# ---- block 1 ----
==> block_1/met4.png <==
The bar under the picture is 20 µm long. Cells faint in the background.
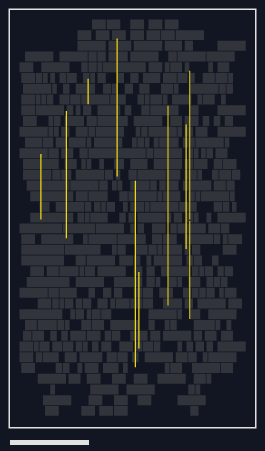

[src/rtl/dance_pkg.sv]
// dance_pkg: game states, one-hot lane constants and lane index/one-hot helpers
package dance_pkg;
   typedef enum logic [1:0] {IDLE = 2'd0, COUNTDOWN = 2'd1, PLAYING = 2'd2, DONE = 2'd3} game_state_t;
   localparam logic [3:0] LANE0 = 4'b0001;
   localparam logic [3:0] LANE1 = 4'b0010;
   localparam logic [3:0] LANE2 = 4'b0100;
   localparam logic [3:0] LANE3 = 4'b1000;
   function automatic logic [3:0] lane_encode(input logic [1:0] idx);
      return LANE0 << idx;
   endfunction
   function automatic logic [1:0] lane_decode(input logic [3:0] lane);
      return lane[3] ? 2'd3 : lane[2] ? 2'd2 : lane[1] ? 2'd1 : 2'd0;
   endfunction
   function automatic logic is_onehot(input logic [3:0] lane);
      return lane != 4'd0 && (lane & (lane - 4'd1)) == 4'd0;
   endfunction
endpackage

[src/rtl/lane_fifo.sv]
// lane_fifo: DEPTH x 2-bit synchronous FIFO of lane indices; push into a full FIFO succeeds only alongside a pop
module lane_fifo #(
   parameter int DEPTH = 4
) (
   input  logic       clock,
   input  logic       resetn,
   input  logic       push,
   input  logic       pop,
   input  logic       clear,
   input  logic [1:0] din,
   output logic       full,
   output logic       empty,
   output logic [1:0] head
);
   localparam int AW = DEPTH > 1 ? $clog2(DEPTH) : 1;
   logic [1:0] mem [DEPTH];
   logic [AW-1:0] rd, wr;
   logic [AW:0] count;
   logic do_push, do_pop;
   function automatic logic [AW-1:0] inc(input logic [AW-1:0] p);
      return p == AW'(DEPTH - 1) ? '0 : p + 1'b1;
   endfunction
   assign full = count == (AW + 1)'(DEPTH);
   assign empty = count == '0;
   assign head = mem[rd];
   assign do_pop = pop && !empty;
   assign do_push = push && (!full || do_pop);
   always_ff @(posedge clock) begin
      if (!resetn || clear) begin
         rd <= '0;
         wr <= '0;
         count <= '0;
      end else begin
         if (do_push) wr <= inc(wr);
         if (do_pop) rd <= inc(rd);
         count <= count + (AW + 1)'(do_push) - (AW + 1)'(do_pop);
      end
   end
   always_ff @(posedge clock)
      if (do_push) mem[wr] <= din;
endmodule

[src/rtl/step_scheduler.sv]
// step_scheduler: game FSM (idle/countdown/playing/done), step buffering with drop count,
// and launch of buffered steps into the lowest-index free animator slot
module step_scheduler
   import dance_pkg::*;
#(
   parameter int NUM_SLOTS       = 4,
   parameter int FIFO_DEPTH      = 4,
   parameter int SONG_STEPS      = 100,
   parameter int COUNTDOWN_TICKS = 3,
   parameter int TICK_DIV        = 50000000
) (
   input  logic                 clock,
   input  logic                 resetn,
   input  logic                 start,
   input  logic                 pause,
   input  logic                 step_valid,
   input  logic [3:0]           step_lane,
   input  logic [NUM_SLOTS-1:0] slot_free,
   output logic [NUM_SLOTS-1:0] spawn_valid,
   output logic [3:0]           spawn_lane,
   output logic                 chor_resetn,
   output logic                 chor_run,
   output logic [1:0]           game_state,
   output logic [1:0]           countdown,
   output logic [7:0]           steps_left,
   output logic [7:0]           dropped_count
);
   localparam int TW = $clog2(TICK_DIV);
   game_state_t state, nstate;
   logic [TW-1:0] tick;
   logic [NUM_SLOTS-1:0] avail, grant;
   logic [1:0] head;
   logic full, empty, pop, accept, load, cd_step, tick_wrap, cd_done, fin;
   // a slot granted last cycle still reads free for one cycle, so mask it
   assign avail = slot_free & ~spawn_valid;
   assign grant = avail & (~avail + 1'b1);
   assign pop = state == PLAYING && !pause && !empty && |avail;
   assign accept = state == PLAYING && step_valid && is_onehot(step_lane) && steps_left != 8'd0;
   assign load = start && (state == IDLE || state == DONE);
   assign cd_step = state == COUNTDOWN && !pause;
   assign tick_wrap = tick == TW'(TICK_DIV - 1);
   assign cd_done = cd_step && tick_wrap && countdown == 2'd1;
   assign fin = state == PLAYING && steps_left == 8'd0 && empty && &slot_free && spawn_valid == '0;
   assign nstate = load ? COUNTDOWN : cd_done ? PLAYING : fin ? DONE : state;
   assign game_state = state;
   lane_fifo #(.DEPTH(FIFO_DEPTH)) u_fifo (
      .clock(clock), .resetn(resetn), .push(accept), .pop(pop), .clear(load),
      .din(lane_decode(step_lane)), .full(full), .empty(empty), .head(head)
   );
   always_ff @(posedge clock) begin
      if (!resetn) begin
         state <= IDLE;
         tick <= '0;
         countdown <= '0;
         steps_left <= '0;
         dropped_count <= '0;
         spawn_valid <= '0;
         spawn_lane <= '0;
         chor_resetn <= 1'b0;
         chor_run <= 1'b0;
      end else begin
         state <= nstate;
         chor_resetn <= nstate == PLAYING;
         chor_run <= nstate == PLAYING && !pause;
         spawn_valid <= pop ? grant : '0;
         if (pop) spawn_lane <= lane_encode(head);
         if (load) begin
            countdown <= 2'(COUNTDOWN_TICKS);
            tick <= '0;
         end else if (cd_step) begin
            tick <= tick_wrap ? '0 : tick + 1'b1;
            if (tick_wrap) countdown <= countdown - 2'd1;
         end
         if (cd_done) steps_left <= 8'(SONG_STEPS);
         else if (accept) steps_left <= steps_left - 8'd1;
         if (load) dropped_count <= '0;
         else if (accept && full && !pop && dropped_count != 8'hFF) dropped_count <= dropped_count + 8'd1;
      end
   end
endmodule

[config.mk]
export PLATFORM = sky130hd
export DESIGN_NAME = step_scheduler
export DESIGN_NICKNAME = d
export VERILOG_FILES = /design/src/rtl/dance_pkg.sv /design/src/rtl/lane_fifo.sv /design/src/rtl/step_scheduler.sv
export SDC_FILE = /design/constraint.sdc
export NUM_CORES = 1
export LEC_CHECK = 0
export CORE_ASPECT_RATIO = 1.75
export CORE_MARGIN = 2
export CORE_UTILIZATION = 60
export DETAILED_ROUTE_END_ITERATION = 12
export PLACE_DENSITY = 0.84
export RECOVER_POWER = 25
export SYNTH_ARGS = -nofsm -noshare
export SYNTH_HDL_FRONTEND = slang
export SYNTH_HIERARCHICAL = 1
export SYNTH_SLANG_ARGS = --single-unit
[constraint.sdc]
create_clock -name clock -period 7.2 [get_ports clock]
set_input_delay 1.08 -clock clock [delete_from_list [all_inputs] [get_ports clock]]
set_output_delay 1.08 -clock clock [all_outputs]
set_load 0.01 [all_outputs]
# ---- block 2 ----
--- src/rtl/instr_sequencer.sv ---
// instr_sequencer: program memory plus Run/DIN issue engine for the
// multicycle processor's control unit. Issues one word per instruction,
// supplies the mvi immediate during WAIT, advances PC on Done.
// Optional watchdog on WAIT compiled in with `define SEQ_WATCHDOG_EN.
module instr_sequencer #(
  parameter int unsigned IW        = 10,
  parameter int unsigned AW        = 5,
  parameter logic [2:0]  MVI_OP    = 3'b111,
  parameter int unsigned WD_CYCLES = 64
) (
  input  logic          clock,
  input  logic          Reset,
  input  logic          Start,
  input  logic [AW:0]   prog_len,
  input  logic          load_en,
  input  logic [AW-1:0] load_addr,
  input  logic [IW-1:0] load_data,
  input  logic          Done,
  output logic          Run,
  output logic [IW-1:0] DIN,
  output logic [AW-1:0] PC,
  output logic          Busy,
  output logic          Halted,
  output logic          Err,
  output logic [15:0]   instr_count
);

  typedef enum logic [1:0] {
    S_IDLE,
    S_ISSUE,
    S_WAIT,
    S_HALT
  } state_t;

  localparam logic [AW:0] PC_STEP1 = (AW+1)'(1);
  localparam logic [AW:0] PC_STEP2 = (AW+1)'(2);

  if (WD_CYCLES == 0) begin : g_wd_cfg_check
    $error("instr_sequencer: WD_CYCLES must be nonzero");
  end

  state_t        state_q, state_d;
  // PC carries one extra bit so the end-of-program compare sees PC+2 past 2^AW-1
  logic [AW:0]   pc_q, pc_d;
  logic [AW:0]   plen_q, plen_d;
  logic [15:0]   cnt_q, cnt_d;
  logic          mvi_q, mvi_d;
  logic          halted_q, halted_d;

  logic [IW-1:0] mem_q [2**AW];
  logic          mem_we;

  logic [AW-1:0] pc_lo;
  logic [AW-1:0] imm_addr;
  logic [IW-1:0] cur_word;
  logic [AW:0]   pc_next;

`ifdef SEQ_WATCHDOG_EN
  localparam int unsigned    WDW     = (WD_CYCLES < 2) ? 1 : $clog2(WD_CYCLES);
  localparam logic [WDW-1:0] WD_LAST = WDW'(WD_CYCLES - 1);

  logic [WDW-1:0] wd_cnt_q, wd_cnt_d;
  logic           err_q, err_d;
`endif

  assign pc_lo    = pc_q[AW-1:0];
  assign imm_addr = pc_lo + 1'b1;
  assign cur_word = mem_q[pc_lo];
  assign pc_next  = pc_q + (mvi_q ? PC_STEP2 : PC_STEP1);

  // Program memory write port; only open while no program is executing
  always_ff @(posedge clock) begin
    if (mem_we) begin
      mem_q[load_addr] <= load_data;
    end
  end

  // State and bookkeeping registers
  always_ff @(posedge clock or posedge Reset) begin
    if (Reset) begin
      state_q  <= S_IDLE;
      pc_q     <= '0;
      plen_q   <= '0;
      cnt_q    <= '0;
      mvi_q    <= 1'b0;
      halted_q <= 1'b0;
`ifdef SEQ_WATCHDOG_EN
      wd_cnt_q <= '0;
      err_q    <= 1'b0;
`endif
    end else begin
      state_q  <= state_d;
      pc_q     <= pc_d;
      plen_q   <= plen_d;
      cnt_q    <= cnt_d;
      mvi_q    <= mvi_d;
      halted_q <= halted_d;
`ifdef SEQ_WATCHDOG_EN
      wd_cnt_q <= wd_cnt_d;
      err_q    <= err_d;
`endif
    end
  end

  // Next-state, datapath updates and issue-side outputs
  always_comb begin
    state_d  = state_q;
    pc_d     = pc_q;
    plen_d   = plen_q;
    cnt_d    = cnt_q;
    mvi_d    = mvi_q;
    halted_d = halted_q;
    mem_we   = 1'b0;
    Run      = 1'b0;
    Busy     = 1'b0;
    DIN      = '0;
`ifdef SEQ_WATCHDOG_EN
    wd_cnt_d = wd_cnt_q;
    err_d    = err_q;
`endif

    unique case (state_q)
      S_IDLE, S_HALT: begin
        mem_we = load_en;
        if (Start) begin
`ifdef SEQ_WATCHDOG_EN
          err_d = 1'b0;
`endif
          if (prog_len != '0) begin
            plen_d   = prog_len;
            pc_d     = '0;
            cnt_d    = '0;
            halted_d = 1'b0;
            state_d  = S_ISSUE;
          end else begin
            halted_d = 1'b1;
            state_d  = S_HALT;
          end
        end
      end

      S_ISSUE: begin
        Run     = 1'b1;
        Busy    = 1'b1;
        DIN     = cur_word;
        mvi_d   = (cur_word[IW-1:IW-3] == MVI_OP);
        state_d = S_WAIT;
`ifdef SEQ_WATCHDOG_EN
        wd_cnt_d = '0;
`endif
      end

      S_WAIT: begin
        Busy = 1'b1;
        DIN  = mvi_q ? mem_q[imm_addr] : cur_word;
        if (Done) begin
          pc_d  = pc_next;
          cnt_d = (cnt_q == 16'hFFFF) ? cnt_q : cnt_q + 16'd1;
          if (pc_next >= plen_q) begin
            halted_d = 1'b1;
            state_d  = S_HALT;
          end else begin
            state_d  = S_ISSUE;
          end
        end
`ifdef SEQ_WATCHDOG_EN
        // Done on the expiry edge takes priority over the timeout
        else if (wd_cnt_q == WD_LAST) begin
          err_d    = 1'b1;
          halted_d = 1'b1;
          state_d  = S_HALT;
        end else begin
          wd_cnt_d = wd_cnt_q + 1'b1;
        end
`endif
      end

      default: begin
        state_d = S_IDLE;
      end
    endcase
  end

  assign PC          = pc_lo;
  assign Halted      = halted_q;
  assign instr_count = cnt_q;
`ifdef SEQ_WATCHDOG_EN
  assign Err         = err_q;
`else
  assign Err         = 1'b0;
`endif

endmodule
--- config.mk ---
export PLATFORM = sky130hd
export DESIGN_NAME = instr_sequencer
export DESIGN_NICKNAME = d
export VERILOG_FILES = /design/src/rtl/instr_sequencer.sv
export SDC_FILE = /design/constraint.sdc
export NUM_CORES = 1
export LEC_CHECK = 0
export CAP_MARGIN = 20
export CORE_MARGIN = 5
export CORE_UTILIZATION = 55
export CTS_BUF_LIST = sky130_fd_sc_hd__clkbuf_8
export DETAILED_ROUTE_END_ITERATION = 6
export GPL_TIMING_DRIVEN = 0
export PLACE_DENSITY = 0.73
export SYNTH_ARGS = -nofsm -noshare
export SYNTH_HDL_FRONTEND = slang
export SYNTH_SLANG_ARGS = --single-unit
--- constraint.sdc ---
create_clock -name clock -period 4.72 [get_ports clock]
set_input_delay 1.18 -clock clock [delete_from_list [all_inputs] [get_ports clock]]
set_output_delay 1.18 -clock clock [all_outputs]
set_load 0.005 [all_outputs]
# ---- block 3 ----
`src/rtl/s_stream_feeder_pkg.sv`:
```
// Shared types and defaults for the streaming operand feeder.
// The feeder FSM encoding and the PEA operand width live here.
package s_stream_feeder_pkg;

  localparam int PEA_N_BITS = 16;

  typedef enum logic [1:0] {
    F_IDLE   = 2'd0,
    F_STREAM = 2'd1,
    F_DONE   = 2'd2
  } feeder_state_t;

endpackage

```
`src/rtl/s_stream_fifo.sv`:
```
// Small synchronous FIFO with registered full/empty flags and a synchronous clear.
// A push while full and a pop while empty are ignored.
module s_stream_fifo
  import s_stream_feeder_pkg::*;
#(
  parameter int W     = 16,
  parameter int DEPTH = 4
) (
  input  logic         clk_i,
  input  logic         rst_i,
  input  logic         clear_i,
  input  logic         push_i,
  input  logic         pop_i,
  input  logic [W-1:0] data_i,
  output logic [W-1:0] data_o,
  output logic         full_o,
  output logic         empty_o
);

  localparam int AW = $clog2(DEPTH);
  localparam int CW = AW + 1;
  localparam logic [AW-1:0] PTR_ONE  = AW'(1);
  localparam logic [CW-1:0] CNT_ONE  = CW'(1);
  localparam logic [CW-1:0] CNT_FULL = CW'(DEPTH);

  logic [W-1:0]  r_mem [DEPTH];
  logic [AW-1:0] r_wr_ptr;
  logic [AW-1:0] r_rd_ptr;
  logic [CW-1:0] r_count;
  logic          r_full;
  logic          r_empty;
  logic          w_push;
  logic          w_pop;
  logic [CW-1:0] w_cnt_next;

  assign w_push  = push_i && !r_full;
  assign w_pop   = pop_i && !r_empty;
  assign data_o  = r_mem[r_rd_ptr];
  assign full_o  = r_full;
  assign empty_o = r_empty;

  // Occupancy after this cycle's push/pop, used to register the flags.
  always_comb begin
    w_cnt_next = r_count;
    if (w_push && !w_pop) begin
      w_cnt_next = r_count + CNT_ONE;
    end else if (w_pop && !w_push) begin
      w_cnt_next = r_count - CNT_ONE;
    end else begin
      w_cnt_next = r_count;
    end
  end

  // Pointers, occupancy and flags.
  always_ff @(posedge clk_i) begin
    if (rst_i || clear_i) begin
      r_wr_ptr <= {AW{1'b0}};
      r_rd_ptr <= {AW{1'b0}};
      r_count  <= {CW{1'b0}};
      r_full   <= 1'b0;
      r_empty  <= 1'b1;
    end else begin
      if (w_push) begin
        r_wr_ptr <= r_wr_ptr + PTR_ONE;
      end
      if (w_pop) begin
        r_rd_ptr <= r_rd_ptr + PTR_ONE;
      end
      r_count <= w_cnt_next;
      r_full  <= (w_cnt_next == CNT_FULL);
      r_empty <= (w_cnt_next == {CW{1'b0}});
    end
  end

  // Storage needs no reset: flags guard every read.
  always_ff @(posedge clk_i) begin
    if (w_push) begin
      r_mem[r_wr_ptr] <= data_i;
    end
  end

endmodule

```
`src/rtl/s_stream_feeder.sv`:
```
// Drives one PEA edge operand (data + valid) from a memory-side valid/ready stream,
// counting a configured transfer length and pulsing done when the last word is consumed.
module s_stream_feeder
  import s_stream_feeder_pkg::*;
#(
  parameter int N_BITS     = PEA_N_BITS,
  parameter int FIFO_DEPTH = 4,
  parameter int LEN_W      = 16
) (
  input  logic              clk_i,
  input  logic              rst_i,
  input  logic              start_i,
  input  logic [LEN_W-1:0]  len_i,
  input  logic              flush_i,
  input  logic [N_BITS-1:0] in_data_i,
  input  logic              in_valid_i,
  output logic              in_ready_o,
  input  logic              pea_ready_i,
  output logic              valid_o,
  output logic [N_BITS-1:0] data_o,
  output logic              busy_o,
  output logic              done_o
);

  localparam logic [LEN_W-1:0] LEN_ONE = LEN_W'(1);

  feeder_state_t     r_state;
  logic [LEN_W-1:0]  r_len;
  logic [LEN_W-1:0]  r_acc_cnt;
  logic [LEN_W-1:0]  r_cons_cnt;
  logic              r_valid;
  logic [N_BITS-1:0] r_data;
  logic              r_busy;
  logic              r_done;

  logic              w_fifo_full;
  logic              w_fifo_empty;
  logic [N_BITS-1:0] w_fifo_data;
  logic              w_in_ready;
  logic              w_accept;
  logic              w_load;
  logic              w_consume;
  logic              w_last;

  // Ready is built from the registered full flag, so a same-cycle pop never opens a slot early.
  assign w_in_ready = (r_state == F_STREAM) && !w_fifo_full && (r_acc_cnt < r_len);
  assign w_accept   = in_valid_i && w_in_ready;
  assign w_load     = (!r_valid || pea_ready_i) && !w_fifo_empty;
  assign w_consume  = r_valid && pea_ready_i;
  assign w_last     = (r_cons_cnt == (r_len - LEN_ONE));

  assign in_ready_o = w_in_ready;
  assign valid_o    = r_valid;
  assign data_o     = r_data;
  assign busy_o     = r_busy;
  assign done_o     = r_done;

  s_stream_fifo #(
    .W     (N_BITS),
    .DEPTH (FIFO_DEPTH)
  ) u_fifo (
    .clk_i   (clk_i),
    .rst_i   (rst_i),
    .clear_i (flush_i),
    .push_i  (w_accept),
    .pop_i   (w_load),
    .data_i  (in_data_i),
    .data_o  (w_fifo_data),
    .full_o  (w_fifo_full),
    .empty_o (w_fifo_empty)
  );

  // Transfer FSM with its counters and the busy/done flags.
  always_ff @(posedge clk_i) begin
    if (rst_i) begin
      r_state    <= F_IDLE;
      r_len      <= {LEN_W{1'b0}};
      r_acc_cnt  <= {LEN_W{1'b0}};
      r_cons_cnt <= {LEN_W{1'b0}};
      r_busy     <= 1'b0;
      r_done     <= 1'b0;
    end else if (flush_i) begin
      r_state    <= F_IDLE;
      r_acc_cnt  <= {LEN_W{1'b0}};
      r_cons_cnt <= {LEN_W{1'b0}};
      r_busy     <= 1'b0;
      r_done     <= 1'b0;
    end else begin
      case (r_state)
        F_IDLE: begin
          if (start_i) begin
            r_len      <= len_i;
            r_acc_cnt  <= {LEN_W{1'b0}};
            r_cons_cnt <= {LEN_W{1'b0}};
            r_busy     <= 1'b1;
            if (len_i == {LEN_W{1'b0}}) begin
              r_state <= F_DONE;
              r_done  <= 1'b1;
            end else begin
              r_state <= F_STREAM;
              r_done  <= 1'b0;
            end
          end else begin
            r_busy <= 1'b0;
            r_done <= 1'b0;
          end
        end
        F_STREAM: begin
          if (w_accept) begin
            r_acc_cnt <= r_acc_cnt + LEN_ONE;
          end
          if (w_consume) begin
            r_cons_cnt <= r_cons_cnt + LEN_ONE;
            if (w_last) begin
              r_state <= F_DONE;
              r_done  <= 1'b1;
            end
          end
        end
        F_DONE: begin
          r_state <= F_IDLE;
          r_busy  <= 1'b0;
          r_done  <= 1'b0;
        end
        default: begin
          r_state <= F_IDLE;
          r_busy  <= 1'b0;
          r_done  <= 1'b0;
        end
      endcase
    end
  end

  // Operand register: refill from the FIFO whenever the current word is gone or being taken.
  always_ff @(posedge clk_i) begin
    if (rst_i) begin
      r_valid <= 1'b0;
      r_data  <= {N_BITS{1'b0}};
    end else if (flush_i) begin
      r_valid <= 1'b0;
    end else if (w_load) begin
      r_valid <= 1'b1;
      r_data  <= w_fifo_data;
    end else if (!r_valid || pea_ready_i) begin
      r_valid <= 1'b0;
    end else begin
      r_valid <= r_valid;
    end
  end

endmodule
```
`config.mk`:
```
export PLATFORM = sky130hd
export DESIGN_NAME = s_stream_feeder
export DESIGN_NICKNAME = d
export VERILOG_FILES = /design/src/rtl/s_stream_feeder_pkg.sv /design/src/rtl/s_stream_fifo.sv /design/src/rtl/s_stream_feeder.sv
export SDC_FILE = /design/constraint.sdc
export NUM_CORES = 1
export LEC_CHECK = 0
export CORE_MARGIN = 2
export CORE_UTILIZATION = 55
export DETAILED_ROUTE_END_ITERATION = 10
export PLACE_DENSITY = 0.84
export RECOVER_POWER = 100
export SYNTH_ARGS = -nofsm -noshare
export SYNTH_HDL_FRONTEND = slang
export SYNTH_SLANG_ARGS = --single-unit
```
`constraint.sdc`:
```
create_clock -name clk_i -period 8.6 [get_ports clk_i]
set_input_delay 1.72 -clock clk_i [delete_from_list [all_inputs] [get_ports clk_i]]
set_output_delay 1.72 -clock clk_i [all_outputs]
set_load 0.02 [all_outputs]
```
# ---- block 4 ----
$ cat src/rtl/fx_div_pipe_ctrl.sv
// Iterative radix-2^R restoring divider, q = a / b with signed a, unsigned b, saturating.
// Latency: o_valid rises ITERS+2 edges after the accept edge, independent of operand values.
// Backpressure: result held in DONE until i_ready; o_ready low while busy or while a result is held unconsumed.
module fx_div_pipe_ctrl #(
    parameter int W      = 16,
    parameter int A_FRAC = 14,
    parameter int B_FRAC = 14,
    parameter int Q_FRAC = 14,
    parameter int R      = 2
) (
    input  logic         i_clk,
    input  logic         i_rst_n,
    input  logic         i_flush,
    input  logic         i_valid,
    output logic         o_ready,
    input  logic [W-1:0] i_a,
    input  logic [W-1:0] i_b,
    output logic         o_valid,
    input  logic         i_ready,
    output logic [W-1:0] o_q,
    output logic         o_ovf,
    output logic         o_dbz
);

    localparam int SH    = Q_FRAC + B_FRAC - A_FRAC;
    localparam int N     = W + SH;
    localparam int ITERS = (N + R - 1) / R;
    localparam int NP    = ITERS * R;
    localparam int CW    = $clog2(ITERS + 1);

    localparam logic [CW-1:0] LAST   = CW'(ITERS);
    localparam logic [W-1:0]  MAXQ   = {1'b0, {(W-1){1'b1}}};
    localparam logic [W-1:0]  MINQ   = {1'b1, {(W-1){1'b0}}};
    localparam logic [NP-1:0] POS_LIM = NP'(MAXQ);
    localparam logic [NP-1:0] NEG_LIM = NP'(MINQ);

    typedef enum logic [1:0] {
        S_IDLE = 2'd0,
        S_CALC = 2'd1,
        S_POST = 2'd2,
        S_DONE = 2'd3
    } state_t;

    state_t        state_q;
    state_t        state_d;
    logic          accept;

    logic [CW-1:0] cnt_q;
    logic          neg_q;
    logic [W-1:0]  mag_q;
    logic [W-1:0]  b_q;
    logic [NP-1:0] num_q;
    logic [W-1:0]  rem_q;
    logic [NP-1:0] quo_q;

    logic [W:0]    rem_t;
    logic [NP-1:0] num_t;
    logic [NP-1:0] quo_t;

    logic [W-1:0]  res_q;
    logic          res_ovf;
    logic          res_dbz;

    assign accept = i_valid && o_ready && !i_flush;

    always_ff @(posedge i_clk or negedge i_rst_n) begin
        if (!i_rst_n) begin
            state_q <= S_IDLE;
        end else begin
            state_q <= state_d;
        end
    end

    // CALC spends its first cycle loading the numerator, then ITERS iteration cycles.
    always_comb begin
        state_d = state_q;
        case (state_q)
            S_IDLE: if (accept) state_d = S_CALC;
            S_CALC: if (cnt_q == LAST) state_d = S_POST;
            S_POST: state_d = S_DONE;
            S_DONE: begin
                if (accept) begin
                    state_d = S_CALC;
                end else if (i_ready) begin
                    state_d = S_IDLE;
                end
            end
            default: state_d = S_IDLE;
        endcase
        if (i_flush) begin
            state_d = S_IDLE;
        end
    end

    always_comb begin
        o_valid = 1'b0;
        o_ready = 1'b0;
        case (state_q)
            S_IDLE:  o_ready = 1'b1;
            S_DONE: begin
                o_valid = 1'b1;
                o_ready = i_ready;
            end
            default: begin
                o_valid = 1'b0;
                o_ready = 1'b0;
            end
        endcase
    end

    // R restoring steps per cycle; the remainder stays below b, so W+1 bits cover the shifted value.
    always_comb begin
        rem_t = {1'b0, rem_q};
        num_t = num_q;
        quo_t = quo_q;
        for (int j = 0; j < R; j++) begin
            rem_t = {rem_t[W-1:0], num_t[NP-1]};
            num_t = num_t << 1;
            if (rem_t >= {1'b0, b_q}) begin
                rem_t = rem_t - {1'b0, b_q};
                quo_t = {quo_t[NP-2:0], 1'b1};
            end else begin
                quo_t = {quo_t[NP-2:0], 1'b0};
            end
        end
    end

    always_comb begin
        res_q   = '0;
        res_ovf = 1'b0;
        res_dbz = 1'b0;
        if (b_q == '0) begin
            res_dbz = 1'b1;
            res_q   = neg_q ? MINQ : MAXQ;
        end else if (!neg_q) begin
            if (quo_q > POS_LIM) begin
                res_q   = MAXQ;
                res_ovf = 1'b1;
            end else begin
                res_q = quo_q[W-1:0];
            end
        end else begin
            if (quo_q > NEG_LIM) begin
                res_q   = MINQ;
                res_ovf = 1'b1;
            end else begin
                res_q = -quo_q[W-1:0];
            end
        end
    end

    always_ff @(posedge i_clk or negedge i_rst_n) begin
        if (!i_rst_n) begin
            cnt_q <= '0;
            neg_q <= 1'b0;
            mag_q <= '0;
            b_q   <= '0;
            num_q <= '0;
            rem_q <= '0;
            quo_q <= '0;
            o_q   <= '0;
            o_ovf <= 1'b0;
            o_dbz <= 1'b0;
        end else if (i_flush) begin
            o_q   <= '0;
            o_ovf <= 1'b0;
            o_dbz <= 1'b0;
        end else begin
            if (state_q == S_DONE && i_ready) begin
                o_q   <= '0;
                o_ovf <= 1'b0;
                o_dbz <= 1'b0;
            end
            if (accept) begin
                neg_q <= i_a[W-1];
                mag_q <= i_a[W-1] ? -i_a : i_a;
                b_q   <= i_b;
                cnt_q <= '0;
            end
            if (state_q == S_CALC) begin
                cnt_q <= cnt_q + CW'(1);
                if (cnt_q == '0) begin
                    // Leading zeros pad the numerator so its value is unchanged when N < ITERS*R.
                    num_q <= NP'(mag_q) << SH;
                    rem_q <= '0;
                    quo_q <= '0;
                end else begin
                    num_q <= num_t;
                    rem_q <= rem_t[W-1:0];
                    quo_q <= quo_t;
                end
            end
            if (state_q == S_POST) begin
                o_q   <= res_q;
                o_ovf <= res_ovf;
                o_dbz <= res_dbz;
            end
        end
    end

endmodule

$ cat config.mk
export PLATFORM = sky130hd
export DESIGN_NAME = fx_div_pipe_ctrl
export DESIGN_NICKNAME = d
export VERILOG_FILES = /design/src/rtl/fx_div_pipe_ctrl.sv
export SDC_FILE = /design/constraint.sdc
export NUM_CORES = 1
export LEC_CHECK = 0
export ABC_CLOCK_PERIOD_IN_PS = 11200
export CAP_MARGIN = 15
export CORE_MARGIN = 3
export CORE_UTILIZATION = 50
export DETAILED_ROUTE_END_ITERATION = 10
export PLACE_DENSITY = 0.77
export SLEW_MARGIN = 0
export SYNTH_ARGS = -nofsm -noshare
export SYNTH_HDL_FRONTEND = slang
export SYNTH_SLANG_ARGS = --single-unit
$ cat constraint.sdc
create_clock -name i_clk -period 11.2 [get_ports i_clk]
set_input_delay 2.24 -clock i_clk [delete_from_list [all_inputs] [get_ports i_clk]]
set_output_delay 2.24 -clock i_clk [all_outputs]
set_load 0.02 [all_outputs]
==> block_1/final_congestion.png <==
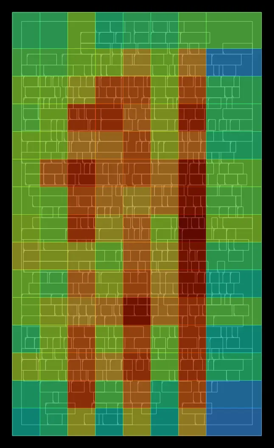
met2 Use GR: 46.9%
routed len/inst: 15.6 µm
GR Util met1: 25.5%

## Picture notes: block_1/met4.png
nets with wire on the layer = 10
wire length on this layer = 299 µm
share of all routed wire = 3.8%
main direction = vertical
longest straight run = 50.3 µm
wire length reported by the detailed router: 7.97 mm
Via Count: 3022

==> report_table.html, block 1 <==
<!-- implementation run metrics -->
<table>
<tr><th>Metric</th><th>Value</th></tr>
<tr><th colspan="2">Status</th></tr>
<tr><td>Outcome</td><td>finished clean</td></tr>
<tr><th colspan="2">Worst setup path</th></tr>
<tr><td>Required @ worst endpoint</td><td>7.46 ns</td></tr>
<tr><td>Worst EP arrival</td><td>4.64 ns</td></tr>
<tr><td>CP startpoint</td><td>step_lane[2]</td></tr>
<tr><th colspan="2">Layout</th></tr>
<tr><td>Clock buffer count</td><td>10</td></tr>
<tr><td>Repair and plain buffers</td><td>43</td></tr>
<tr><td>Inverters</td><td>16</td></tr>
<tr><td>Max-area cell class</td><td>logic gates</td></tr>
<tr><td>Proportion of cell area occupied by registers</td><td>36.7%</td></tr>
<tr><th colspan="2">Synthesis</th></tr>
<tr><td>Area reported by Yosys stat</td><td>3540 µm²</td></tr>
<tr><td>FA/HA/MAJ Cells, Area Fraction</td><td>4.80%</td></tr>
<tr><td>Post-synthesis register bit count</td><td>73</td></tr>
<tr><th colspan="2">Run</th></tr>
<tr><td>Number of OpenROAD warnings</td><td>30</td></tr>
<tr><th colspan="2">Detailed routing</th></tr>
<tr><td>Post-DRT Antenna Nets</td><td>0</td></tr>
<tr><td>1st-iter DRT viols</td><td>96</td></tr>
<tr><td>Met1 routed wirelength after detailed routing</td><td>2.87 mm</td></tr>
<tr><th colspan="2">STA</th></tr>
<tr><td>Total negative slack</td><td>0 ns</td></tr>
</table>
-- block 1: flip-flops by register name (all words and copies together) (netlist names), named ones only --
signal	cells
dropped_count	8
spawn_valid	4
tick	26
spawn_lane	4
u_fifo/mem	8
chor_resetn	1
chor_run	1
steps_left	8
u_fifo/count	3
u_fifo/wr	2
game_state	2
countdown	2
u_fifo/rd	2
-- block 1: worst paths after layout --
check,endpoint,slack [ns]
worst min register to register,spawn_lane[3]$_SDFFE_PN0P_,0.46
worst max register to register,u_fifo/count[2]$_SDFF_PP0_,3.71
worst min-delay path,spawn_lane[3]$_SDFFE_PN0P_,0.46
worst max-delay path,u_fifo/count[2]$_SDFF_PP0_,2.82
-- block 1: per-stage QoR --
step	cells	util, %	setup WS [ns]
6_report	510	72.6	2.82
4_1_cts	510	72.6	2.97
3_3_place_gp	494	69.4	2.80
2_1_floorplan	381	-	3.41
5_1_grt	510	72.6	2.57
3_5_place_dp	494	69.4	2.63
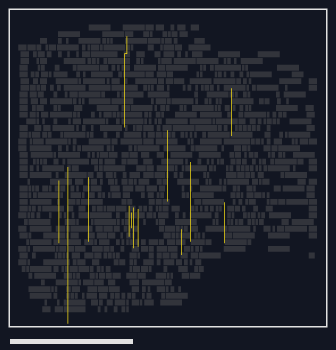
(block_4/met4.png)
The bar under the picture is 50 µm long. Cells faint in the background.
main direction = vertical
share of all routed wire = 1.8%
nets with wire on the layer = 9
longest straight run = 63.2 µm
wire length on this layer = 308 µm
Via Count: 6441
wire length reported by the detailed router: 17.4 mm

==> block_4/final_congestion.png <==
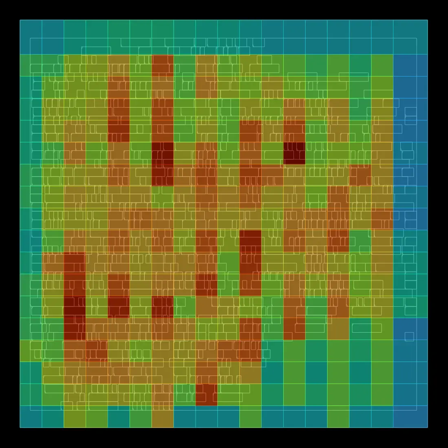
final core utilization: 62.0%
routed len/inst: 15.7 µm
most crowded layer after global routing: met2
total global-route track usage: 21.6%
GR Util met1: 28.9%

==> report_table.html, block 4 <==
<!-- implementation run metrics -->
<table>
<tr><th>Metric</th><th>Value</th></tr>
<tr><th colspan="2">Worst setup path</th></tr>
<tr><td>Worst Setup Start Kind</td><td>input pin</td></tr>
<tr><td>Worst r2r dst</td><td>rem_q[7]$_DFFE_PN0P_</td></tr>
<tr><td>Worst R2R Start</td><td>b_q[8]$_DFFE_PN0P_</td></tr>
<tr><td>Critical Path End Type</td><td>output port</td></tr>
<tr><td>Worst reg-to-reg setup slack</td><td>about 5.7 ns</td></tr>
<tr><th colspan="2">Clock tree</th></tr>
<tr><td>CTS hold repair buffers</td><td>0</td></tr>
<tr><td>Clock transition at the registers of the reported paths</td><td>0.06 ns</td></tr>
<tr><td># H-tree levels</td><td>4</td></tr>
<tr><th colspan="2">Layout</th></tr>
<tr><td>Clock-cell share</td><td>about 7.4%</td></tr>
<tr><td>Proportion of layout cells with a drive suffix above 1</td><td>7.47%</td></tr>
<tr><th colspan="2">STA</th></tr>
<tr><td>Time the worst path needs with I/O delays and setup</td><td>approximately 5.9 ns</td></tr>
<tr><td>Period utilisation layout</td><td>52.4%</td></tr>
<tr><th colspan="2">Status</th></tr>
<tr><td>Outcome</td><td>finished clean</td></tr>
<tr><th colspan="2">Synthesis</th></tr>
<tr><td>Most used flip-flop cell after synthesis</td><td>sky130_fd_sc_hd__dfrtp_1</td></tr>
<tr><td>Number of nets at floorplan</td><td>945</td></tr>
<tr><th colspan="2">Global route</th></tr>
<tr><td>Met2 Use GR</td><td>35.9%</td></tr>
<tr><th colspan="2">Min path</th></tr>
<tr><td>Endpoint, Worst Hold</td><td>o_q[15]$_DFFE_PN0P_</td></tr>
<tr><th colspan="2">Floorplan</th></tr>
<tr><td>DIE HEIGHT</td><td>about 130 µm</td></tr>
<tr><th colspan="2">Detailed routing</th></tr>
<tr><td>Routed met2 length</td><td>8.19 mm</td></tr>
</table>
==> block 4: per-stage QoR <==
step | std cells
after floorplan | 865
after global placement | 1071
after detailed placement | 1071
after CTS | 1103
after global routing | 1104
final | 1104
==> block 4: cell families after synthesis <==
| logic type | count (synthesis) | share of synthesized area (%) |
|---|---|---|
| flip-flops | 119 | 39.9 |
| multiplexers | 47 | 6.58 |
| AND-OR/OR-AND | 214 | 17.6 |
| AND/OR/NAND/NOR | 335 | 20.2 |
| adder cells (fa/ha/maj) | 43 | 7.42 |
| XOR/XNOR | 37 | 4.45 |
| buffers and inverters | 70 | 3.79 |
==> block 4: registers in the layout, summed over array words and instances (netlist names), 2 cells and up <==
register / count
cnt_q: 4
quo_q: 30
rem_q: 16
o_q: 16
state_q: 2
mag_q: 16
num_q: 16
b_q: 16
==> block_3/met3.png <==
Cells faint in the background.
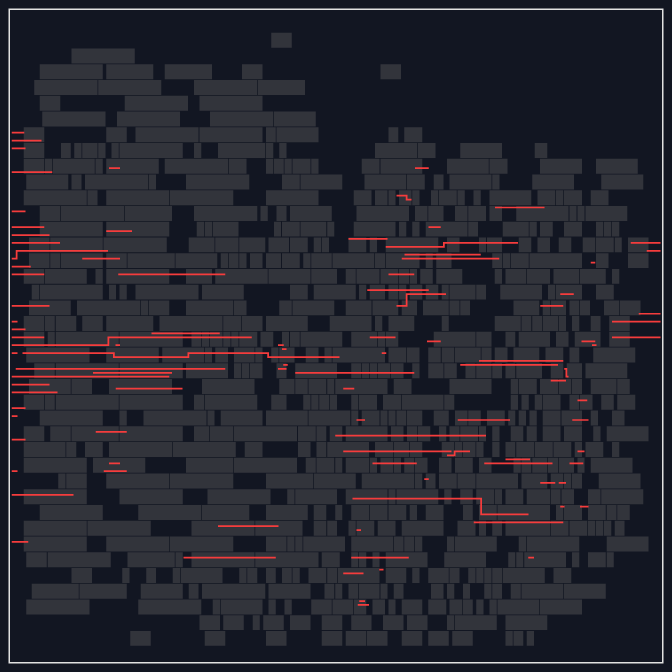
wire length on this layer = 731 µm
longest straight run = 35.9 µm
main direction = horizontal
share of all routed wire = 5.0%
GRT met3 Usage: 6.64%
Via Count: 4838
wire length reported by the detailed router: 14.6 mm

==> report_table.html, block 3 <==
<!-- implementation run metrics -->
<table>
<tr><th>Metric</th><th>Value</th></tr>
<tr><th colspan="2">Clock tree</th></tr>
<tr><td>CTS tree</td><td>yes</td></tr>
<tr><td>Source-to-sink clock delay at the later pin of the worst-skew pair</td><td>approximately 0.42 ns</td></tr>
<tr><th colspan="2">Floorplan</th></tr>
<tr><td>Number of placed I/O pins</td><td>58</td></tr>
<tr><th colspan="2">Synthesis</th></tr>
<tr><td>XOR/XNOR share of the synthesized area</td><td>6.74%</td></tr>
<tr><td>Synthesized area per cell</td><td>10.7 µm²</td></tr>
<tr><td>Sequential fraction of the synthesis area</td><td>between 50% and 60%</td></tr>
<tr><th colspan="2">Status</th></tr>
<tr><td>Violated checks</td><td>max-capacitance violations, max-slew violations</td></tr>
<tr><td>Outcome</td><td>finished with violations</td></tr>
<tr><th colspan="2">Layout</th></tr>
<tr><td>Multi-input logic portion of the cell area</td><td>36.1%</td></tr>
<tr><td>Non-filler instance count after layout</td><td>809</td></tr>
<tr><th colspan="2">Run</th></tr>
<tr><td>Max-cap violation count</td><td>1</td></tr>
<tr><th colspan="2">Detailed routing</th></tr>
<tr><td>Highest routed layer</td><td>met4</td></tr>
<tr><th colspan="2">Min path</th></tr>
<tr><td>Hold WC Path Type</td><td>reg2reg</td></tr>
<tr><th colspan="2">STA</th></tr>
<tr><td>Final number of max-transition violations</td><td>35</td></tr>
<tr><th colspan="2">Worst setup path</th></tr>
<tr><td>Critical Path End Type</td><td>output port</td></tr>
</table>
-- block 3: synth_stat cells, types with 11 or more instances --
cell,number,area (µm²)
sky130_fd_sc_hd__edfxtp_1,64,1920
sky130_fd_sc_hd__xor2_1,29,254
sky130_fd_sc_hd__clkbuf_1,27,101
sky130_fd_sc_hd__dfxtp_1,78,1560
sky130_fd_sc_hd__a21oi_1,49,245
sky130_fd_sc_hd__inv_1,24,90.1
sky130_fd_sc_hd__ha_1,24,300
sky130_fd_sc_hd__nand4_1,24,150
sky130_fd_sc_hd__nand3_1,11,55.1
sky130_fd_sc_hd__mux4_2,16,360
sky130_fd_sc_hd__o21ai_0,13,65.1
sky130_fd_sc_hd__nand2_1,83,312
sky130_fd_sc_hd__nor2_1,47,176
sky130_fd_sc_hd__xnor2_1,21,184
-- block 3: kinds of logic after synthesis --
kind of cell    count (synthesis)
mux                            18
fa+ha+maj                      24
flops                         142
xor+xnor                       50
compound gates                 85
buf+inv                        57
simple gates                  230
-- block 3: per-stage QoR --
stage,hold slack (ns),setup WS [ns]
4_1_cts,0.459,3.85
5_1_grt,0.484,3.65
3_5_place_dp,0.450,4.13
3_3_place_gp,0.433,4.27
6_report,0.457,3.81
2_1_floorplan,0.423,4.97
==> block_2/met3.png <==
Cells faint in the background.
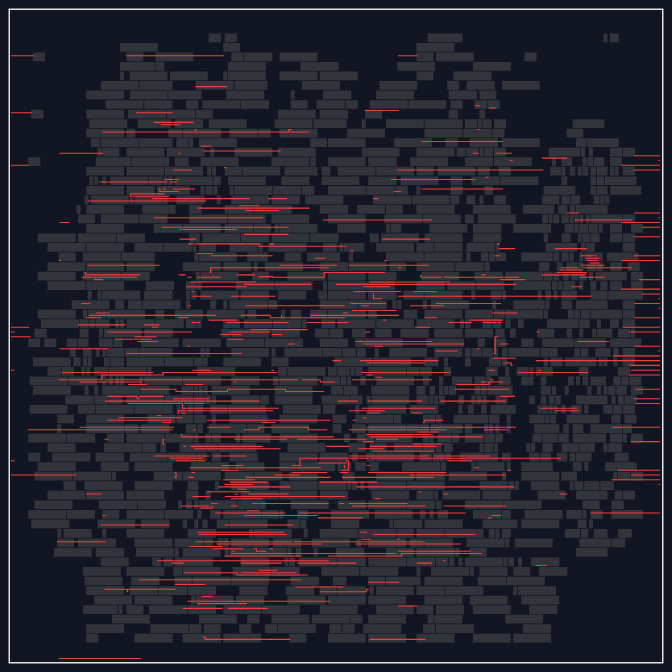
nets with wire on the layer = 247
wire length on this layer = 4800 µm

==> block_2/final_congestion.png <==
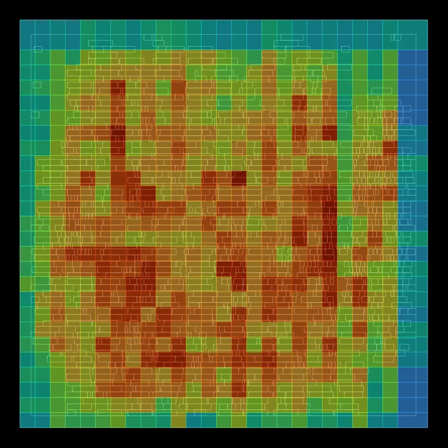
GRT met3 Usage: 4.81%
GR Util met1: 37.1%
routed len/inst: 28.4 µm
total global-route track usage: 26.7%

==> report_table.html, block 2 <==
<!-- implementation run metrics -->
<table>
<tr><th>Metric</th><th>Value</th></tr>
<tr><th colspan="2">Worst setup path</th></tr>
<tr><td>Stages on the worst setup path</td><td>7</td></tr>
<tr><td>Worst EP arrival</td><td>about 3.5 ns</td></tr>
<tr><td>Crit path buffers/inverters</td><td>3</td></tr>
<tr><th colspan="2">Min path</th></tr>
<tr><td>Launch point of the worst hold path</td><td>plen_q[3]$_DFFE_PP0P_</td></tr>
<tr><th colspan="2">STA</th></tr>
<tr><td>Setup Viol. Count Final</td><td>0</td></tr>
<tr><td>Final Hold Viols</td><td>0</td></tr>
<tr><td>Normalized max-slew margin</td><td>21.6%</td></tr>
<tr><th colspan="2">Detailed routing</th></tr>
<tr><td>Vias per std cell</td><td>6.69</td></tr>
<tr><th colspan="2">Synthesis</th></tr>
<tr><td>Post-Synthesis Cell Area</td><td>17100 µm²</td></tr>
<tr><td>XOR/XNOR share of the synthesized area</td><td>less than 1%</td></tr>
<tr><td>Simple-gate portion of the synthesized area</td><td>5.99%</td></tr>
<tr><th colspan="2">Status</th></tr>
<tr><td>Outcome</td><td>finished clean</td></tr>
<tr><th colspan="2">Run</th></tr>
<tr><td>Max-cap violation count</td><td>0</td></tr>
</table>
block 2: synthesized netlist by cell type, drive strengths merged (6+ instances only):
| cell | count | area share [%] |
|---|---|---|
| nor2 | 56 | 1.2 |
| edfxtp | 320 | 56 |
| clkbuf | 16 | 0.35 |
| a41o | 8 | 0.47 |
| ha | 13 | 0.95 |
| nand3 | 34 | 1.0 |
| a21oi | 10 | 0.29 |
| dfrtp | 32 | 4.7 |
| mux2i | 35 | 2.1 |
| inv | 18 | 0.40 |
| nor2b | 6 | 0.22 |
| nand2 | 98 | 2.2 |
| a22o | 13 | 0.67 |
| o21ai | 15 | 0.44 |
| mux2 | 6 | 0.40 |
| a22oi | 15 | 0.66 |
| nor3 | 10 | 0.29 |
| a21o | 6 | 0.26 |
| a32oi | 10 | 0.51 |
| buf | 50 | 1.8 |
| xnor2 | 8 | 0.41 |
| mux4 | 162 | 22 |
block 2: sequential cells by signal (all words and copies together) (netlist names):
name,count
Halted,1
mem_q,320
instr_count,16
pc_q,6
mvi_q,1
state_q,2
plen_q,6

# ---- block 5 ----
==> block_5/final_congestion.png <==
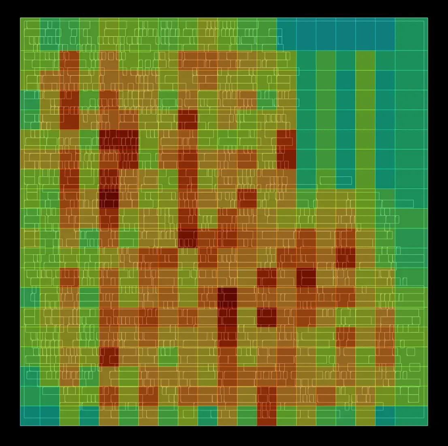

**config.mk**
```make
export PLATFORM = sky130hd
export DESIGN_NAME = dcsk_demodulator
export DESIGN_NICKNAME = d
export VERILOG_FILES = /design/src/rtl/dcsk_demodulator.sv
export SDC_FILE = /design/constraint.sdc
export NUM_CORES = 1
export LEC_CHECK = 0
export ABC_AREA = 1
export CAP_MARGIN = 0
export CORE_UTILIZATION = 55
export DETAILED_ROUTE_END_ITERATION = 16
export HOLD_SLACK_MARGIN = 0.02
export PLACE_DENSITY = 0.74
export SLEW_MARGIN = 15
export SYNTH_ARGS = -nofsm -noshare
export SYNTH_HDL_FRONTEND = slang
export SYNTH_SLANG_ARGS = --single-unit
```
**constraint.sdc**
```tcl
create_clock -name clk -period 9.9 [get_ports clk]
set_input_delay 2.475 -clock clk [delete_from_list [all_inputs] [get_ports clk]]
set_output_delay 2.475 -clock clk [all_outputs]
set_load 0.02 [all_outputs]
```
**src/rtl/dcsk_demodulator.sv**
```systemverilog
// rtl/dcsk_demodulator.sv - DCSK receiver: correlates info chips against stored reference chips per frame
package spreading_factors_pkg;
  typedef enum logic [1:0] {SF2 = 2'd0, SF4 = 2'd1, SF8 = 2'd2, SF16 = 2'd3} sf_t;
endpackage

module dcsk_demodulator
  import spreading_factors_pkg::*;
#(
  parameter int DATA_W = 8,
  parameter int ACC_W  = 2*DATA_W+4
) (
  input  logic                     clk,
  input  logic                     rst_n,
  input  sf_t                      sf_i,
  input  logic                     sync_i,
  input  logic                     in_valid_i,
  input  logic signed [DATA_W-1:0] in_sample_i,
  output logic                     out_valid_o,
  output logic                     out_bit_o,
  output logic signed [ACC_W-1:0]  out_corr_o,
  output logic                     busy_o
);

  typedef enum logic {ST_REF = 1'b0, ST_INFO = 1'b1} state_t;

  state_t                    state_q, state_d;
  logic [3:0]                cnt_q, cnt_d;
  logic signed [ACC_W-1:0]   acc_q, acc_d;
  sf_t                       sf_q, sf_d;
  sf_t                       sf_cur;
  logic [3:0]                last_idx;
  logic signed [DATA_W-1:0]  ref_buf [16];
  logic signed [2*DATA_W-1:0] product;
  logic signed [ACC_W-1:0]   product_ext;
  logic signed [ACC_W-1:0]   acc_sum;
  logic                      ref_we;
  logic                      frame_done;

  // At reference chip 0 the frame length comes straight from sf_i, since sf_q is only being latched now.
  always_comb begin
    sf_cur = (state_q == ST_REF && cnt_q == 4'd0) ? sf_i : sf_q;
    case (sf_cur)
      SF2:     last_idx = 4'd1;
      SF4:     last_idx = 4'd3;
      SF8:     last_idx = 4'd7;
      default: last_idx = 4'd15;
    endcase
  end

  always_comb begin
    product     = ref_buf[cnt_q] * in_sample_i;
    product_ext = ACC_W'(product);
    acc_sum     = acc_q + product_ext;
  end

  always_comb begin
    state_d    = state_q;
    cnt_d      = cnt_q;
    acc_d      = acc_q;
    sf_d       = sf_q;
    ref_we     = 1'b0;
    frame_done = 1'b0;
    if (sync_i) begin
      state_d = ST_REF;
      cnt_d   = 4'd0;
      acc_d   = '0;
    end else if (in_valid_i) begin
      case (state_q)
        ST_REF: begin
          ref_we = 1'b1;
          if (cnt_q == 4'd0) sf_d = sf_i;
          if (cnt_q == last_idx) begin
            state_d = ST_INFO;
            cnt_d   = 4'd0;
            acc_d   = '0;
          end else begin
            cnt_d = cnt_q + 4'd1;
          end
        end
        default: begin
          acc_d = acc_sum;
          if (cnt_q == last_idx) begin
            state_d    = ST_REF;
            cnt_d      = 4'd0;
            acc_d      = '0;
            frame_done = 1'b1;
          end else begin
            cnt_d = cnt_q + 4'd1;
          end
        end
      endcase
    end
  end

  always_ff @(posedge clk) begin
    if (!rst_n) begin
      state_q     <= ST_REF;
      cnt_q       <= 4'd0;
      acc_q       <= '0;
      sf_q        <= SF2;
      out_valid_o <= 1'b0;
      out_bit_o   <= 1'b0;
      out_corr_o  <= '0;
    end else begin
      state_q     <= state_d;
      cnt_q       <= cnt_d;
      acc_q       <= acc_d;
      sf_q        <= sf_d;
      out_valid_o <= frame_done;
      if (frame_done) begin
        out_corr_o <= acc_sum;
        out_bit_o  <= ~acc_sum[ACC_W-1];
      end
    end
  end

  // Buffer contents are meaningless outside a frame, so they carry no reset.
  always_ff @(posedge clk) begin
    if (ref_we) ref_buf[cnt_q] <= in_sample_i;
  end

  assign busy_o = (state_q != ST_REF) || (cnt_q != 4'd0);

endmodule

```
# ---- block 6 ----
$ cat src/rtl/pipe_mem_arbiter.sv
// rtl/pipe_mem_arbiter.sv - single-port memory arbiter between IF fetch and MEM data access
// Optional round-robin arbitration when ARB_RR_EN is defined (default: data-over-fetch priority).
module pipe_mem_arbiter #(
    parameter int ADDR_W  = 8,
    parameter int TMO_CYC = 15
) (
    input  logic              clk,
    input  logic              clr,
    input  logic              if_req,
    input  logic [ADDR_W-1:0] if_addr,
    output logic [31:0]       if_rdata,
    output logic              if_done,
    output logic              if_stall,
    input  logic              d_req,
    input  logic              d_we,
    input  logic [2:0]        d_wtype,
    input  logic [ADDR_W-1:0] d_addr,
    input  logic [31:0]       d_wdata,
    output logic [31:0]       d_rdata,
    output logic              d_done,
    output logic              d_stall,
    output logic              mem_req,
    output logic              mem_we,
    output logic [3:0]        mem_be,
    output logic [ADDR_W-1:0] mem_addr,
    output logic [31:0]       mem_wdata,
    input  logic [31:0]       mem_rdata,
    input  logic              mem_ready,
    output logic              tmo_err
);

    typedef enum logic [1:0] {IDLE, IBUSY, DBUSY} state_t;

    localparam logic [ADDR_W-1:0] WORD_MASK = ~(ADDR_W'(3));
    localparam logic [7:0]        TMO_LIM   = 8'(TMO_CYC);

    state_t            state, state_nxt;
    logic [7:0]        wdog, wdog_nxt, wdog_inc;
    logic              mem_req_nxt, mem_we_nxt;
    logic [3:0]        mem_be_nxt;
    logic [ADDR_W-1:0] mem_addr_nxt;
    logic [31:0]       mem_wdata_nxt;
    logic              if_done_nxt, d_done_nxt, tmo_err_nxt;
    logic [31:0]       if_rdata_nxt, d_rdata_nxt;
    logic              if_elig, d_elig, grant_d, grant_i;
    logic [3:0]        data_be;
    logic [31:0]       data_wdata;

    assign if_stall = if_req & ~if_done;
    assign d_stall  = d_req & ~d_done;

    // A requester whose done is high this cycle is not eligible, so it is never re-granted.
    assign if_elig = if_req & ~if_done;
    assign d_elig  = d_req & ~d_done;

`ifdef ARB_RR_EN
    logic last_grant;

    assign grant_d = d_elig & (~if_elig | ~last_grant);

    always_ff @(posedge clk) begin
        if (clr) begin
            last_grant <= 1'b0;
        end else if (state == IDLE && (grant_d || grant_i)) begin
            last_grant <= grant_d;
        end
    end
`else
    assign grant_d = d_elig;
`endif
    assign grant_i = if_elig & ~grant_d;

    always_comb begin
        data_be    = 4'b1111;
        data_wdata = d_wdata;
        if (d_we) begin
            case (d_wtype)
                3'b001: begin
                    data_be    = d_addr[1] ? 4'b1100 : 4'b0011;
                    data_wdata = {2{d_wdata[15:0]}};
                end
                3'b010: begin
                    data_be    = 4'b0001 << d_addr[1:0];
                    data_wdata = {4{d_wdata[7:0]}};
                end
                default: begin
                    data_be    = 4'b1111;
                    data_wdata = d_wdata;
                end
            endcase
        end
    end

    always_comb begin
        state_nxt     = state;
        wdog_nxt      = wdog;
        wdog_inc      = wdog + 8'd1;
        mem_req_nxt   = mem_req;
        mem_we_nxt    = mem_we;
        mem_be_nxt    = mem_be;
        mem_addr_nxt  = mem_addr;
        mem_wdata_nxt = mem_wdata;
        if_done_nxt   = 1'b0;
        d_done_nxt    = 1'b0;
        tmo_err_nxt   = tmo_err;
        if_rdata_nxt  = if_rdata;
        d_rdata_nxt   = d_rdata;
        case (state)
            IDLE: begin
                if (grant_d) begin
                    state_nxt     = DBUSY;
                    wdog_nxt      = 8'd0;
                    mem_req_nxt   = 1'b1;
                    mem_we_nxt    = d_we;
                    mem_be_nxt    = data_be;
                    mem_addr_nxt  = d_addr & WORD_MASK;
                    mem_wdata_nxt = data_wdata;
                end else if (grant_i) begin
                    state_nxt     = IBUSY;
                    wdog_nxt      = 8'd0;
                    mem_req_nxt   = 1'b1;
                    mem_we_nxt    = 1'b0;
                    mem_be_nxt    = 4'b1111;
                    mem_addr_nxt  = if_addr & WORD_MASK;
                    mem_wdata_nxt = 32'h0;
                end
            end
            IBUSY, DBUSY: begin
                if (mem_ready) begin
                    state_nxt   = IDLE;
                    mem_req_nxt = 1'b0;
                    if (state == IBUSY) begin
                        if_done_nxt  = 1'b1;
                        if_rdata_nxt = mem_rdata;
                    end else begin
                        d_done_nxt = 1'b1;
                        if (!mem_we) d_rdata_nxt = mem_rdata;
                    end
                // Timeout fires at the end of busy cycle TMO_CYC; a late ready in that cycle still wins.
                end else if (wdog_inc == TMO_LIM) begin
                    state_nxt   = IDLE;
                    mem_req_nxt = 1'b0;
                    tmo_err_nxt = 1'b1;
                    if (state == IBUSY) begin
                        if_done_nxt  = 1'b1;
                        if_rdata_nxt = 32'h0;
                    end else begin
                        d_done_nxt  = 1'b1;
                        d_rdata_nxt = 32'h0;
                    end
                end else begin
                    wdog_nxt = wdog_inc;
                end
            end
            default: state_nxt = IDLE;
        endcase
    end

    always_ff @(posedge clk) begin
        if (clr) begin
            state     <= IDLE;
            wdog      <= 8'd0;
            mem_req   <= 1'b0;
            mem_we    <= 1'b0;
            mem_be    <= 4'b0000;
            mem_addr  <= '0;
            mem_wdata <= 32'h0;
            if_done   <= 1'b0;
            d_done    <= 1'b0;
            tmo_err   <= 1'b0;
            if_rdata  <= 32'h0;
            d_rdata   <= 32'h0;
        end else begin
            state     <= state_nxt;
            wdog      <= wdog_nxt;
            mem_req   <= mem_req_nxt;
            mem_we    <= mem_we_nxt;
            mem_be    <= mem_be_nxt;
            mem_addr  <= mem_addr_nxt;
            mem_wdata <= mem_wdata_nxt;
            if_done   <= if_done_nxt;
            d_done    <= d_done_nxt;
            tmo_err   <= tmo_err_nxt;
            if_rdata  <= if_rdata_nxt;
            d_rdata   <= d_rdata_nxt;
        end
    end

endmodule
$ cat config.mk
export PLATFORM = sky130hd
export DESIGN_NAME = pipe_mem_arbiter
export DESIGN_NICKNAME = d
export VERILOG_FILES = /design/src/rtl/pipe_mem_arbiter.sv
export SDC_FILE = /design/constraint.sdc
export NUM_CORES = 1
export LEC_CHECK = 0
export CAP_MARGIN = 20
export CORE_MARGIN = 4
export CORE_UTILIZATION = 45
export CTS_BUF_LIST = sky130_fd_sc_hd__clkbuf_8
export DETAILED_ROUTE_END_ITERATION = 10
export PLACE_DENSITY = 0.83
export SLEW_MARGIN = 0
export SYNTH_ARGS = -nofsm -noshare
export SYNTH_HDL_FRONTEND = slang
export SYNTH_SLANG_ARGS = --single-unit
$ cat constraint.sdc
create_clock -name clk -period 3 [get_ports clk]
set_input_delay 0.3 -clock clk [delete_from_list [all_inputs] [get_ports clk]]
set_output_delay 0.3 -clock clk [all_outputs]
set_load 0.01 [all_outputs]
==> block_6/final_congestion.png <==
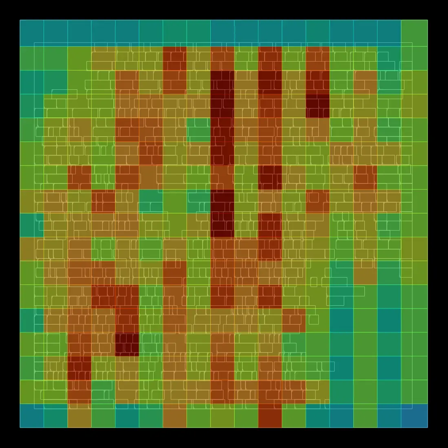
total global-route track usage: 25.2%
met2 Use GR: 44.3%
routed len/inst: 18.9 µm

==> report_table.html, block 6 <==
<!-- implementation run metrics -->
<table>
<tr><th>Metric</th><th>Value</th></tr>
<tr><th colspan="2">Status</th></tr>
<tr><td>Outcome</td><td>finished clean</td></tr>
<tr><th colspan="2">Global route</th></tr>
<tr><td>GRT overflow</td><td>0</td></tr>
<tr><td>Most crowded layer after global routing</td><td>met2</td></tr>
<tr><th colspan="2">Synthesis</th></tr>
<tr><td>Max-area cell share</td><td>44.4%</td></tr>
<tr><td>Synthesized area per cell</td><td>8.88 µm²</td></tr>
<tr><td>Area reported by Yosys stat</td><td>around 5500 µm²</td></tr>
<tr><th colspan="2">Place</th></tr>
<tr><td>Worst slack at placement</td><td>0.585 ns</td></tr>
<tr><td>Post-placement cell count</td><td>between 900 and 1000</td></tr>
<tr><td>Number of buffers inserted by port buffering</td><td>199</td></tr>
<tr><th colspan="2">Clock tree</th></tr>
<tr><td>Maximum buffer depth of the clock tree</td><td>2</td></tr>
<tr><th colspan="2">Run</th></tr>
<tr><td>Max-cap violation count</td><td>0</td></tr>
<tr><th colspan="2">Pwr</th></tr>
<tr><td>Clock network power</td><td>0.00169 W</td></tr>
<tr><th colspan="2">STA</th></tr>
<tr><td>Maximum achievable frequency</td><td>404 MHz</td></tr>
<tr><th colspan="2">Floorplan</th></tr>
<tr><td>Floorplan die area</td><td>13900 µm²</td></tr>
</table>
## block 6: critical path, cell delays in order, from the launching register on
cell and delay [ns]:
sky130_fd_sc_hd__dfxtp_1 0.42, sky130_fd_sc_hd__ha_1 0.30, sky130_fd_sc_hd__xor2_1 0.19, sky130_fd_sc_hd__nand3_1 0.13
sky130_fd_sc_hd__or4_1 0.63, sky130_fd_sc_hd__buf_4 0.32, sky130_fd_sc_hd__o211ai_1 0.23, sky130_fd_sc_hd__a21oi_1 0.10
## block 6: logic make-up after synthesis
family                     Yosys count  share of synthesized area (%)
buffers and inverters               73                           5.30
DFF                                121                           44.4
xor gates and xnor gates             5                          0.803
adders and majority gates            4                          0.918
other                                1                         0.0688
muxes                               16                           3.21
and+or+nand+nor                    149                           13.5
AOI/OAI and AO/OA                  245                           31.7
## block 6: cell type report
type | count | area, µm²
clock buffer | 19 | 262
inverter | 12 | 45.0
fill | 917 | 3600
tap | 143 | 179
clock inverter | 12 | 198
sequential | 121 | 2420
multi-input combinational | 421 | 2770
timing repair buffer | 219 | 2140
==> block_5/met4.png <==
The bar under the picture is 50 µm long. Cells faint in the background.
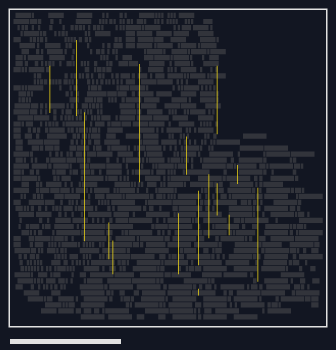
share of all routed wire = 1.7%
nets with wire on the layer = 11
wire length on this layer = 410 µm
main direction = vertical
wire length reported by the detailed router: 23.8 mm
Via Count: 7682

## Picture notes: block_5/final_congestion.png
GR Util met1: 36.8%
GRT met3 Usage: 5.01%

==> report_table.html, block 5 <==
<!-- implementation run metrics -->
<table>
<tr><th>Metric</th><th>Value</th></tr>
<tr><th colspan="2">Global route</th></tr>
<tr><td>Wire length of the first global-routing pass</td><td>about 39 mm</td></tr>
<tr><td>GRT overflow</td><td>0</td></tr>
<tr><td>Total global-route track usage</td><td>25.5%</td></tr>
<tr><th colspan="2">Clock tree</th></tr>
<tr><td>CTS sink count</td><td>181</td></tr>
<tr><td>Postcts setup bufs</td><td>0</td></tr>
<tr><th colspan="2">Worst setup path</th></tr>
<tr><td>Worst Setup Start Kind</td><td>input pin</td></tr>
<tr><td>Max stage delay on crit path</td><td>0.58 ns</td></tr>
<tr><td>Maximum fanout along the worst path</td><td>23</td></tr>
<tr><th colspan="2">Synthesis</th></tr>
<tr><td>Area fraction in mux cells</td><td>0%</td></tr>
<tr><td>Cell taking the most area after synthesis</td><td>sky130_fd_sc_hd__edfxtp_1</td></tr>
<tr><th colspan="2">Layout</th></tr>
<tr><td>Proportion of cell area occupied by registers</td><td>40.6%</td></tr>
<tr><td>Final core utilization</td><td>62.3%</td></tr>
<tr><td>Relative area of non-clock buffer cells in the final design</td><td>3.73%</td></tr>
<tr><th colspan="2">Min path</th></tr>
<tr><td>Hold WC Path Type</td><td>reg2reg</td></tr>
<tr><th colspan="2">Detailed routing</th></tr>
<tr><td>Post-DRT Antenna Nets</td><td>0</td></tr>
<tr><th colspan="2">Pwr</th></tr>
<tr><td>Pwr/cell area</td><td>249 nW/µm²</td></tr>
<tr><th colspan="2">Status</th></tr>
<tr><td>Outcome</td><td>finished clean</td></tr>
<tr><th colspan="2">Floorplan</th></tr>
<tr><td>Number of placed I/O pins</td><td>37</td></tr>
</table>
-- block 5: worst paths after layout --
| path | startpoint | to | slack [ns] | depth (start not counted) |
|---|---|---|---|---|
| max | in_sample_i[0] | acc_q[12]$_SDFFE_PP0P_ | 2.33 | 19 |
| min | acc_q[3]$_SDFFE_PP0P_ | acc_q[3]$_SDFFE_PP0P_ | 0.47 | 2 |
| max reg2reg | flop | acc_q[12]$_SDFFE_PP0P_ | 2.98 | 22 |
| min reg2reg | acc_q[3]$_SDFFE_PP0P_ | acc_q[3]$_SDFFE_PP0P_ | 0.47 | 2 |
-- block 5: sequential cells by signal, summed over array words and instances (netlist names), named ones only --
name	flops
out_bit_o	1
cnt_q	4
out_corr_o	20
acc_q	20
out_valid_o	1
sf_q	2
ref_buf	128
state_q	1
-- block 5: layer usage --
| layer | share of wire [%] | GRT usage, % |
|---|---|---|
| met1 | 46 | 36.8 |
| met5 | 0 | 0 |
| met2 | 45 | 39.3 |
| met3 | 7.1 | 5.01 |
| met4 | 1.7 | 7.02 |
-- block 5: power breakdown --
part	internal [W]	total, W	switching [W]
Combinational	0.000555	0.00150	0.000945
Clock	0.000363	0.000689	0.000326
Sequential	0.000813	0.000816	0.00000354

==> screenshots <==
Metal 1.
Cells faint in the background.
(a)
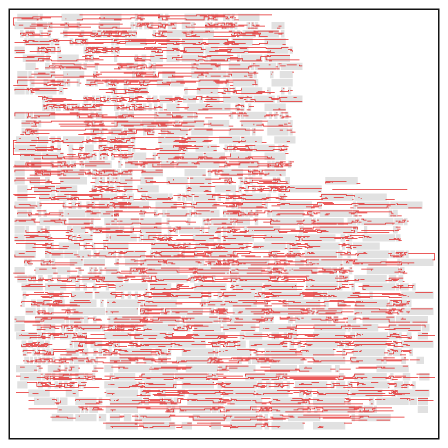
(b)
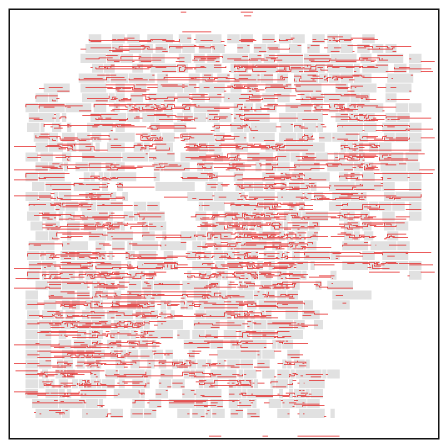
(a) comes from block 5.
(b) comes from block 6.


# ---- block 7 ----
==> block_7/met3.png <==
Cells faint in the background.
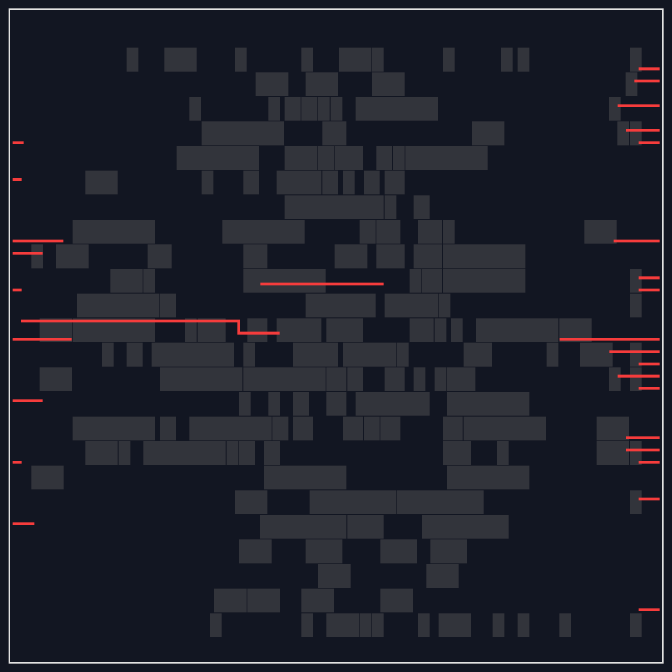

[src/rtl/interrupt_controller_pkg.sv]
// Shared constants for the interrupt controller: FSM encoding and default vectors.
package interrupt_controller_pkg;

  localparam logic [1:0] ST_IDLE    = 2'd0;
  localparam logic [1:0] ST_REQ     = 2'd1;
  localparam logic [1:0] ST_SERVICE = 2'd2;

  localparam logic [31:0] DEF_IRQ_VEC_BASE = 32'h0000_0100;
  localparam logic [31:0] DEF_VEC_STRIDE   = 32'h0000_0010;
  localparam logic [31:0] DEF_NMI_VECTOR   = 32'h0000_0080;

  // Handler address of a maskable line; overflow simply wraps at 32 bits.
  function automatic logic [31:0] irq_vector(input logic [31:0] base,
                                             input logic [31:0] stride,
                                             input logic [2:0]  id);
    return base + 32'(id) * stride;
  endfunction

endpackage

[src/rtl/interrupt_controller_if.sv]
// Bundle between the peripherals/control unit (master) and the interrupt controller (slave).
interface interrupt_controller_if #(
  parameter int NUM_IRQ = 4
);
  logic [NUM_IRQ-1:0] irq_in;
  logic               nmi_in;
  logic               hold_in;
  logic               mask_we;
  logic [NUM_IRQ-1:0] mask_wdata;
  logic               int_ack;
  logic               eoi;
  logic               interrupt;
  logic               nmint;
  logic [31:0]        vector;
  logic [2:0]         active_id;
  logic               in_service;
  logic [NUM_IRQ-1:0] pending;

  // Handshake: interrupt/nmint act as "valid" and stay high with a stable vector
  // until int_ack ("ready") is sampled high on a clock edge; int_ack without an
  // outstanding request and eoi without a handler in service are ignored.
  modport master (
    output irq_in, nmi_in, hold_in, mask_we, mask_wdata, int_ack, eoi,
    input  interrupt, nmint, vector, active_id, in_service, pending
  );

  modport slave (
    input  irq_in, nmi_in, hold_in, mask_we, mask_wdata, int_ack, eoi,
    output interrupt, nmint, vector, active_id, in_service, pending
  );
endinterface

[src/rtl/irq_priority_enc.sv]
// Lowest-index-first priority encoder over the eligible maskable lines.
module irq_priority_enc #(
  parameter int NUM_IRQ = 4
) (
  input  logic [NUM_IRQ-1:0] req_i,
  output logic               valid_o,
  output logic [2:0]         idx_o
);

  always_comb begin
    valid_o = |req_i;
    idx_o   = '0;
    // Scan downwards so the last hit, the lowest index, wins.
    for (int i = NUM_IRQ - 1; i >= 0; i--) begin
      if (req_i[i]) idx_o = 3'(i);
    end
  end

endmodule

[src/rtl/interrupt_controller.sv]
// Edge-latched interrupt controller: one NMI plus NUM_IRQ maskable lines,
// a single registered request to the control unit and one handler in service.
module interrupt_controller
  import interrupt_controller_pkg::*;
#(
  parameter int                 NUM_IRQ      = 4,
  parameter logic [31:0]        IRQ_VEC_BASE = DEF_IRQ_VEC_BASE,
  parameter logic [31:0]        VEC_STRIDE   = DEF_VEC_STRIDE,
  parameter logic [31:0]        NMI_VECTOR   = DEF_NMI_VECTOR,
  parameter logic [NUM_IRQ-1:0] MASK_RESET   = '1
) (
  input  logic                  clk,
  input  logic                  rst,
  interrupt_controller_if.slave bus,
  output logic [1:0]            state_o
);

  logic [1:0]         state_q, state_d;
  logic [NUM_IRQ-1:0] irq_q, pending_q, pending_d, mask_q, mask_d;
  logic               nmi_q, nmi_pend_q, nmi_pend_d;
  logic               sel_nmi_q, sel_nmi_d;
  logic               interrupt_q, interrupt_d, nmint_q, nmint_d;
  logic [31:0]        vector_q, vector_d;
  logic [2:0]         active_id_q, active_id_d;
  logic               in_service_q, in_service_d;

  logic [NUM_IRQ-1:0] irq_rise, eligible, sel_onehot, pend_clr;
  logic               nmi_rise, nmi_clr, enc_valid;
  logic [2:0]         enc_idx;

  irq_priority_enc #(.NUM_IRQ(NUM_IRQ)) u_enc (
    .req_i   (eligible),
    .valid_o (enc_valid),
    .idx_o   (enc_idx)
  );

  always_comb begin
    irq_rise     = bus.irq_in & ~irq_q;
    nmi_rise     = bus.nmi_in & ~nmi_q;
    eligible     = bus.hold_in ? '0 : (pending_q & ~mask_q);
    sel_onehot   = NUM_IRQ'(1) << active_id_q;
    state_d      = state_q;
    sel_nmi_d    = sel_nmi_q;
    interrupt_d  = interrupt_q;
    nmint_d      = nmint_q;
    vector_d     = vector_q;
    active_id_d  = active_id_q;
    in_service_d = in_service_q;
    pend_clr     = '0;
    nmi_clr      = 1'b0;

    case (state_q)
      ST_IDLE: begin
        if (nmi_pend_q) begin
          state_d     = ST_REQ;
          sel_nmi_d   = 1'b1;
          nmint_d     = 1'b1;
          interrupt_d = 1'b0;
          vector_d    = NMI_VECTOR;
        end else if (enc_valid) begin
          state_d     = ST_REQ;
          sel_nmi_d   = 1'b0;
          interrupt_d = 1'b1;
          active_id_d = enc_idx;
          vector_d    = irq_vector(IRQ_VEC_BASE, VEC_STRIDE, enc_idx);
        end
      end
      ST_REQ: begin
        // Ack beats an NMI upgrade; an upgrade beats withdrawal.
        if (bus.int_ack) begin
          state_d      = ST_SERVICE;
          interrupt_d  = 1'b0;
          nmint_d      = 1'b0;
          in_service_d = 1'b1;
          if (sel_nmi_q) nmi_clr = 1'b1;
          else           pend_clr = sel_onehot;
        end else if (!sel_nmi_q && nmi_pend_q) begin
          sel_nmi_d   = 1'b1;
          nmint_d     = 1'b1;
          interrupt_d = 1'b0;
          vector_d    = NMI_VECTOR;
        end else if (!sel_nmi_q && (bus.hold_in || |(mask_q & sel_onehot))) begin
          state_d     = ST_IDLE;
          interrupt_d = 1'b0;
        end
      end
      ST_SERVICE: begin
        if (bus.eoi) begin
          state_d      = ST_IDLE;
          in_service_d = 1'b0;
        end
      end
      default: state_d = ST_IDLE;
    endcase

    // A fresh rising edge survives a clear of the same bit.
    pending_d  = (pending_q & ~pend_clr) | irq_rise;
    nmi_pend_d = (nmi_pend_q & ~nmi_clr) | nmi_rise;
    mask_d     = bus.mask_we ? bus.mask_wdata : mask_q;
  end

  always_ff @(posedge clk or posedge rst) begin
    if (rst) begin
      state_q      <= ST_IDLE;
      irq_q        <= '0;
      nmi_q        <= 1'b0;
      pending_q    <= '0;
      nmi_pend_q   <= 1'b0;
      mask_q       <= MASK_RESET;
      sel_nmi_q    <= 1'b0;
      interrupt_q  <= 1'b0;
      nmint_q      <= 1'b0;
      vector_q     <= '0;
      active_id_q  <= '0;
      in_service_q <= 1'b0;
    end else begin
      state_q      <= state_d;
      irq_q        <= bus.irq_in;
      nmi_q        <= bus.nmi_in;
      pending_q    <= pending_d;
      nmi_pend_q   <= nmi_pend_d;
      mask_q       <= mask_d;
      sel_nmi_q    <= sel_nmi_d;
      interrupt_q  <= interrupt_d;
      nmint_q      <= nmint_d;
      vector_q     <= vector_d;
      active_id_q  <= active_id_d;
      in_service_q <= in_service_d;
    end
  end

  assign bus.interrupt  = interrupt_q;
  assign bus.nmint      = nmint_q;
  assign bus.vector     = vector_q;
  assign bus.active_id  = active_id_q;
  assign bus.in_service = in_service_q;
  assign bus.pending    = pending_q;
  assign state_o        = state_q;

endmodule

[src/flat_wrapper.sv]
// flat-port wrapper written by rule: the top's interface ports become plain ports
module interrupt_controller_flat import interrupt_controller_pkg::*;
#(
  parameter int                 NUM_IRQ      = 4,
  parameter logic [31:0]        IRQ_VEC_BASE = DEF_IRQ_VEC_BASE,
  parameter logic [31:0]        VEC_STRIDE   = DEF_VEC_STRIDE,
  parameter logic [31:0]        NMI_VECTOR   = DEF_NMI_VECTOR,
  parameter logic [NUM_IRQ-1:0] MASK_RESET   = '1
)
  (clk, rst, state_o, bus_irq_in, bus_nmi_in, bus_hold_in, bus_mask_we, bus_mask_wdata, bus_int_ack, bus_eoi, bus_interrupt, bus_nmint, bus_vector, bus_active_id, bus_in_service, bus_pending);
  interrupt_controller_if #(.NUM_IRQ(NUM_IRQ)) bus_i ();
  input  logic clk;
  input  logic rst;
  output logic [1:0] state_o;
  input wire logic [$bits(bus_i.irq_in)-1:0] bus_irq_in;
  input wire logic [$bits(bus_i.nmi_in)-1:0] bus_nmi_in;
  input wire logic [$bits(bus_i.hold_in)-1:0] bus_hold_in;
  input wire logic [$bits(bus_i.mask_we)-1:0] bus_mask_we;
  input wire logic [$bits(bus_i.mask_wdata)-1:0] bus_mask_wdata;
  input wire logic [$bits(bus_i.int_ack)-1:0] bus_int_ack;
  input wire logic [$bits(bus_i.eoi)-1:0] bus_eoi;
  output wire logic [$bits(bus_i.interrupt)-1:0] bus_interrupt;
  output wire logic [$bits(bus_i.nmint)-1:0] bus_nmint;
  output wire logic [$bits(bus_i.vector)-1:0] bus_vector;
  output wire logic [$bits(bus_i.active_id)-1:0] bus_active_id;
  output wire logic [$bits(bus_i.in_service)-1:0] bus_in_service;
  output wire logic [$bits(bus_i.pending)-1:0] bus_pending;
  assign bus_i.irq_in = bus_irq_in;
  assign bus_i.nmi_in = bus_nmi_in;
  assign bus_i.hold_in = bus_hold_in;
  assign bus_i.mask_we = bus_mask_we;
  assign bus_i.mask_wdata = bus_mask_wdata;
  assign bus_i.int_ack = bus_int_ack;
  assign bus_i.eoi = bus_eoi;
  assign bus_interrupt = bus_i.interrupt;
  assign bus_nmint = bus_i.nmint;
  assign bus_vector = bus_i.vector;
  assign bus_active_id = bus_i.active_id;
  assign bus_in_service = bus_i.in_service;
  assign bus_pending = bus_i.pending;
  interrupt_controller #(.NUM_IRQ(NUM_IRQ), .IRQ_VEC_BASE(IRQ_VEC_BASE), .VEC_STRIDE(VEC_STRIDE), .NMI_VECTOR(NMI_VECTOR), .MASK_RESET(MASK_RESET)) u_core (.clk(clk), .rst(rst), .bus(bus_i), .state_o(state_o));
endmodule
[config.mk]
export PLATFORM = sky130hd
export DESIGN_NAME = interrupt_controller_flat
export DESIGN_NICKNAME = d
export VERILOG_FILES = /design/src/rtl/interrupt_controller_pkg.sv /design/src/rtl/interrupt_controller_if.sv /design/src/rtl/irq_priority_enc.sv /design/src/rtl/interrupt_controller.sv /design/src/flat_wrapper.sv
export SDC_FILE = /design/constraint.sdc
export NUM_CORES = 1
export LEC_CHECK = 0
export ABC_CLOCK_PERIOD_IN_PS = 3400
export CORE_MARGIN = 2
export CORE_UTILIZATION = 30
export CTS_CLUSTER_DIAMETER = 120
export DETAILED_ROUTE_END_ITERATION = 6
export MAX_ROUTING_LAYER = met4
export PLACE_DENSITY = 0.6
export SYNTH_ARGS = -nofsm -noshare
export SYNTH_HDL_FRONTEND = slang
export SYNTH_SLANG_ARGS = --single-unit
[constraint.sdc]
create_clock -name clk -period 3.4 [get_ports clk]
set_input_delay 0.68 -clock clk [delete_from_list [all_inputs] [get_ports clk]]
set_output_delay 0.68 -clock clk [all_outputs]
set_load 0.01 [all_outputs]
# ---- block 8 ----
## src/rtl/btn_pkg.sv

```systemverilog
// Shared types and constants for the push-button conditioning path.
package btn_pkg;

  typedef enum logic [1:0] {
    STABLE_LO = 2'd0,
    CHECK_HI  = 2'd1,
    STABLE_HI = 2'd2,
    CHECK_LO  = 2'd3
  } db_state_t;

  localparam int DB_CYCLES_50MHZ = 1_000_000;

endpackage

```

## src/rtl/btn_sync2.sv

```systemverilog
// Two-flop synchroniser bringing an asynchronous level into the clk domain.
module btn_sync2 (
  input  logic clk,
  input  logic rst,
  input  logic in_i,
  output logic out_o
);

  logic meta_q;
  logic sync_q;

  always_ff @(posedge clk) begin
    if (rst) begin
      meta_q <= 1'b0;
      sync_q <= 1'b0;
    end else begin
      meta_q <= in_i;
      sync_q <= meta_q;
    end
  end

  assign out_o = sync_q;

endmodule

```

## src/rtl/button_debounce.sv

```systemverilog
// Button debouncer: polarity fix, 2-FF synchroniser, hold-counter FSM,
// registered level, press/release strobes and a press-toggled flag.
module button_debounce
  import btn_pkg::*;
#(
  parameter int DEBOUNCE_CYCLES = DB_CYCLES_50MHZ,
  parameter int CNT_W           = 20,
  parameter int ACTIVE_LOW      = 0
) (
  input  logic clk,
  input  logic rst,
  input  logic btn_i,
  output logic level_o,
  output logic press_o,
  output logic release_o,
  output logic toggle_o
);

  localparam logic [CNT_W-1:0] CNT_LAST = CNT_W'(DEBOUNCE_CYCLES - 1);

  logic pol;
  logic s;

  assign pol = (ACTIVE_LOW != 0) ? ~btn_i : btn_i;

  btn_sync2 u_sync (
    .clk   (clk),
    .rst   (rst),
    .in_i  (pol),
    .out_o (s)
  );

  db_state_t        state_q, state_d;
  logic [CNT_W-1:0] cnt_q, cnt_d;
  logic             level_q, level_d;
  logic             press_q, press_d;
  logic             release_q, release_d;
  logic             toggle_q, toggle_d;

  // A bounce back to the stable value abandons the check with no partial credit.
  always_comb begin
    state_d   = state_q;
    cnt_d     = cnt_q;
    level_d   = level_q;
    press_d   = 1'b0;
    release_d = 1'b0;
    toggle_d  = toggle_q;
    case (state_q)
      STABLE_LO: begin
        if (s) begin
          state_d = CHECK_HI;
          cnt_d   = '0;
        end
      end
      CHECK_HI: begin
        if (!s) begin
          state_d = STABLE_LO;
          cnt_d   = '0;
        end else if (cnt_q == CNT_LAST) begin
          state_d  = STABLE_HI;
          cnt_d    = '0;
          level_d  = 1'b1;
          press_d  = 1'b1;
          toggle_d = ~toggle_q;
        end else begin
          cnt_d = cnt_q + 1'b1;
        end
      end
      STABLE_HI: begin
        if (!s) begin
          state_d = CHECK_LO;
          cnt_d   = '0;
        end
      end
      CHECK_LO: begin
        if (s) begin
          state_d = STABLE_HI;
          cnt_d   = '0;
        end else if (cnt_q == CNT_LAST) begin
          state_d   = STABLE_LO;
          cnt_d     = '0;
          level_d   = 1'b0;
          release_d = 1'b1;
        end else begin
          cnt_d = cnt_q + 1'b1;
        end
      end
      default: begin
        state_d = STABLE_LO;
        cnt_d   = '0;
      end
    endcase
  end

  always_ff @(posedge clk) begin
    if (rst) begin
      state_q   <= STABLE_LO;
      cnt_q     <= '0;
      level_q   <= 1'b0;
      press_q   <= 1'b0;
      release_q <= 1'b0;
      toggle_q  <= 1'b0;
    end else begin
      state_q   <= state_d;
      cnt_q     <= cnt_d;
      level_q   <= level_d;
      press_q   <= press_d;
      release_q <= release_d;
      toggle_q  <= toggle_d;
    end
  end

  assign level_o   = level_q;
  assign press_o   = press_q;
  assign release_o = release_q;
  assign toggle_o  = toggle_q;

endmodule

```

## config.mk

```make
export PLATFORM = sky130hd
export DESIGN_NAME = button_debounce
export DESIGN_NICKNAME = d
export VERILOG_FILES = /design/src/rtl/btn_pkg.sv /design/src/rtl/btn_sync2.sv /design/src/rtl/button_debounce.sv
export SDC_FILE = /design/constraint.sdc
export NUM_CORES = 1
export LEC_CHECK = 0
export CAP_MARGIN = 0
export CORE_ASPECT_RATIO = 0.5
export CORE_MARGIN = 5
export CORE_UTILIZATION = 40
export DETAILED_ROUTE_END_ITERATION = 8
export GPL_TIMING_DRIVEN = 0
export PLACE_DENSITY = 0.55
export SETUP_SLACK_MARGIN = 0.3
export SLEW_MARGIN = 40
export SYNTH_ARGS = -nofsm -noshare
export SYNTH_HDL_FRONTEND = slang
export SYNTH_SLANG_ARGS = --single-unit
```

## constraint.sdc

```tcl
create_clock -name clk -period 4.9 [get_ports clk]
set_input_delay 0.735 -clock clk [delete_from_list [all_inputs] [get_ports clk]]
set_output_delay 0.735 -clock clk [all_outputs]
set_load 0.01 [all_outputs]
```

==> block_7/final_congestion.png <==
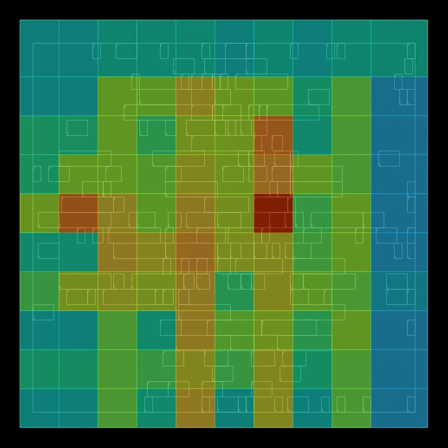
met2 Use GR: 13.9%
final core utilization: 38.3%
routed len/inst: 11.0 µm

## Picture notes: block_7/met3.png
longest straight run = 23.9 µm
main direction = horizontal

==> report_table.html, block 7 <==
<!-- implementation run metrics -->
<table>
<tr><th>Metric</th><th>Value</th></tr>
<tr><th colspan="2">Status</th></tr>
<tr><td>Outcome</td><td>finished clean</td></tr>
<tr><th colspan="2">Clock tree</th></tr>
<tr><td>CTS tree</td><td>yes</td></tr>
<tr><td>CTS sink count</td><td>26</td></tr>
<tr><td>CTS Root Buffer Type</td><td>sky130_fd_sc_hd__clkbuf_8</td></tr>
<tr><th colspan="2">STA</th></tr>
<tr><td>Setup Viol. Count Final</td><td>0</td></tr>
<tr><th colspan="2">Global route</th></tr>
<tr><td>GRT overflow</td><td>0</td></tr>
<tr><td>Total global-route track usage</td><td>10.0%</td></tr>
<tr><th colspan="2">Place</th></tr>
<tr><td>DP Wirelength</td><td>around 1.8 mm</td></tr>
<tr><th colspan="2">Worst setup path</th></tr>
<tr><td>Max stage delay on crit path</td><td>0.64 ns</td></tr>
<tr><th colspan="2">Synthesis</th></tr>
<tr><td>Total cells reported by yosys after synthesis</td><td>roughly 140</td></tr>
<tr><td>Number of synthesized flops with an enable pin</td><td>0</td></tr>
<tr><td>Mapped Cells</td><td>135</td></tr>
<tr><td>Max-area cell share</td><td>39.5%</td></tr>
<tr><td>Most used flip-flop cell after synthesis</td><td>sky130_fd_sc_hd__dfrtp_1</td></tr>
<tr><th colspan="2">Floorplan</th></tr>
<tr><td>DIE HEIGHT</td><td>72.1 µm</td></tr>
<tr><th colspan="2">Detailed routing</th></tr>
<tr><td>Number of remaining DRC errors</td><td>0</td></tr>
</table>
## block 7: power breakdown
part           internal (W)  switching [W]
logic              0.000229       0.000196
registers          0.000394       0.000117
clock network      0.000157      0.0000956
total              0.000780       0.000409
## block 7: worst paths after layout
check | slack [ns] | endpoint | from
min in group asynchronous | 0.92 | u_core.nmi_q$_DFF_PP0_ | rst
worst max-delay path | 1.21 | state_o[0] | u_core.state_o[0]$_DFFE_PP0P_
max in group asynchronous | 1.91 | u_core.state_o[1]$_DFFE_PP0P_ | rst
worst max register to register | 1.64 | u_core.bus.vector[4]$_DFFE_PP0P_ | u_core.mask_q[0]$_DFFE_PP1P_
worst min-delay path | 0.41 | u_core.bus.pending[1]$_DFF_PP0_ | u_core.irq_q[1]$_DFF_PP0_
worst min register to register | 0.41 | u_core.bus.pending[1]$_DFF_PP0_ | u_core.irq_q[1]$_DFF_PP0_
## block 7: flip-flops by register name, indices dropped and copies added (netlist names), 2 cells and up
| name | cells |
|---|---|
| u_core.bus.pending | 4 |
| u_core.bus.vector | 4 |
| u_core.irq_q | 4 |
| u_core.mask_q | 4 |
| u_core.bus.active_id | 2 |
| u_core.state_o | 2 |
==> block_8/met3.png <==
Cells faint in the background.
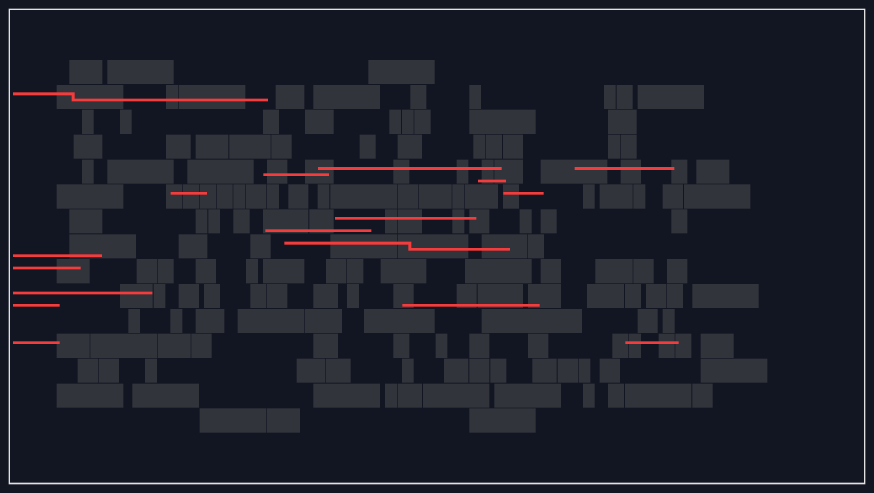
wire length on this layer = 189 µm
main direction = horizontal
nets with wire on the layer = 15
longest straight run = 21.2 µm
wire length reported by the detailed router: 3.07 mm
Via Count: 1215
GRT met3 Usage: 4.05%

==> report_table.html, block 8 <==
<!-- implementation run metrics -->
<table>
<tr><th>Metric</th><th>Value</th></tr>
<tr><th colspan="2">Synthesis</th></tr>
<tr><td>Post-Synthesis Cell Area</td><td>around 1400 µm²</td></tr>
<tr><td>Number of synthesized flops with an enable pin</td><td>0</td></tr>
<tr><td>Most common cell in the netlist</td><td>sky130_fd_sc_hd__dfxtp_1</td></tr>
<tr><th colspan="2">Global route</th></tr>
<tr><td>Most crowded layer after global routing</td><td>met2</td></tr>
<tr><td>Met2 Use GR</td><td>between 20% and 30%</td></tr>
<tr><th colspan="2">Clock tree</th></tr>
<tr><td>Maximum buffer depth of the clock tree</td><td>2</td></tr>
<tr><td>CTS sink count</td><td>28</td></tr>
<tr><td>Inserted Clock Buffers</td><td>3</td></tr>
<tr><td>Gates resized, CTS repair</td><td>0</td></tr>
<tr><th colspan="2">Detailed routing</th></tr>
<tr><td>Routed len/inst</td><td>13.9 µm</td></tr>
<tr><td>Routed met2 length</td><td>1.31 mm</td></tr>
<tr><td>1st-iter DRT viols</td><td>~55</td></tr>
<tr><th colspan="2">Status</th></tr>
<tr><td>Outcome</td><td>finished clean</td></tr>
<tr><th colspan="2">Layout</th></tr>
<tr><td>Number of inserted diodes</td><td>0</td></tr>
<tr><td>Dominant logic cell type in the layout</td><td>sky130_fd_sc_hd__dfxtp_1</td></tr>
</table>
## block 8: path summary, 6_finish.rpt
path,startpoint,to,slack [ns]
worst max-delay path,cnt_q[1]$_SDFFE_PP0P_,cnt_q[13]$_SDFFE_PP0P_,2.69
worst max register to register,cnt_q[1]$_SDFFE_PP0P_,cnt_q[13]$_SDFFE_PP0P_,2.69
worst min-delay path,u_sync.meta_q$_SDFF_PP0_,u_sync.out_o$_SDFF_PP0_,0.45
worst min register to register,u_sync.meta_q$_SDFF_PP0_,u_sync.out_o$_SDFF_PP0_,0.45
## block 8: report_power, final
group          internal [W]  total [W]  leakage [nW]  switching (W)
clock              0.000110   0.000187        0.0357      0.0000772
sequential         0.000229   0.000231         0.226     0.00000138
combinational    0.00000638  0.0000150         0.297     0.00000863
total              0.000345   0.000432         0.559      0.0000872
## block 8: metrics by stage
stage / hold slack [ns] / std cells / utilization (%)
6_report: 0.449 / 221 / 46.6
3_5_place_dp: 0.427 / 217 / 44.5
5_1_grt: 0.468 / 221 / 46.6
2_1_floorplan: 0.414 / 160 / -
4_1_cts: 0.458 / 221 / 46.6
3_3_place_gp: 0.424 / 217 / 44.5

# ---- block 9 ----
`config.mk`:
```
export PLATFORM = sky130hd
export DESIGN_NAME = qspi_latency_line_flat
export DESIGN_NICKNAME = d
export VERILOG_FILES = /design/src/rtl/qspi_latency_line_if.sv /design/src/rtl/qspi_latency_line.sv /design/src/flat_wrapper.sv
export SDC_FILE = /design/constraint.sdc
export NUM_CORES = 1
export LEC_CHECK = 0
export CELL_PAD_IN_SITES_DETAIL_PLACEMENT = 2
export CELL_PAD_IN_SITES_GLOBAL_PLACEMENT = 2
export CORE_ASPECT_RATIO = 0.9
export CORE_MARGIN = 10
export CORE_UTILIZATION = 35
export CTS_CLUSTER_SIZE = 28
export DETAILED_ROUTE_END_ITERATION = 10
export GPL_ROUTABILITY_DRIVEN = 0
export GPL_TIMING_DRIVEN = 0
export PLACE_DENSITY = 0.77
export SYNTH_ARGS = -nofsm -noshare
export SYNTH_HDL_FRONTEND = slang
export SYNTH_SLANG_ARGS = --single-unit
```
`constraint.sdc`:
```
create_clock -name clk -period 5.9 [get_ports clk]
set_clock_uncertainty 0.05 [all_clocks]
set_input_delay 1.77 -clock clk [delete_from_list [all_inputs] [get_ports clk]]
set_output_delay 1.77 -clock clk [all_outputs]
set_load 0.02 [all_outputs]
```
`src/rtl/qspi_latency_line_if.sv`:
```
// Bus bundle between the QSPI memory model, the latency line and the SoC
// data inputs. The master side drives selects, raw data and configuration;
// the slave side (the latency line) returns delayed data and status.
interface qspi_latency_line_if #(
    parameter int DATA_WIDTH   = 4,
    parameter int NUM_CHANNELS = 3,
    parameter int MAX_LATENCY  = 8
);
    localparam int LW = $clog2(MAX_LATENCY + 1);
    localparam int CW = (NUM_CHANNELS > 1) ? $clog2(NUM_CHANNELS) : 1;

    logic [NUM_CHANNELS-1:0] sel_n;
    logic [DATA_WIDTH-1:0]   data_in;
    logic [DATA_WIDTH-1:0]   data_out;
    logic                    valid_out;
    logic                    cfg_wr;
    logic [CW-1:0]           cfg_chan;
    logic [LW-1:0]           cfg_lat;
    logic [LW-1:0]           cfg_rdata;
    logic [LW-1:0]           active_lat;
    logic                    err_multi_sel;

    modport master (
        output sel_n, data_in, cfg_wr, cfg_chan, cfg_lat,
        input  data_out, valid_out, cfg_rdata, active_lat, err_multi_sel
    );

    modport slave (
        input  sel_n, data_in, cfg_wr, cfg_chan, cfg_lat,
        output data_out, valid_out, cfg_rdata, active_lat, err_multi_sel
    );
endinterface

```
`src/rtl/qspi_latency_line.sv`:
```
// Read-data delay line for the QSPI PMOD path. Each chip select has its own
// programmable return latency; the latency is latched when a transaction
// starts and held until the next start so the delayed tail drains cleanly.
// A valid sideband marks which output cycles carry selected data.
module qspi_latency_line #(
    parameter int                    DATA_WIDTH    = 4,
    parameter int                    NUM_CHANNELS  = 3,
    parameter int                    MAX_LATENCY   = 8,
    parameter int                    RESET_LATENCY = 0,
    parameter logic [DATA_WIDTH-1:0] IDLE_VALUE    = '0
) (
    input  logic               clk,
    input  logic               rst,
    qspi_latency_line_if.slave bus
);
    localparam int            LW      = $clog2(MAX_LATENCY + 1);
    localparam int            CW      = (NUM_CHANNELS > 1) ? $clog2(NUM_CHANNELS) : 1;
    localparam logic [LW-1:0] MAX_LAT = LW'(MAX_LATENCY);
    localparam logic [LW-1:0] RST_LAT = LW'(RESET_LATENCY);

    // Stored per-channel latencies and the data/valid history taps.
    logic [LW-1:0]           lat_reg [NUM_CHANNELS];
    logic [DATA_WIDTH-1:0]   hist    [MAX_LATENCY];
    logic [MAX_LATENCY-1:0]  vhist;
    logic [LW-1:0]           lat_q;
    logic                    prev_any;
    logic                    err;

    logic [NUM_CHANNELS-1:0] sel_low;
    logic                    any_sel;
    logic                    multi_sel;
    logic                    start;
    logic [LW-1:0]           sel_lat;
    logic [LW-1:0]           eff_lat;
    logic [LW-1:0]           wr_lat;
    logic                    tap_valid;
    logic [DATA_WIDTH-1:0]   tap_data;

    assign sel_low   = ~bus.sel_n;
    assign any_sel   = |sel_low;
    // More than one bit set: clearing the lowest set bit leaves something.
    assign multi_sel = |(sel_low & (sel_low - NUM_CHANNELS'(1)));
    // A channel hand-over without an idle cycle is not a new start.
    assign start     = any_sel & ~prev_any;
    assign eff_lat   = start ? sel_lat : lat_q;
    assign wr_lat    = (bus.cfg_lat > MAX_LAT) ? MAX_LAT : bus.cfg_lat;

    assign bus.err_multi_sel = err;

    // Latency of the lowest-indexed selected channel (lowest index wins).
    always_comb begin
        // NOTE: give every combinational output a default before any branch,
        // otherwise an uncovered path would infer a latch.
        sel_lat = lat_reg[0];
        for (int i = NUM_CHANNELS - 1; i >= 0; i--) begin
            if (sel_low[i]) sel_lat = lat_reg[i];
        end
    end

    // Readback of the stored latency for the addressed channel.
    always_comb begin
        bus.cfg_rdata = '0;
        for (int i = 0; i < NUM_CHANNELS; i++) begin
            if (bus.cfg_chan == CW'(i)) bus.cfg_rdata = lat_reg[i];
        end
    end

    // Tap selection: latency 0 bypasses the history entirely.
    always_comb begin
        tap_valid = any_sel;
        tap_data  = bus.data_in;
        for (int i = 1; i <= MAX_LATENCY; i++) begin
            if (eff_lat == LW'(i)) begin
                tap_valid = vhist[i-1];
                tap_data  = hist[i-1];
            end
        end
    end

    // Output gating: reset and invalid cycles present the idle value.
    always_comb begin
        bus.valid_out  = tap_valid & ~rst;
        bus.data_out   = bus.valid_out ? tap_data : IDLE_VALUE;
        bus.active_lat = rst ? '0 : eff_lat;
    end

    // Data and valid history shift registers, advanced every cycle.
    always_ff @(posedge clk) begin
        // NOTE: sequential state uses non-blocking assignment so each stage
        // samples its neighbour's pre-edge value and the shift is race-free.
        if (rst) begin
            // NOTE: the history is a memory that is deliberately reset here;
            // a reset mid-transfer must never replay stale data afterwards.
            for (int i = 0; i < MAX_LATENCY; i++) hist[i] <= IDLE_VALUE;
            vhist <= '0;
        end else begin
            hist[0]  <= bus.data_in;
            vhist[0] <= any_sel;
            for (int i = 1; i < MAX_LATENCY; i++) begin
                hist[i]  <= hist[i-1];
                vhist[i] <= vhist[i-1];
            end
        end
    end

    // Configuration registers, transaction latency capture and error flag.
    always_ff @(posedge clk) begin
        if (rst) begin
            for (int i = 0; i < NUM_CHANNELS; i++) lat_reg[i] <= RST_LAT;
            lat_q    <= '0;
            prev_any <= 1'b0;
            err      <= 1'b0;
        end else begin
            if (start) lat_q <= sel_lat;
            prev_any <= any_sel;
            if (multi_sel) err <= 1'b1;
            // Out-of-range channel indices match no register and are ignored.
            if (bus.cfg_wr) begin
                for (int i = 0; i < NUM_CHANNELS; i++) begin
                    if (bus.cfg_chan == CW'(i)) lat_reg[i] <= wr_lat;
                end
            end
        end
    end
endmodule

```
`src/flat_wrapper.sv`:
```
// flat-port wrapper written by rule: the top's interface ports become plain ports
module qspi_latency_line_flat 
#(
    parameter int                    DATA_WIDTH    = 4,
    parameter int                    NUM_CHANNELS  = 3,
    parameter int                    MAX_LATENCY   = 8,
    parameter int                    RESET_LATENCY = 0,
    parameter logic [DATA_WIDTH-1:0] IDLE_VALUE    = '0
)
  (clk, rst, bus_sel_n, bus_data_in, bus_cfg_wr, bus_cfg_chan, bus_cfg_lat, bus_data_out, bus_valid_out, bus_cfg_rdata, bus_active_lat, bus_err_multi_sel);
  qspi_latency_line_if #(.DATA_WIDTH(DATA_WIDTH), .NUM_CHANNELS(NUM_CHANNELS), .MAX_LATENCY(MAX_LATENCY)) bus_i ();
  input  logic clk;
  input  logic rst;
  input wire logic [$bits(bus_i.sel_n)-1:0] bus_sel_n;
  input wire logic [$bits(bus_i.data_in)-1:0] bus_data_in;
  input wire logic [$bits(bus_i.cfg_wr)-1:0] bus_cfg_wr;
  input wire logic [$bits(bus_i.cfg_chan)-1:0] bus_cfg_chan;
  input wire logic [$bits(bus_i.cfg_lat)-1:0] bus_cfg_lat;
  output wire logic [$bits(bus_i.data_out)-1:0] bus_data_out;
  output wire logic [$bits(bus_i.valid_out)-1:0] bus_valid_out;
  output wire logic [$bits(bus_i.cfg_rdata)-1:0] bus_cfg_rdata;
  output wire logic [$bits(bus_i.active_lat)-1:0] bus_active_lat;
  output wire logic [$bits(bus_i.err_multi_sel)-1:0] bus_err_multi_sel;
  assign bus_i.sel_n = bus_sel_n;
  assign bus_i.data_in = bus_data_in;
  assign bus_i.cfg_wr = bus_cfg_wr;
  assign bus_i.cfg_chan = bus_cfg_chan;
  assign bus_i.cfg_lat = bus_cfg_lat;
  assign bus_data_out = bus_i.data_out;
  assign bus_valid_out = bus_i.valid_out;
  assign bus_cfg_rdata = bus_i.cfg_rdata;
  assign bus_active_lat = bus_i.active_lat;
  assign bus_err_multi_sel = bus_i.err_multi_sel;
  qspi_latency_line #(.DATA_WIDTH(DATA_WIDTH), .NUM_CHANNELS(NUM_CHANNELS), .MAX_LATENCY(MAX_LATENCY), .RESET_LATENCY(RESET_LATENCY), .IDLE_VALUE(IDLE_VALUE)) u_core (.clk(clk), .rst(rst), .bus(bus_i));
endmodule
```
# ---- block 10 ----
File: src/rtl/eth_pkg.sv
// Shared types and constants for the Ethernet II header parser.
package eth_pkg;

  // Parser states: header bytes, optional 802.1Q tag, header handshake, payload forwarding.
  typedef enum logic [1:0] {
    S_HDR     = 2'd0,
    S_VLAN    = 2'd1,
    S_HOLD    = 2'd2,
    S_PAYLOAD = 2'd3
  } state_t;

  localparam int          ETH_HDR_LEN  = 14;
  localparam int          VLAN_TAG_LEN = 4;
  localparam logic [15:0] TPID_8021Q   = 16'h8100;

  // Parsed header as presented on the hdr_* sideband.
  typedef struct packed {
    logic [47:0] dst;
    logic [47:0] src;
    logic [15:0] etype;
    logic        vlan_present;
    logic [15:0] tci;
  } eth_hdr_t;

endpackage

File: src/rtl/sat_counter.sv
// Statistics counter that sticks at all-ones instead of wrapping.
module sat_counter #(
  parameter int CNT_W = 16
) (
  input  logic             clk,
  input  logic             rst_n,
  input  logic             inc,
  output logic [CNT_W-1:0] count
);

  logic [CNT_W-1:0] count_reg;

  // Count one event per cycle, holding once every bit is set.
  always_ff @(posedge clk or negedge rst_n) begin
    if (!rst_n) begin
      count_reg <= '0;
    end else if (inc && (count_reg != {CNT_W{1'b1}})) begin
      count_reg <= count_reg + CNT_W'(1);
    end
  end

  assign count = count_reg;

endmodule

File: src/rtl/eth_hdr_parser.sv
// Ethernet II header parser: strips dst/src/(802.1Q)/EtherType from a byte
// stream, offers them on a valid/ready sideband, then forwards the payload.
module eth_hdr_parser
  import eth_pkg::*;
#(
  parameter int VLAN_EN    = 1,
  parameter int USER_WIDTH = 1,
  parameter int CNT_W      = 16
) (
  input  logic                  clk,
  input  logic                  rst_n,
  input  logic [7:0]            s_tdata,
  input  logic                  s_tvalid,
  output logic                  s_tready,
  input  logic                  s_tlast,
  input  logic [USER_WIDTH-1:0] s_tuser,
  output logic [7:0]            m_tdata,
  output logic                  m_tvalid,
  input  logic                  m_tready,
  output logic                  m_tlast,
  output logic [USER_WIDTH-1:0] m_tuser,
  output logic                  hdr_valid,
  input  logic                  hdr_ready,
  output logic [47:0]           hdr_dst_mac,
  output logic [47:0]           hdr_src_mac,
  output logic [15:0]           hdr_ethertype,
  output logic                  hdr_vlan_present,
  output logic [15:0]           hdr_vlan_tci,
  output logic                  hdr_no_payload,
  output logic                  err_runt,
  output logic [CNT_W-1:0]      stat_frames,
  output logic [CNT_W-1:0]      stat_runts
);

  localparam logic [3:0] HDR_LAST = 4'(ETH_HDR_LEN - 1);
  localparam logic [3:0] TAG_LAST = 4'(VLAN_TAG_LEN - 1);

  state_t     state_reg;
  logic [3:0] cnt_reg;
  eth_hdr_t   hdr_reg;
  logic       hdr_valid_reg;
  logic       no_payload_reg;
  logic       err_runt_reg;

  logic        s_acc;
  logic [15:0] etype_next;
  logic        is_tag;
  logic        runt_det;
  logic [1:0]  stat_inc;
  logic [CNT_W-1:0] stat_val [2];

  // Input is open while collecting header bytes, follows the sink during payload, closed in hold.
  always_comb begin
    s_tready = 1'b0;
    case (state_reg)
      S_HDR, S_VLAN: s_tready = 1'b1;
      S_PAYLOAD:     s_tready = m_tready;
      default:       s_tready = 1'b0;
    endcase
  end

  assign s_acc      = s_tvalid && s_tready;
  assign etype_next = {hdr_reg.etype[7:0], s_tdata};
  assign is_tag     = (VLAN_EN != 0) && (etype_next == TPID_8021Q);

  // A frame that ends before its header is complete; a tag announced on the
  // very last untagged byte also counts, since the tag bytes never arrive.
  assign runt_det = s_acc && s_tlast &&
                    (((state_reg == S_HDR) && ((cnt_reg != HDR_LAST) || is_tag)) ||
                     ((state_reg == S_VLAN) && (cnt_reg != TAG_LAST)));

  // Parser FSM: shifts header bytes into their fields and sequences the handshake.
  always_ff @(posedge clk or negedge rst_n) begin
    if (!rst_n) begin
      state_reg      <= S_HDR;
      cnt_reg        <= '0;
      hdr_reg        <= '0;
      hdr_valid_reg  <= 1'b0;
      no_payload_reg <= 1'b0;
      err_runt_reg   <= 1'b0;
    end else begin
      err_runt_reg <= runt_det;
      case (state_reg)
        S_HDR: begin
          if (s_acc) begin
            // First byte of a new frame: drop tag info left over from the previous one.
            if (cnt_reg == 4'd0) begin
              hdr_reg.vlan_present <= 1'b0;
              hdr_reg.tci          <= '0;
              no_payload_reg       <= 1'b0;
            end
            if (cnt_reg < 4'd6) begin
              hdr_reg.dst <= {hdr_reg.dst[39:0], s_tdata};
            end else if (cnt_reg < 4'd12) begin
              hdr_reg.src <= {hdr_reg.src[39:0], s_tdata};
            end else begin
              hdr_reg.etype <= etype_next;
            end
            if (runt_det) begin
              cnt_reg <= '0;
            end else if (cnt_reg == HDR_LAST) begin
              cnt_reg <= '0;
              if (is_tag) begin
                hdr_reg.vlan_present <= 1'b1;
                state_reg            <= S_VLAN;
              end else begin
                hdr_valid_reg  <= 1'b1;
                no_payload_reg <= s_tlast;
                state_reg      <= S_HOLD;
              end
            end else begin
              cnt_reg <= cnt_reg + 4'd1;
            end
          end
        end
        S_VLAN: begin
          if (s_acc) begin
            // Tag bytes 0-1 are the TCI; bytes 2-3 overwrite the type with the inner EtherType.
            if (cnt_reg < 4'd2) begin
              hdr_reg.tci <= {hdr_reg.tci[7:0], s_tdata};
            end else begin
              hdr_reg.etype <= etype_next;
            end
            if (runt_det) begin
              cnt_reg   <= '0;
              state_reg <= S_HDR;
            end else if (cnt_reg == TAG_LAST) begin
              cnt_reg        <= '0;
              hdr_valid_reg  <= 1'b1;
              no_payload_reg <= s_tlast;
              state_reg      <= S_HOLD;
            end else begin
              cnt_reg <= cnt_reg + 4'd1;
            end
          end
        end
        S_HOLD: begin
          if (hdr_ready) begin
            hdr_valid_reg <= 1'b0;
            state_reg     <= no_payload_reg ? S_HDR : S_PAYLOAD;
          end
        end
        S_PAYLOAD: begin
          if (s_acc && s_tlast) begin
            cnt_reg   <= '0;
            state_reg <= S_HDR;
          end
        end
        default: state_reg <= S_HDR;
      endcase
    end
  end

  // Payload is a straight wire-through; only valid is gated by the state.
  assign m_tdata  = s_tdata;
  assign m_tlast  = s_tlast;
  assign m_tuser  = s_tuser;
  assign m_tvalid = (state_reg == S_PAYLOAD) && s_tvalid;

  assign hdr_valid        = hdr_valid_reg;
  assign hdr_dst_mac      = hdr_reg.dst;
  assign hdr_src_mac      = hdr_reg.src;
  assign hdr_ethertype    = hdr_reg.etype;
  assign hdr_vlan_present = hdr_reg.vlan_present;
  assign hdr_vlan_tci     = hdr_reg.tci;
  assign hdr_no_payload   = no_payload_reg;
  assign err_runt         = err_runt_reg;

  // Index 0 counts accepted headers, index 1 counts runts.
  assign stat_inc[0] = hdr_valid_reg && hdr_ready;
  assign stat_inc[1] = runt_det;

  genvar gi;
  generate
    for (gi = 0; gi < 2; gi++) begin : g_stat
      sat_counter #(.CNT_W(CNT_W)) u_cnt (
        .clk   (clk),
        .rst_n (rst_n),
        .inc   (stat_inc[gi]),
        .count (stat_val[gi])
      );
    end
  endgenerate

  assign stat_frames = stat_val[0];
  assign stat_runts  = stat_val[1];

endmodule

File: config.mk
export PLATFORM = sky130hd
export DESIGN_NAME = eth_hdr_parser
export DESIGN_NICKNAME = d
export VERILOG_FILES = /design/src/rtl/eth_pkg.sv /design/src/rtl/sat_counter.sv /design/src/rtl/eth_hdr_parser.sv
export SDC_FILE = /design/constraint.sdc
export NUM_CORES = 1
export LEC_CHECK = 0
export ABC_AREA = 1
export CAP_MARGIN = 20
export CORE_MARGIN = 8
export CORE_UTILIZATION = 49
export CTS_CLUSTER_DIAMETER = 100
export DETAILED_ROUTE_END_ITERATION = 8
export PLACE_DENSITY = 0.8
export SLEW_MARGIN = 20
export SYNTH_ARGS = -nofsm -noshare
export SYNTH_HDL_FRONTEND = slang
export SYNTH_SLANG_ARGS = --single-unit
File: constraint.sdc
create_clock -name clk -period 2.25 [get_ports clk]
set_input_delay 0.225 -clock clk [delete_from_list [all_inputs] [get_ports clk]]
set_output_delay 0.225 -clock clk [all_outputs]
set_load 0.03 [all_outputs]
==> block_9/met2.png <==
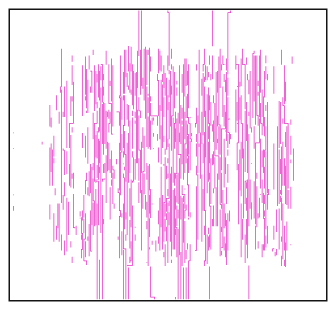
share of all routed wire = 51%
main direction = vertical
longest straight run = 51.0 µm
wire length on this layer = 5700 µm

==> report_table.html, block 9 <==
<!-- implementation run metrics -->
<table>
<tr><th>Metric</th><th>Value</th></tr>
<tr><th colspan="2">Status</th></tr>
<tr><td>Outcome</td><td>finished with violations</td></tr>
<tr><td>Violated checks</td><td>negative setup slack</td></tr>
<tr><th colspan="2">Synthesis</th></tr>
<tr><td>XOR/XNOR share of the synthesized area</td><td>0%</td></tr>
<tr><td>Mapped Cells</td><td>276</td></tr>
<tr><td>Cell taking the most area after synthesis</td><td>sky130_fd_sc_hd__dfxtp_1</td></tr>
<tr><td>Sequential fraction of the synthesis area</td><td>48.3%</td></tr>
<tr><td>Area fraction in mux cells</td><td>around 3.2%</td></tr>
<tr><th colspan="2">Clock tree</th></tr>
<tr><td>Clock transition at the registers of the reported paths</td><td>0.07 ns</td></tr>
<tr><th colspan="2">STA</th></tr>
<tr><td>Final number of max-transition violations</td><td>0</td></tr>
<tr><td>Setup Viol. Count Final</td><td>1</td></tr>
<tr><td>Final WS setup</td><td>-0.0630 ns</td></tr>
<tr><td>Worst hold-check slack</td><td>approximately 0.41 ns</td></tr>
<tr><th colspan="2">Detailed routing</th></tr>
<tr><td>Vias per std cell</td><td>5.54</td></tr>
<tr><td>1st-iter DRT viols</td><td>99</td></tr>
</table>
block 9: power by group:
group          leakage (nW)  switching (W)  internal, W
Clock                 0.102       0.000164     0.000200
Combinational         0.765       0.000166     0.000122
Sequential            0.485      0.0000152     0.000414
Total                  1.35       0.000346     0.000735
block 9: final timing paths:
path                                       from                       endpoint  slack, ns
hold reg to reg   u_core.hist[0][26]$_SDFF_PP0_  u_core.hist[0][30]$_SDFF_PP0_       0.41
setup reg to reg     u_core.vhist[0]$_SDFF_PP0_        u_core.lat_q[1]$_DFF_P_       4.15
setup / recovery                   bus_sel_n[0]                bus_data_out[2]      -0.06
hold / removal    u_core.hist[0][26]$_SDFF_PP0_  u_core.hist[0][30]$_SDFF_PP0_       0.41
block 9: layout make-up:
class                      count  area (µm²)
multi-input combinational    198        1430
tap                           93         116
buffer                        14         103
clock buffer                  14         184
fill                         746        3550
inverter                       6        22.5
timing repair buffer          54         472
sequential                    57        1260
clock inverter                 2        10.0
block 9: per-layer routing:
metal,routed length [µm],part of all wire [%],track usage [%],vias up
met5,0,0,0,-
met3,539,4.8,4.16,17
li1,-,-,-,1107
met2,5700,51,29.4,56
met4,182,1.6,5.13,0
met1,4810,43,20.3,1247
==> block_10/met4.png <==
The bar under the picture is 50 µm long. Cells faint in the background.
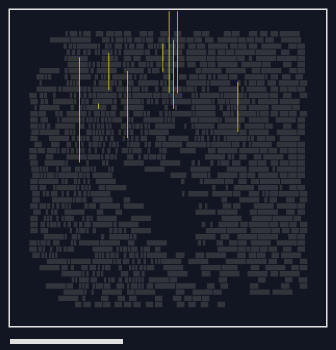
nets with wire on the layer = 7
wire length on this layer = 230 µm
share of all routed wire = 1.2%

==> report_table.html, block 10 <==
<!-- implementation run metrics -->
<table>
<tr><th>Metric</th><th>Value</th></tr>
<tr><th colspan="2">Clock tree</th></tr>
<tr><td>Maximum buffer depth of the clock tree</td><td>2</td></tr>
<tr><th colspan="2">Worst setup path</th></tr>
<tr><td>Classification of the worst setup path</td><td>reg2out</td></tr>
<tr><td>Worst r2r dst</td><td>g_stat[0].u_cnt.count[12]$_DFFE_PN0P_</td></tr>
<tr><th colspan="2">STA</th></tr>
<tr><td>Final number of max-transition violations</td><td>0</td></tr>
<tr><td>Actual transition at the worst max-transition pin</td><td>around 0.75 ns</td></tr>
<tr><th colspan="2">Floorplan</th></tr>
<tr><td>Number of placement rows</td><td>~45</td></tr>
<tr><th colspan="2">Synthesis</th></tr>
<tr><td>Number of synthesized flops with an enable pin</td><td>0</td></tr>
<tr><td>Simple-gate portion of the synthesized area</td><td>between 10% and 20%</td></tr>
<tr><th colspan="2">Detailed routing</th></tr>
<tr><td>Wire length reported by the detailed router</td><td>19.1 mm</td></tr>
<tr><th colspan="2">Layout</th></tr>
<tr><td>Area growth, synth to finish</td><td>36.3%</td></tr>
<tr><th colspan="2">Pwr</th></tr>
<tr><td>Top contributor to total power</td><td>combinational logic</td></tr>
<tr><th colspan="2">Place</th></tr>
<tr><td>Post-placement cell count</td><td>about 1100</td></tr>
<tr><td>Placer congestion estimate</td><td>between 0.9 and 1</td></tr>
<tr><th colspan="2">Min path</th></tr>
<tr><td>Hold WC Path Type</td><td>in2async</td></tr>
<tr><th colspan="2">Status</th></tr>
<tr><td>Outcome</td><td>finished clean</td></tr>
</table>
==> block 10: through the flow <==
step | worst slack, ns | utilization [%] | hold slack [ns]
2_1_floorplan | 0.325 | - | -0.0706
3_3_place_gp | 0.224 | 63.8 | 0.227
3_5_place_dp | 0.123 | 63.8 | 0.225
4_1_cts | 0.0909 | 67.7 | 0.343
5_1_grt | 0.00431 | 67.8 | 0.393
6_report | 0.168 | 67.8 | 0.339
==> block 10: cell type report <==
| class | instances | share of cell area (%) |
|---|---|---|
| multi-input combinational | 474 | 27.4 |
| inverter | 69 | 2.55 |
| clock inverter | 12 | 1.10 |
| sequential | 170 | 41.6 |
| tap | 188 | 2.30 |
| clock buffer | 20 | 4.56 |
| timing repair buffer | 209 | 20.5 |
==> block 10: per-layer routing <==
layer  track usage, %  vias to the layer above
met4             5.43                        0
met3             5.71                       19
met2             31.3                      184
li1                 -                     2834
met5                0                        -
met1             25.9                     2853
==> block 10: critical path, cell delays in order, from the launching register on <==
cell                              delay (ns)
sky130_fd_sc_hd__dfrtp_1                0.46
sky130_fd_sc_hd__inv_2                  0.10
sky130_fd_sc_hd__nor2_2                 0.06
sky130_fd_sc_hd__nor2_4                 0.12
sky130_fd_sc_hd__clkdlybuf4s50_1        0.69

# ---- block 11 ----
**src/rtl/approx_mult_err_sweep.sv**
```systemverilog
// Exhaustive error-characterisation sweep for an approximate W x W multiplier.
// Issues every (A,B) pair once, aligns the exact product with the returned R and accumulates error stats.
module approx_mult_err_sweep #(
  parameter int W       = 8,
  parameter int MUL_LAT = 0,
  parameter int SUM_W   = 32
) (
  input  logic             clk,
  input  logic             rst,
  input  logic             start,
  output logic [W-1:0]     op_a,
  output logic [W-1:0]     op_b,
  input  logic [2*W-1:0]   approx_r,
  output logic             busy,
  output logic             done,
  output logic [2*W:0]     err_cnt,
  output logic [SUM_W-1:0] sum_ed,
  output logic [2*W-1:0]   max_ed,
  output logic [W-1:0]     max_a,
  output logic [W-1:0]     max_b
);

  typedef enum logic [1:0] {S_IDLE, S_SWEEP, S_DRAIN, S_DONE} state_t;

  localparam int EW = 2*W + 1;
  localparam int CW = $clog2(MUL_LAT + 3);
  localparam logic [CW-1:0] DRAIN_LOAD = CW'(MUL_LAT + 1);

  state_t          r_state;
  state_t          w_state_nxt;
  logic [CW-1:0]   r_drain_cnt;
  logic            r_issue;
  logic            w_start_ok;
  logic            w_last;

  logic            w_d_v;
  logic [W-1:0]    w_d_a;
  logic [W-1:0]    w_d_b;
  logic [2*W-1:0]  w_exact;
  logic [2*W-1:0]  w_ed;

  logic            r_c_v;
  logic [2*W-1:0]  r_c_ed;
  logic [W-1:0]    r_c_a;
  logic [W-1:0]    r_c_b;

  assign w_start_ok = start && ((r_state == S_IDLE) || (r_state == S_DONE));
  assign w_last     = (op_a == '1) && (op_b == '1);

  // NOTE: every variable gets its default before the case so no latch is inferred.
  always_comb begin
    w_state_nxt = r_state;
    case (r_state)
      S_IDLE, S_DONE: if (start) w_state_nxt = S_SWEEP;
      S_SWEEP:        if (!r_issue) w_state_nxt = S_DRAIN;
      S_DRAIN:        if (r_drain_cnt == '0) w_state_nxt = S_DONE;
      default:        w_state_nxt = S_IDLE;
    endcase
  end

  // NOTE: sequential state uses non-blocking assignments so all registers update from pre-edge values.
  always_ff @(posedge clk or posedge rst) begin
    if (rst) begin
      r_state     <= S_IDLE;
      busy        <= 1'b0;
      done        <= 1'b0;
      r_drain_cnt <= '0;
    end else begin
      r_state <= w_state_nxt;
      busy    <= (w_state_nxt == S_SWEEP) || (w_state_nxt == S_DRAIN);
      done    <= (w_state_nxt == S_DONE);
      if ((r_state == S_SWEEP) && !r_issue)
        r_drain_cnt <= DRAIN_LOAD;
      else if ((r_state == S_DRAIN) && (r_drain_cnt != '0))
        r_drain_cnt <= r_drain_cnt - 1'b1;
    end
  end

  // Operand generator: r_issue marks the cycles in which op_a/op_b carry a pair under test.
  always_ff @(posedge clk or posedge rst) begin
    if (rst) begin
      op_a    <= '0;
      op_b    <= '0;
      r_issue <= 1'b0;
    end else if (w_start_ok) begin
      op_a    <= '0;
      op_b    <= '0;
      r_issue <= 1'b1;
    end else if (r_issue) begin
      if (w_last) begin
        r_issue <= 1'b0;
      end else begin
        op_b <= op_b + 1'b1;
        if (op_b == '1) op_a <= op_a + 1'b1;
      end
    end
  end

  // Operands and valid travel alongside the multiplier so they meet the matching R.
  generate
    if (MUL_LAT == 0) begin : g_no_delay
      assign w_d_v = r_issue;
      assign w_d_a = op_a;
      assign w_d_b = op_b;
    end else begin : g_delay
      logic [MUL_LAT-1:0]        r_dl_v;
      logic [MUL_LAT-1:0][W-1:0] r_dl_a;
      logic [MUL_LAT-1:0][W-1:0] r_dl_b;

      // NOTE: the delay line is reset as a whole; it is tiny and a stale valid must never survive a reset.
      always_ff @(posedge clk or posedge rst) begin
        if (rst) begin
          r_dl_v <= '0;
          r_dl_a <= '0;
          r_dl_b <= '0;
        end else begin
          r_dl_v[0] <= r_issue;
          r_dl_a[0] <= op_a;
          r_dl_b[0] <= op_b;
          for (int i = 1; i < MUL_LAT; i++) begin
            r_dl_v[i] <= r_dl_v[i-1];
            r_dl_a[i] <= r_dl_a[i-1];
            r_dl_b[i] <= r_dl_b[i-1];
          end
        end
      end

      assign w_d_v = r_dl_v[MUL_LAT-1];
      assign w_d_a = r_dl_a[MUL_LAT-1];
      assign w_d_b = r_dl_b[MUL_LAT-1];
    end
  endgenerate

  assign w_exact = {{W{1'b0}}, w_d_a} * {{W{1'b0}}, w_d_b};
  assign w_ed    = (w_exact >= approx_r) ? (w_exact - approx_r) : (approx_r - w_exact);

  always_ff @(posedge clk or posedge rst) begin
    if (rst) begin
      r_c_v  <= 1'b0;
      r_c_ed <= '0;
      r_c_a  <= '0;
      r_c_b  <= '0;
    end else begin
      r_c_v  <= w_d_v;
      r_c_ed <= w_ed;
      r_c_a  <= w_d_a;
      r_c_b  <= w_d_b;
    end
  end

  // Statistics: strict > keeps the earliest pair in sweep order on ties; sum wraps.
  always_ff @(posedge clk or posedge rst) begin
    if (rst) begin
      err_cnt <= '0;
      sum_ed  <= '0;
      max_ed  <= '0;
      max_a   <= '0;
      max_b   <= '0;
    end else if (w_start_ok) begin
      err_cnt <= '0;
      sum_ed  <= '0;
      max_ed  <= '0;
      max_a   <= '0;
      max_b   <= '0;
    end else if (r_c_v) begin
      err_cnt <= err_cnt + EW'(r_c_ed != '0);
      sum_ed  <= sum_ed + SUM_W'(r_c_ed);
      if (r_c_ed > max_ed) begin
        max_ed <= r_c_ed;
        max_a  <= r_c_a;
        max_b  <= r_c_b;
      end
    end
  end

endmodule

```
**config.mk**
```make
export PLATFORM = sky130hd
export DESIGN_NAME = approx_mult_err_sweep
export DESIGN_NICKNAME = d
export VERILOG_FILES = /design/src/rtl/approx_mult_err_sweep.sv
export SDC_FILE = /design/constraint.sdc
export NUM_CORES = 1
export LEC_CHECK = 0
export ABC_AREA = 1
export CORE_ASPECT_RATIO = 0.5
export CORE_MARGIN = 2
export CORE_UTILIZATION = 35
export DETAILED_ROUTE_END_ITERATION = 10
export GPL_TIMING_DRIVEN = 0
export MAX_ROUTING_LAYER = met4
export PLACE_DENSITY = 0.52
export SLEW_MARGIN = 20
export SYNTH_ARGS = -nofsm -noshare
export SYNTH_HDL_FRONTEND = slang
export SYNTH_SLANG_ARGS = --single-unit
export TNS_END_PERCENT = 20
```
**constraint.sdc**
```tcl
create_clock -name clk -period 17.8 [get_ports clk]
set_clock_uncertainty 0.2 [all_clocks]
set_input_delay 2.67 -clock clk [delete_from_list [all_inputs] [get_ports clk]]
set_output_delay 2.67 -clock clk [all_outputs]
set_load 0.1 [all_outputs]
```
==> block_11/met1.png <==
Cells faint in the background.
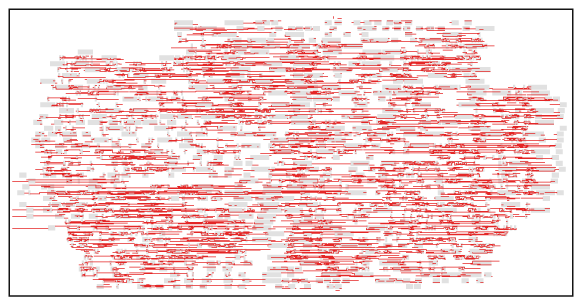
share of all routed wire = 50%
wire length on this layer = 16400 µm
nets with wire on the layer = 1789

==> block_11/met2.png <==
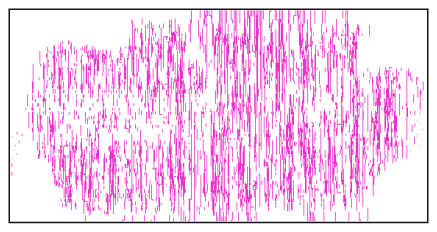
share of all routed wire = 46%
nets with wire on the layer = 1449
longest straight run = 64.1 µm
wire length on this layer = 15200 µm

==> block_11/met3.png <==
Cells faint in the background.
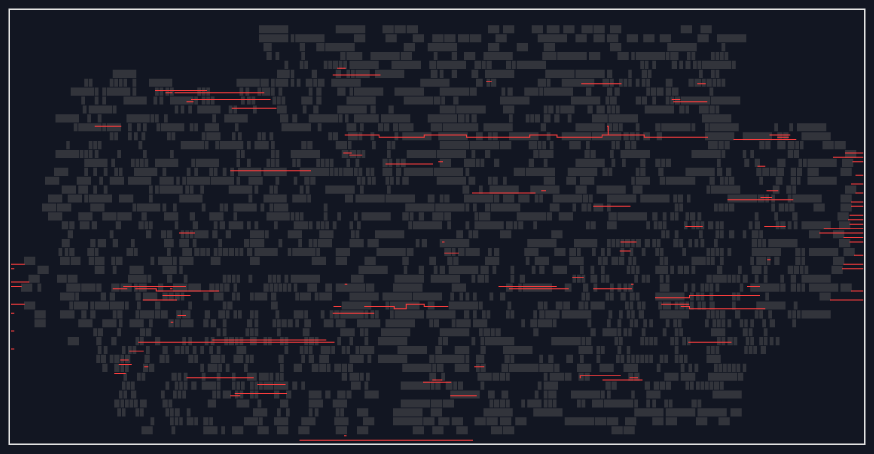
main direction = horizontal
nets with wire on the layer = 92
share of all routed wire = 3.2%
longest straight run = 59.6 µm
wire length on this layer = 1040 µm
wire length reported by the detailed router: 32.9 mm
Via Count: 10600
GRT met3 Usage: 2.58%

==> report_table.html <==
<!-- implementation run metrics -->
<table>
<tr><th>Metric</th><th>Value</th></tr>
<tr><th colspan="2">Status</th></tr>
<tr><td>Outcome</td><td>finished clean</td></tr>
<tr><th colspan="2">Pwr</th></tr>
<tr><td>Switching share of total power</td><td>56.7%</td></tr>
<tr><td>Clock network power</td><td>about 0.00036 W</td></tr>
<tr><td>Peak supply drop</td><td>0.117 mV</td></tr>
<tr><th colspan="2">Synthesis</th></tr>
<tr><td>Area reported by Yosys stat</td><td>11500 µm²</td></tr>
<tr><td>Post-synthesis register bit count</td><td>137</td></tr>
<tr><td>Total cells reported by yosys after synthesis</td><td>1619</td></tr>
<tr><td>Synthesized area per cell</td><td>7.12 µm²</td></tr>
<tr><td>Most used flip-flop cell after synthesis</td><td>sky130_fd_sc_hd__dfrtp_1</td></tr>
<tr><td>Ranking of synthesized cells by instance count</td><td>478 x sky130_fd_sc_hd__nand2_1, 271 x sky130_fd_sc_hd__inv_1, 137 x sky130_fd_sc_hd__dfrtp_1</td></tr>
<tr><th colspan="2">Clock tree</th></tr>
<tr><td>Source-to-sink clock delay at the later pin of the worst-skew pair</td><td>between 0.4 and 0.5 ns</td></tr>
<tr><td>Clock transition at the registers of the reported paths</td><td>roughly 0.060 ns</td></tr>
<tr><td>CTS Root Buffer Type</td><td>sky130_fd_sc_hd__clkbuf_16</td></tr>
<tr><td>Gates resized, CTS repair</td><td>0</td></tr>
<tr><th colspan="2">Layout</th></tr>
<tr><td>Repair and plain buffers</td><td>169</td></tr>
<tr><td>Relative area of non-clock buffer cells in the final design</td><td>10.5%</td></tr>
<tr><td>Filler instances</td><td>around 3300</td></tr>
<tr><td>Dominant logic cell type in the layout</td><td>sky130_fd_sc_hd__nand2_1</td></tr>
<tr><td>Final Cell Area</td><td>13900 µm²</td></tr>
<tr><th colspan="2">Worst setup path</th></tr>
<tr><td>Classification of the worst setup path</td><td>reg2reg</td></tr>
<tr><td>Crit path buffers/inverters</td><td>6</td></tr>
<tr><td>Length in cells of the worst reg-to-reg path</td><td>24</td></tr>
<tr><td>Worst EP arrival</td><td>6.78 ns</td></tr>
<tr><td>Critical Path End Type</td><td>flop</td></tr>
<tr><th colspan="2">Detailed routing</th></tr>
<tr><td>First-pass iteration count of the detailed router</td><td>6</td></tr>
<tr><td>Number of remaining DRC errors</td><td>0</td></tr>
<tr><th colspan="2">Min path</th></tr>
<tr><td>Launch point of the worst hold path</td><td>op_b[4]$_DFFE_PP0P_</td></tr>
<tr><th colspan="2">Global route</th></tr>
<tr><td>Most crowded layer after global routing</td><td>met2</td></tr>
<tr><th colspan="2">Floorplan</th></tr>
<tr><td>Area of the core</td><td>32100 µm²</td></tr>
<tr><th colspan="2">STA</th></tr>
<tr><td>Normalized max-slew margin</td><td>29.2%</td></tr>
<tr><td>Worst hold-check slack</td><td>0.224 ns</td></tr>
<tr><td>Final Hold Viols</td><td>0</td></tr>
<tr><td>Final number of max-transition violations</td><td>0</td></tr>
</table>
## sequential cells by signal (all words and copies together), names as in the netlist, 16 cells and up
signal and flops:
max_ed 16, err_cnt 17, sum_ed 32, r_c_ed 16
## per-stage QoR
step                      utilization (%)  setup slack, ns  instances  power [W]
after global placement               41.3             9.03       2168    0.00204
after CTS                            43.2            11.04       2201    0.00241
after detailed placement             41.4            11.08       2169    0.00205
final                                43.2            11.10       2201    0.00239
after floorplan                         -            11.26       1619    0.00164
after global routing                 43.2            10.74       2201    0.00257
## how the worst max path moves through the flow
stage               cells after the start  slack (ns)                      to                start
finish                                 24       11.10     r_c_ed[7]$_DFF_PP0_  op_b[7]$_DFFE_PP0P_
global route                           24       10.74    r_c_ed[11]$_DFF_PP0_  op_b[7]$_DFFE_PP0P_
CTS                                    24       11.04    r_c_ed[11]$_DFF_PP0_  op_b[7]$_DFFE_PP0P_
detailed placement                     24       11.08    r_c_ed[11]$_DFF_PP0_  op_b[7]$_DFFE_PP0P_
global placement                        2        9.03  sum_ed[12]$_DFFE_PP0P_                  rst
floorplan                               1       11.26          busy$_DFF_PP0_                  rst


==> layout pictures side by side <==
Metal 1.
Cells faint in the background.
picture 1
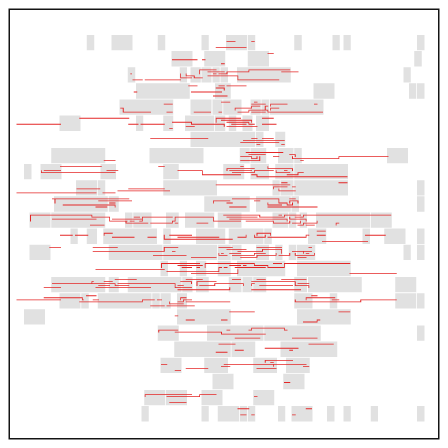
picture 2
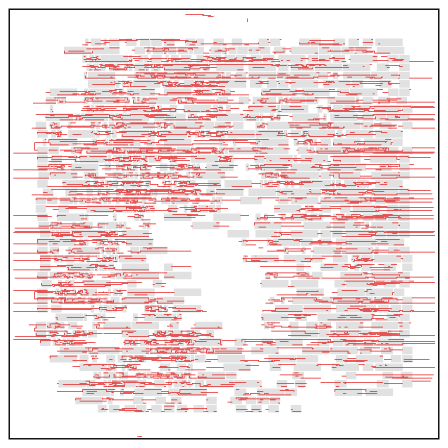
picture 3
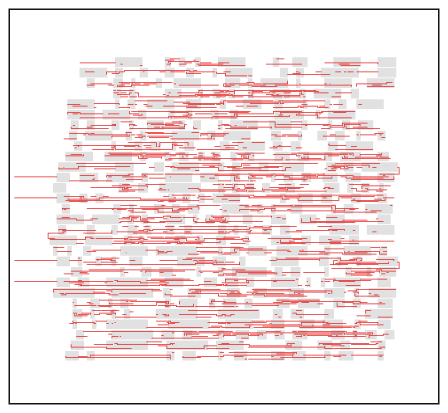
picture 4
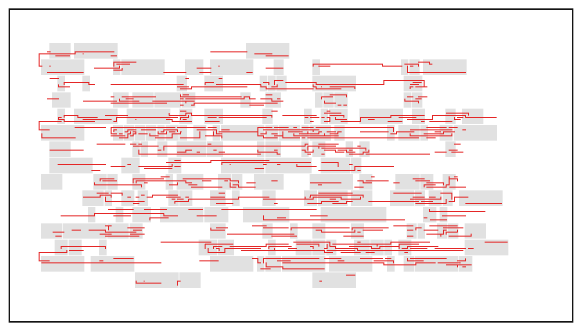
picture 5
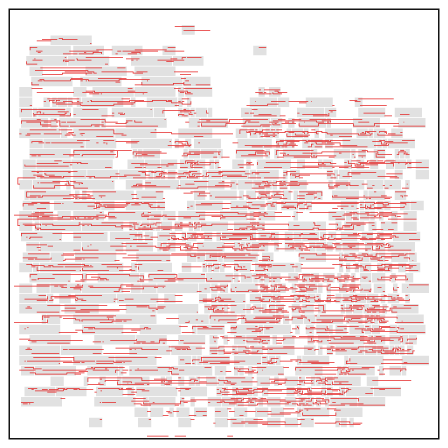
picture 6
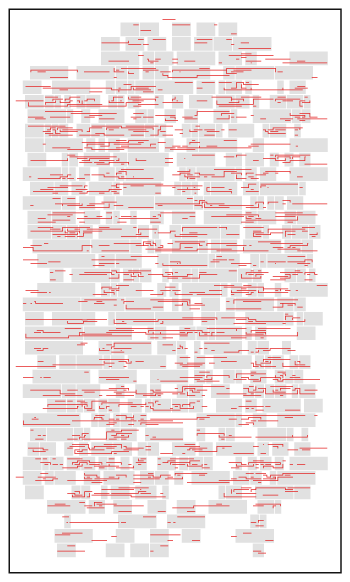
block 8 -> picture 4
block 1 -> picture 6
block 10 -> picture 2
block 3 -> picture 5
block 9 -> picture 3
block 7 -> picture 1


==> layout pictures side by side <==
The metal 2 layer.
image #1
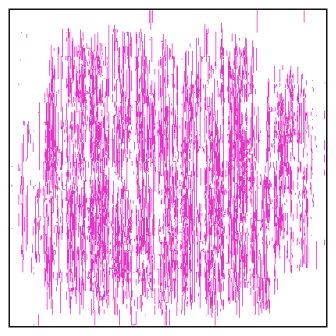
image #2
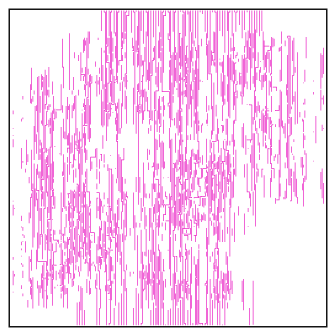
image #3
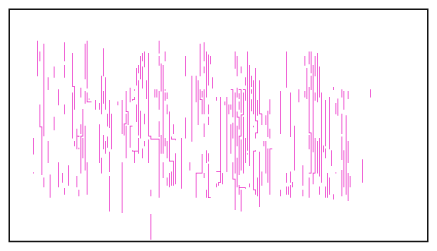
image #4
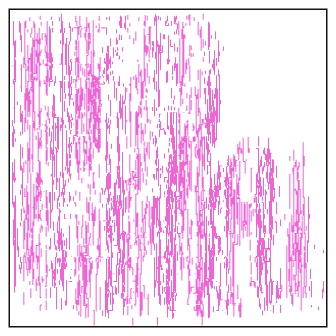
image #5
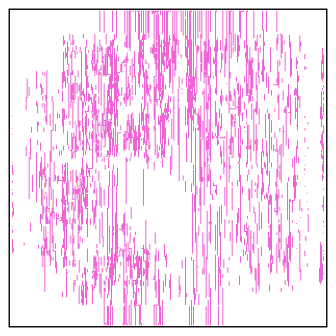
image #6
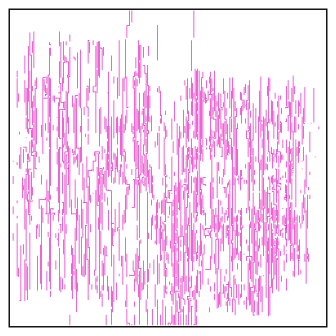
Image #1 is block 2.
Image #3 is block 8.
Image #6 is block 3.
Image #4 is block 5.
Image #5 is block 10.
Image #2 is block 6.

Power and IR drop assume default switching activity.
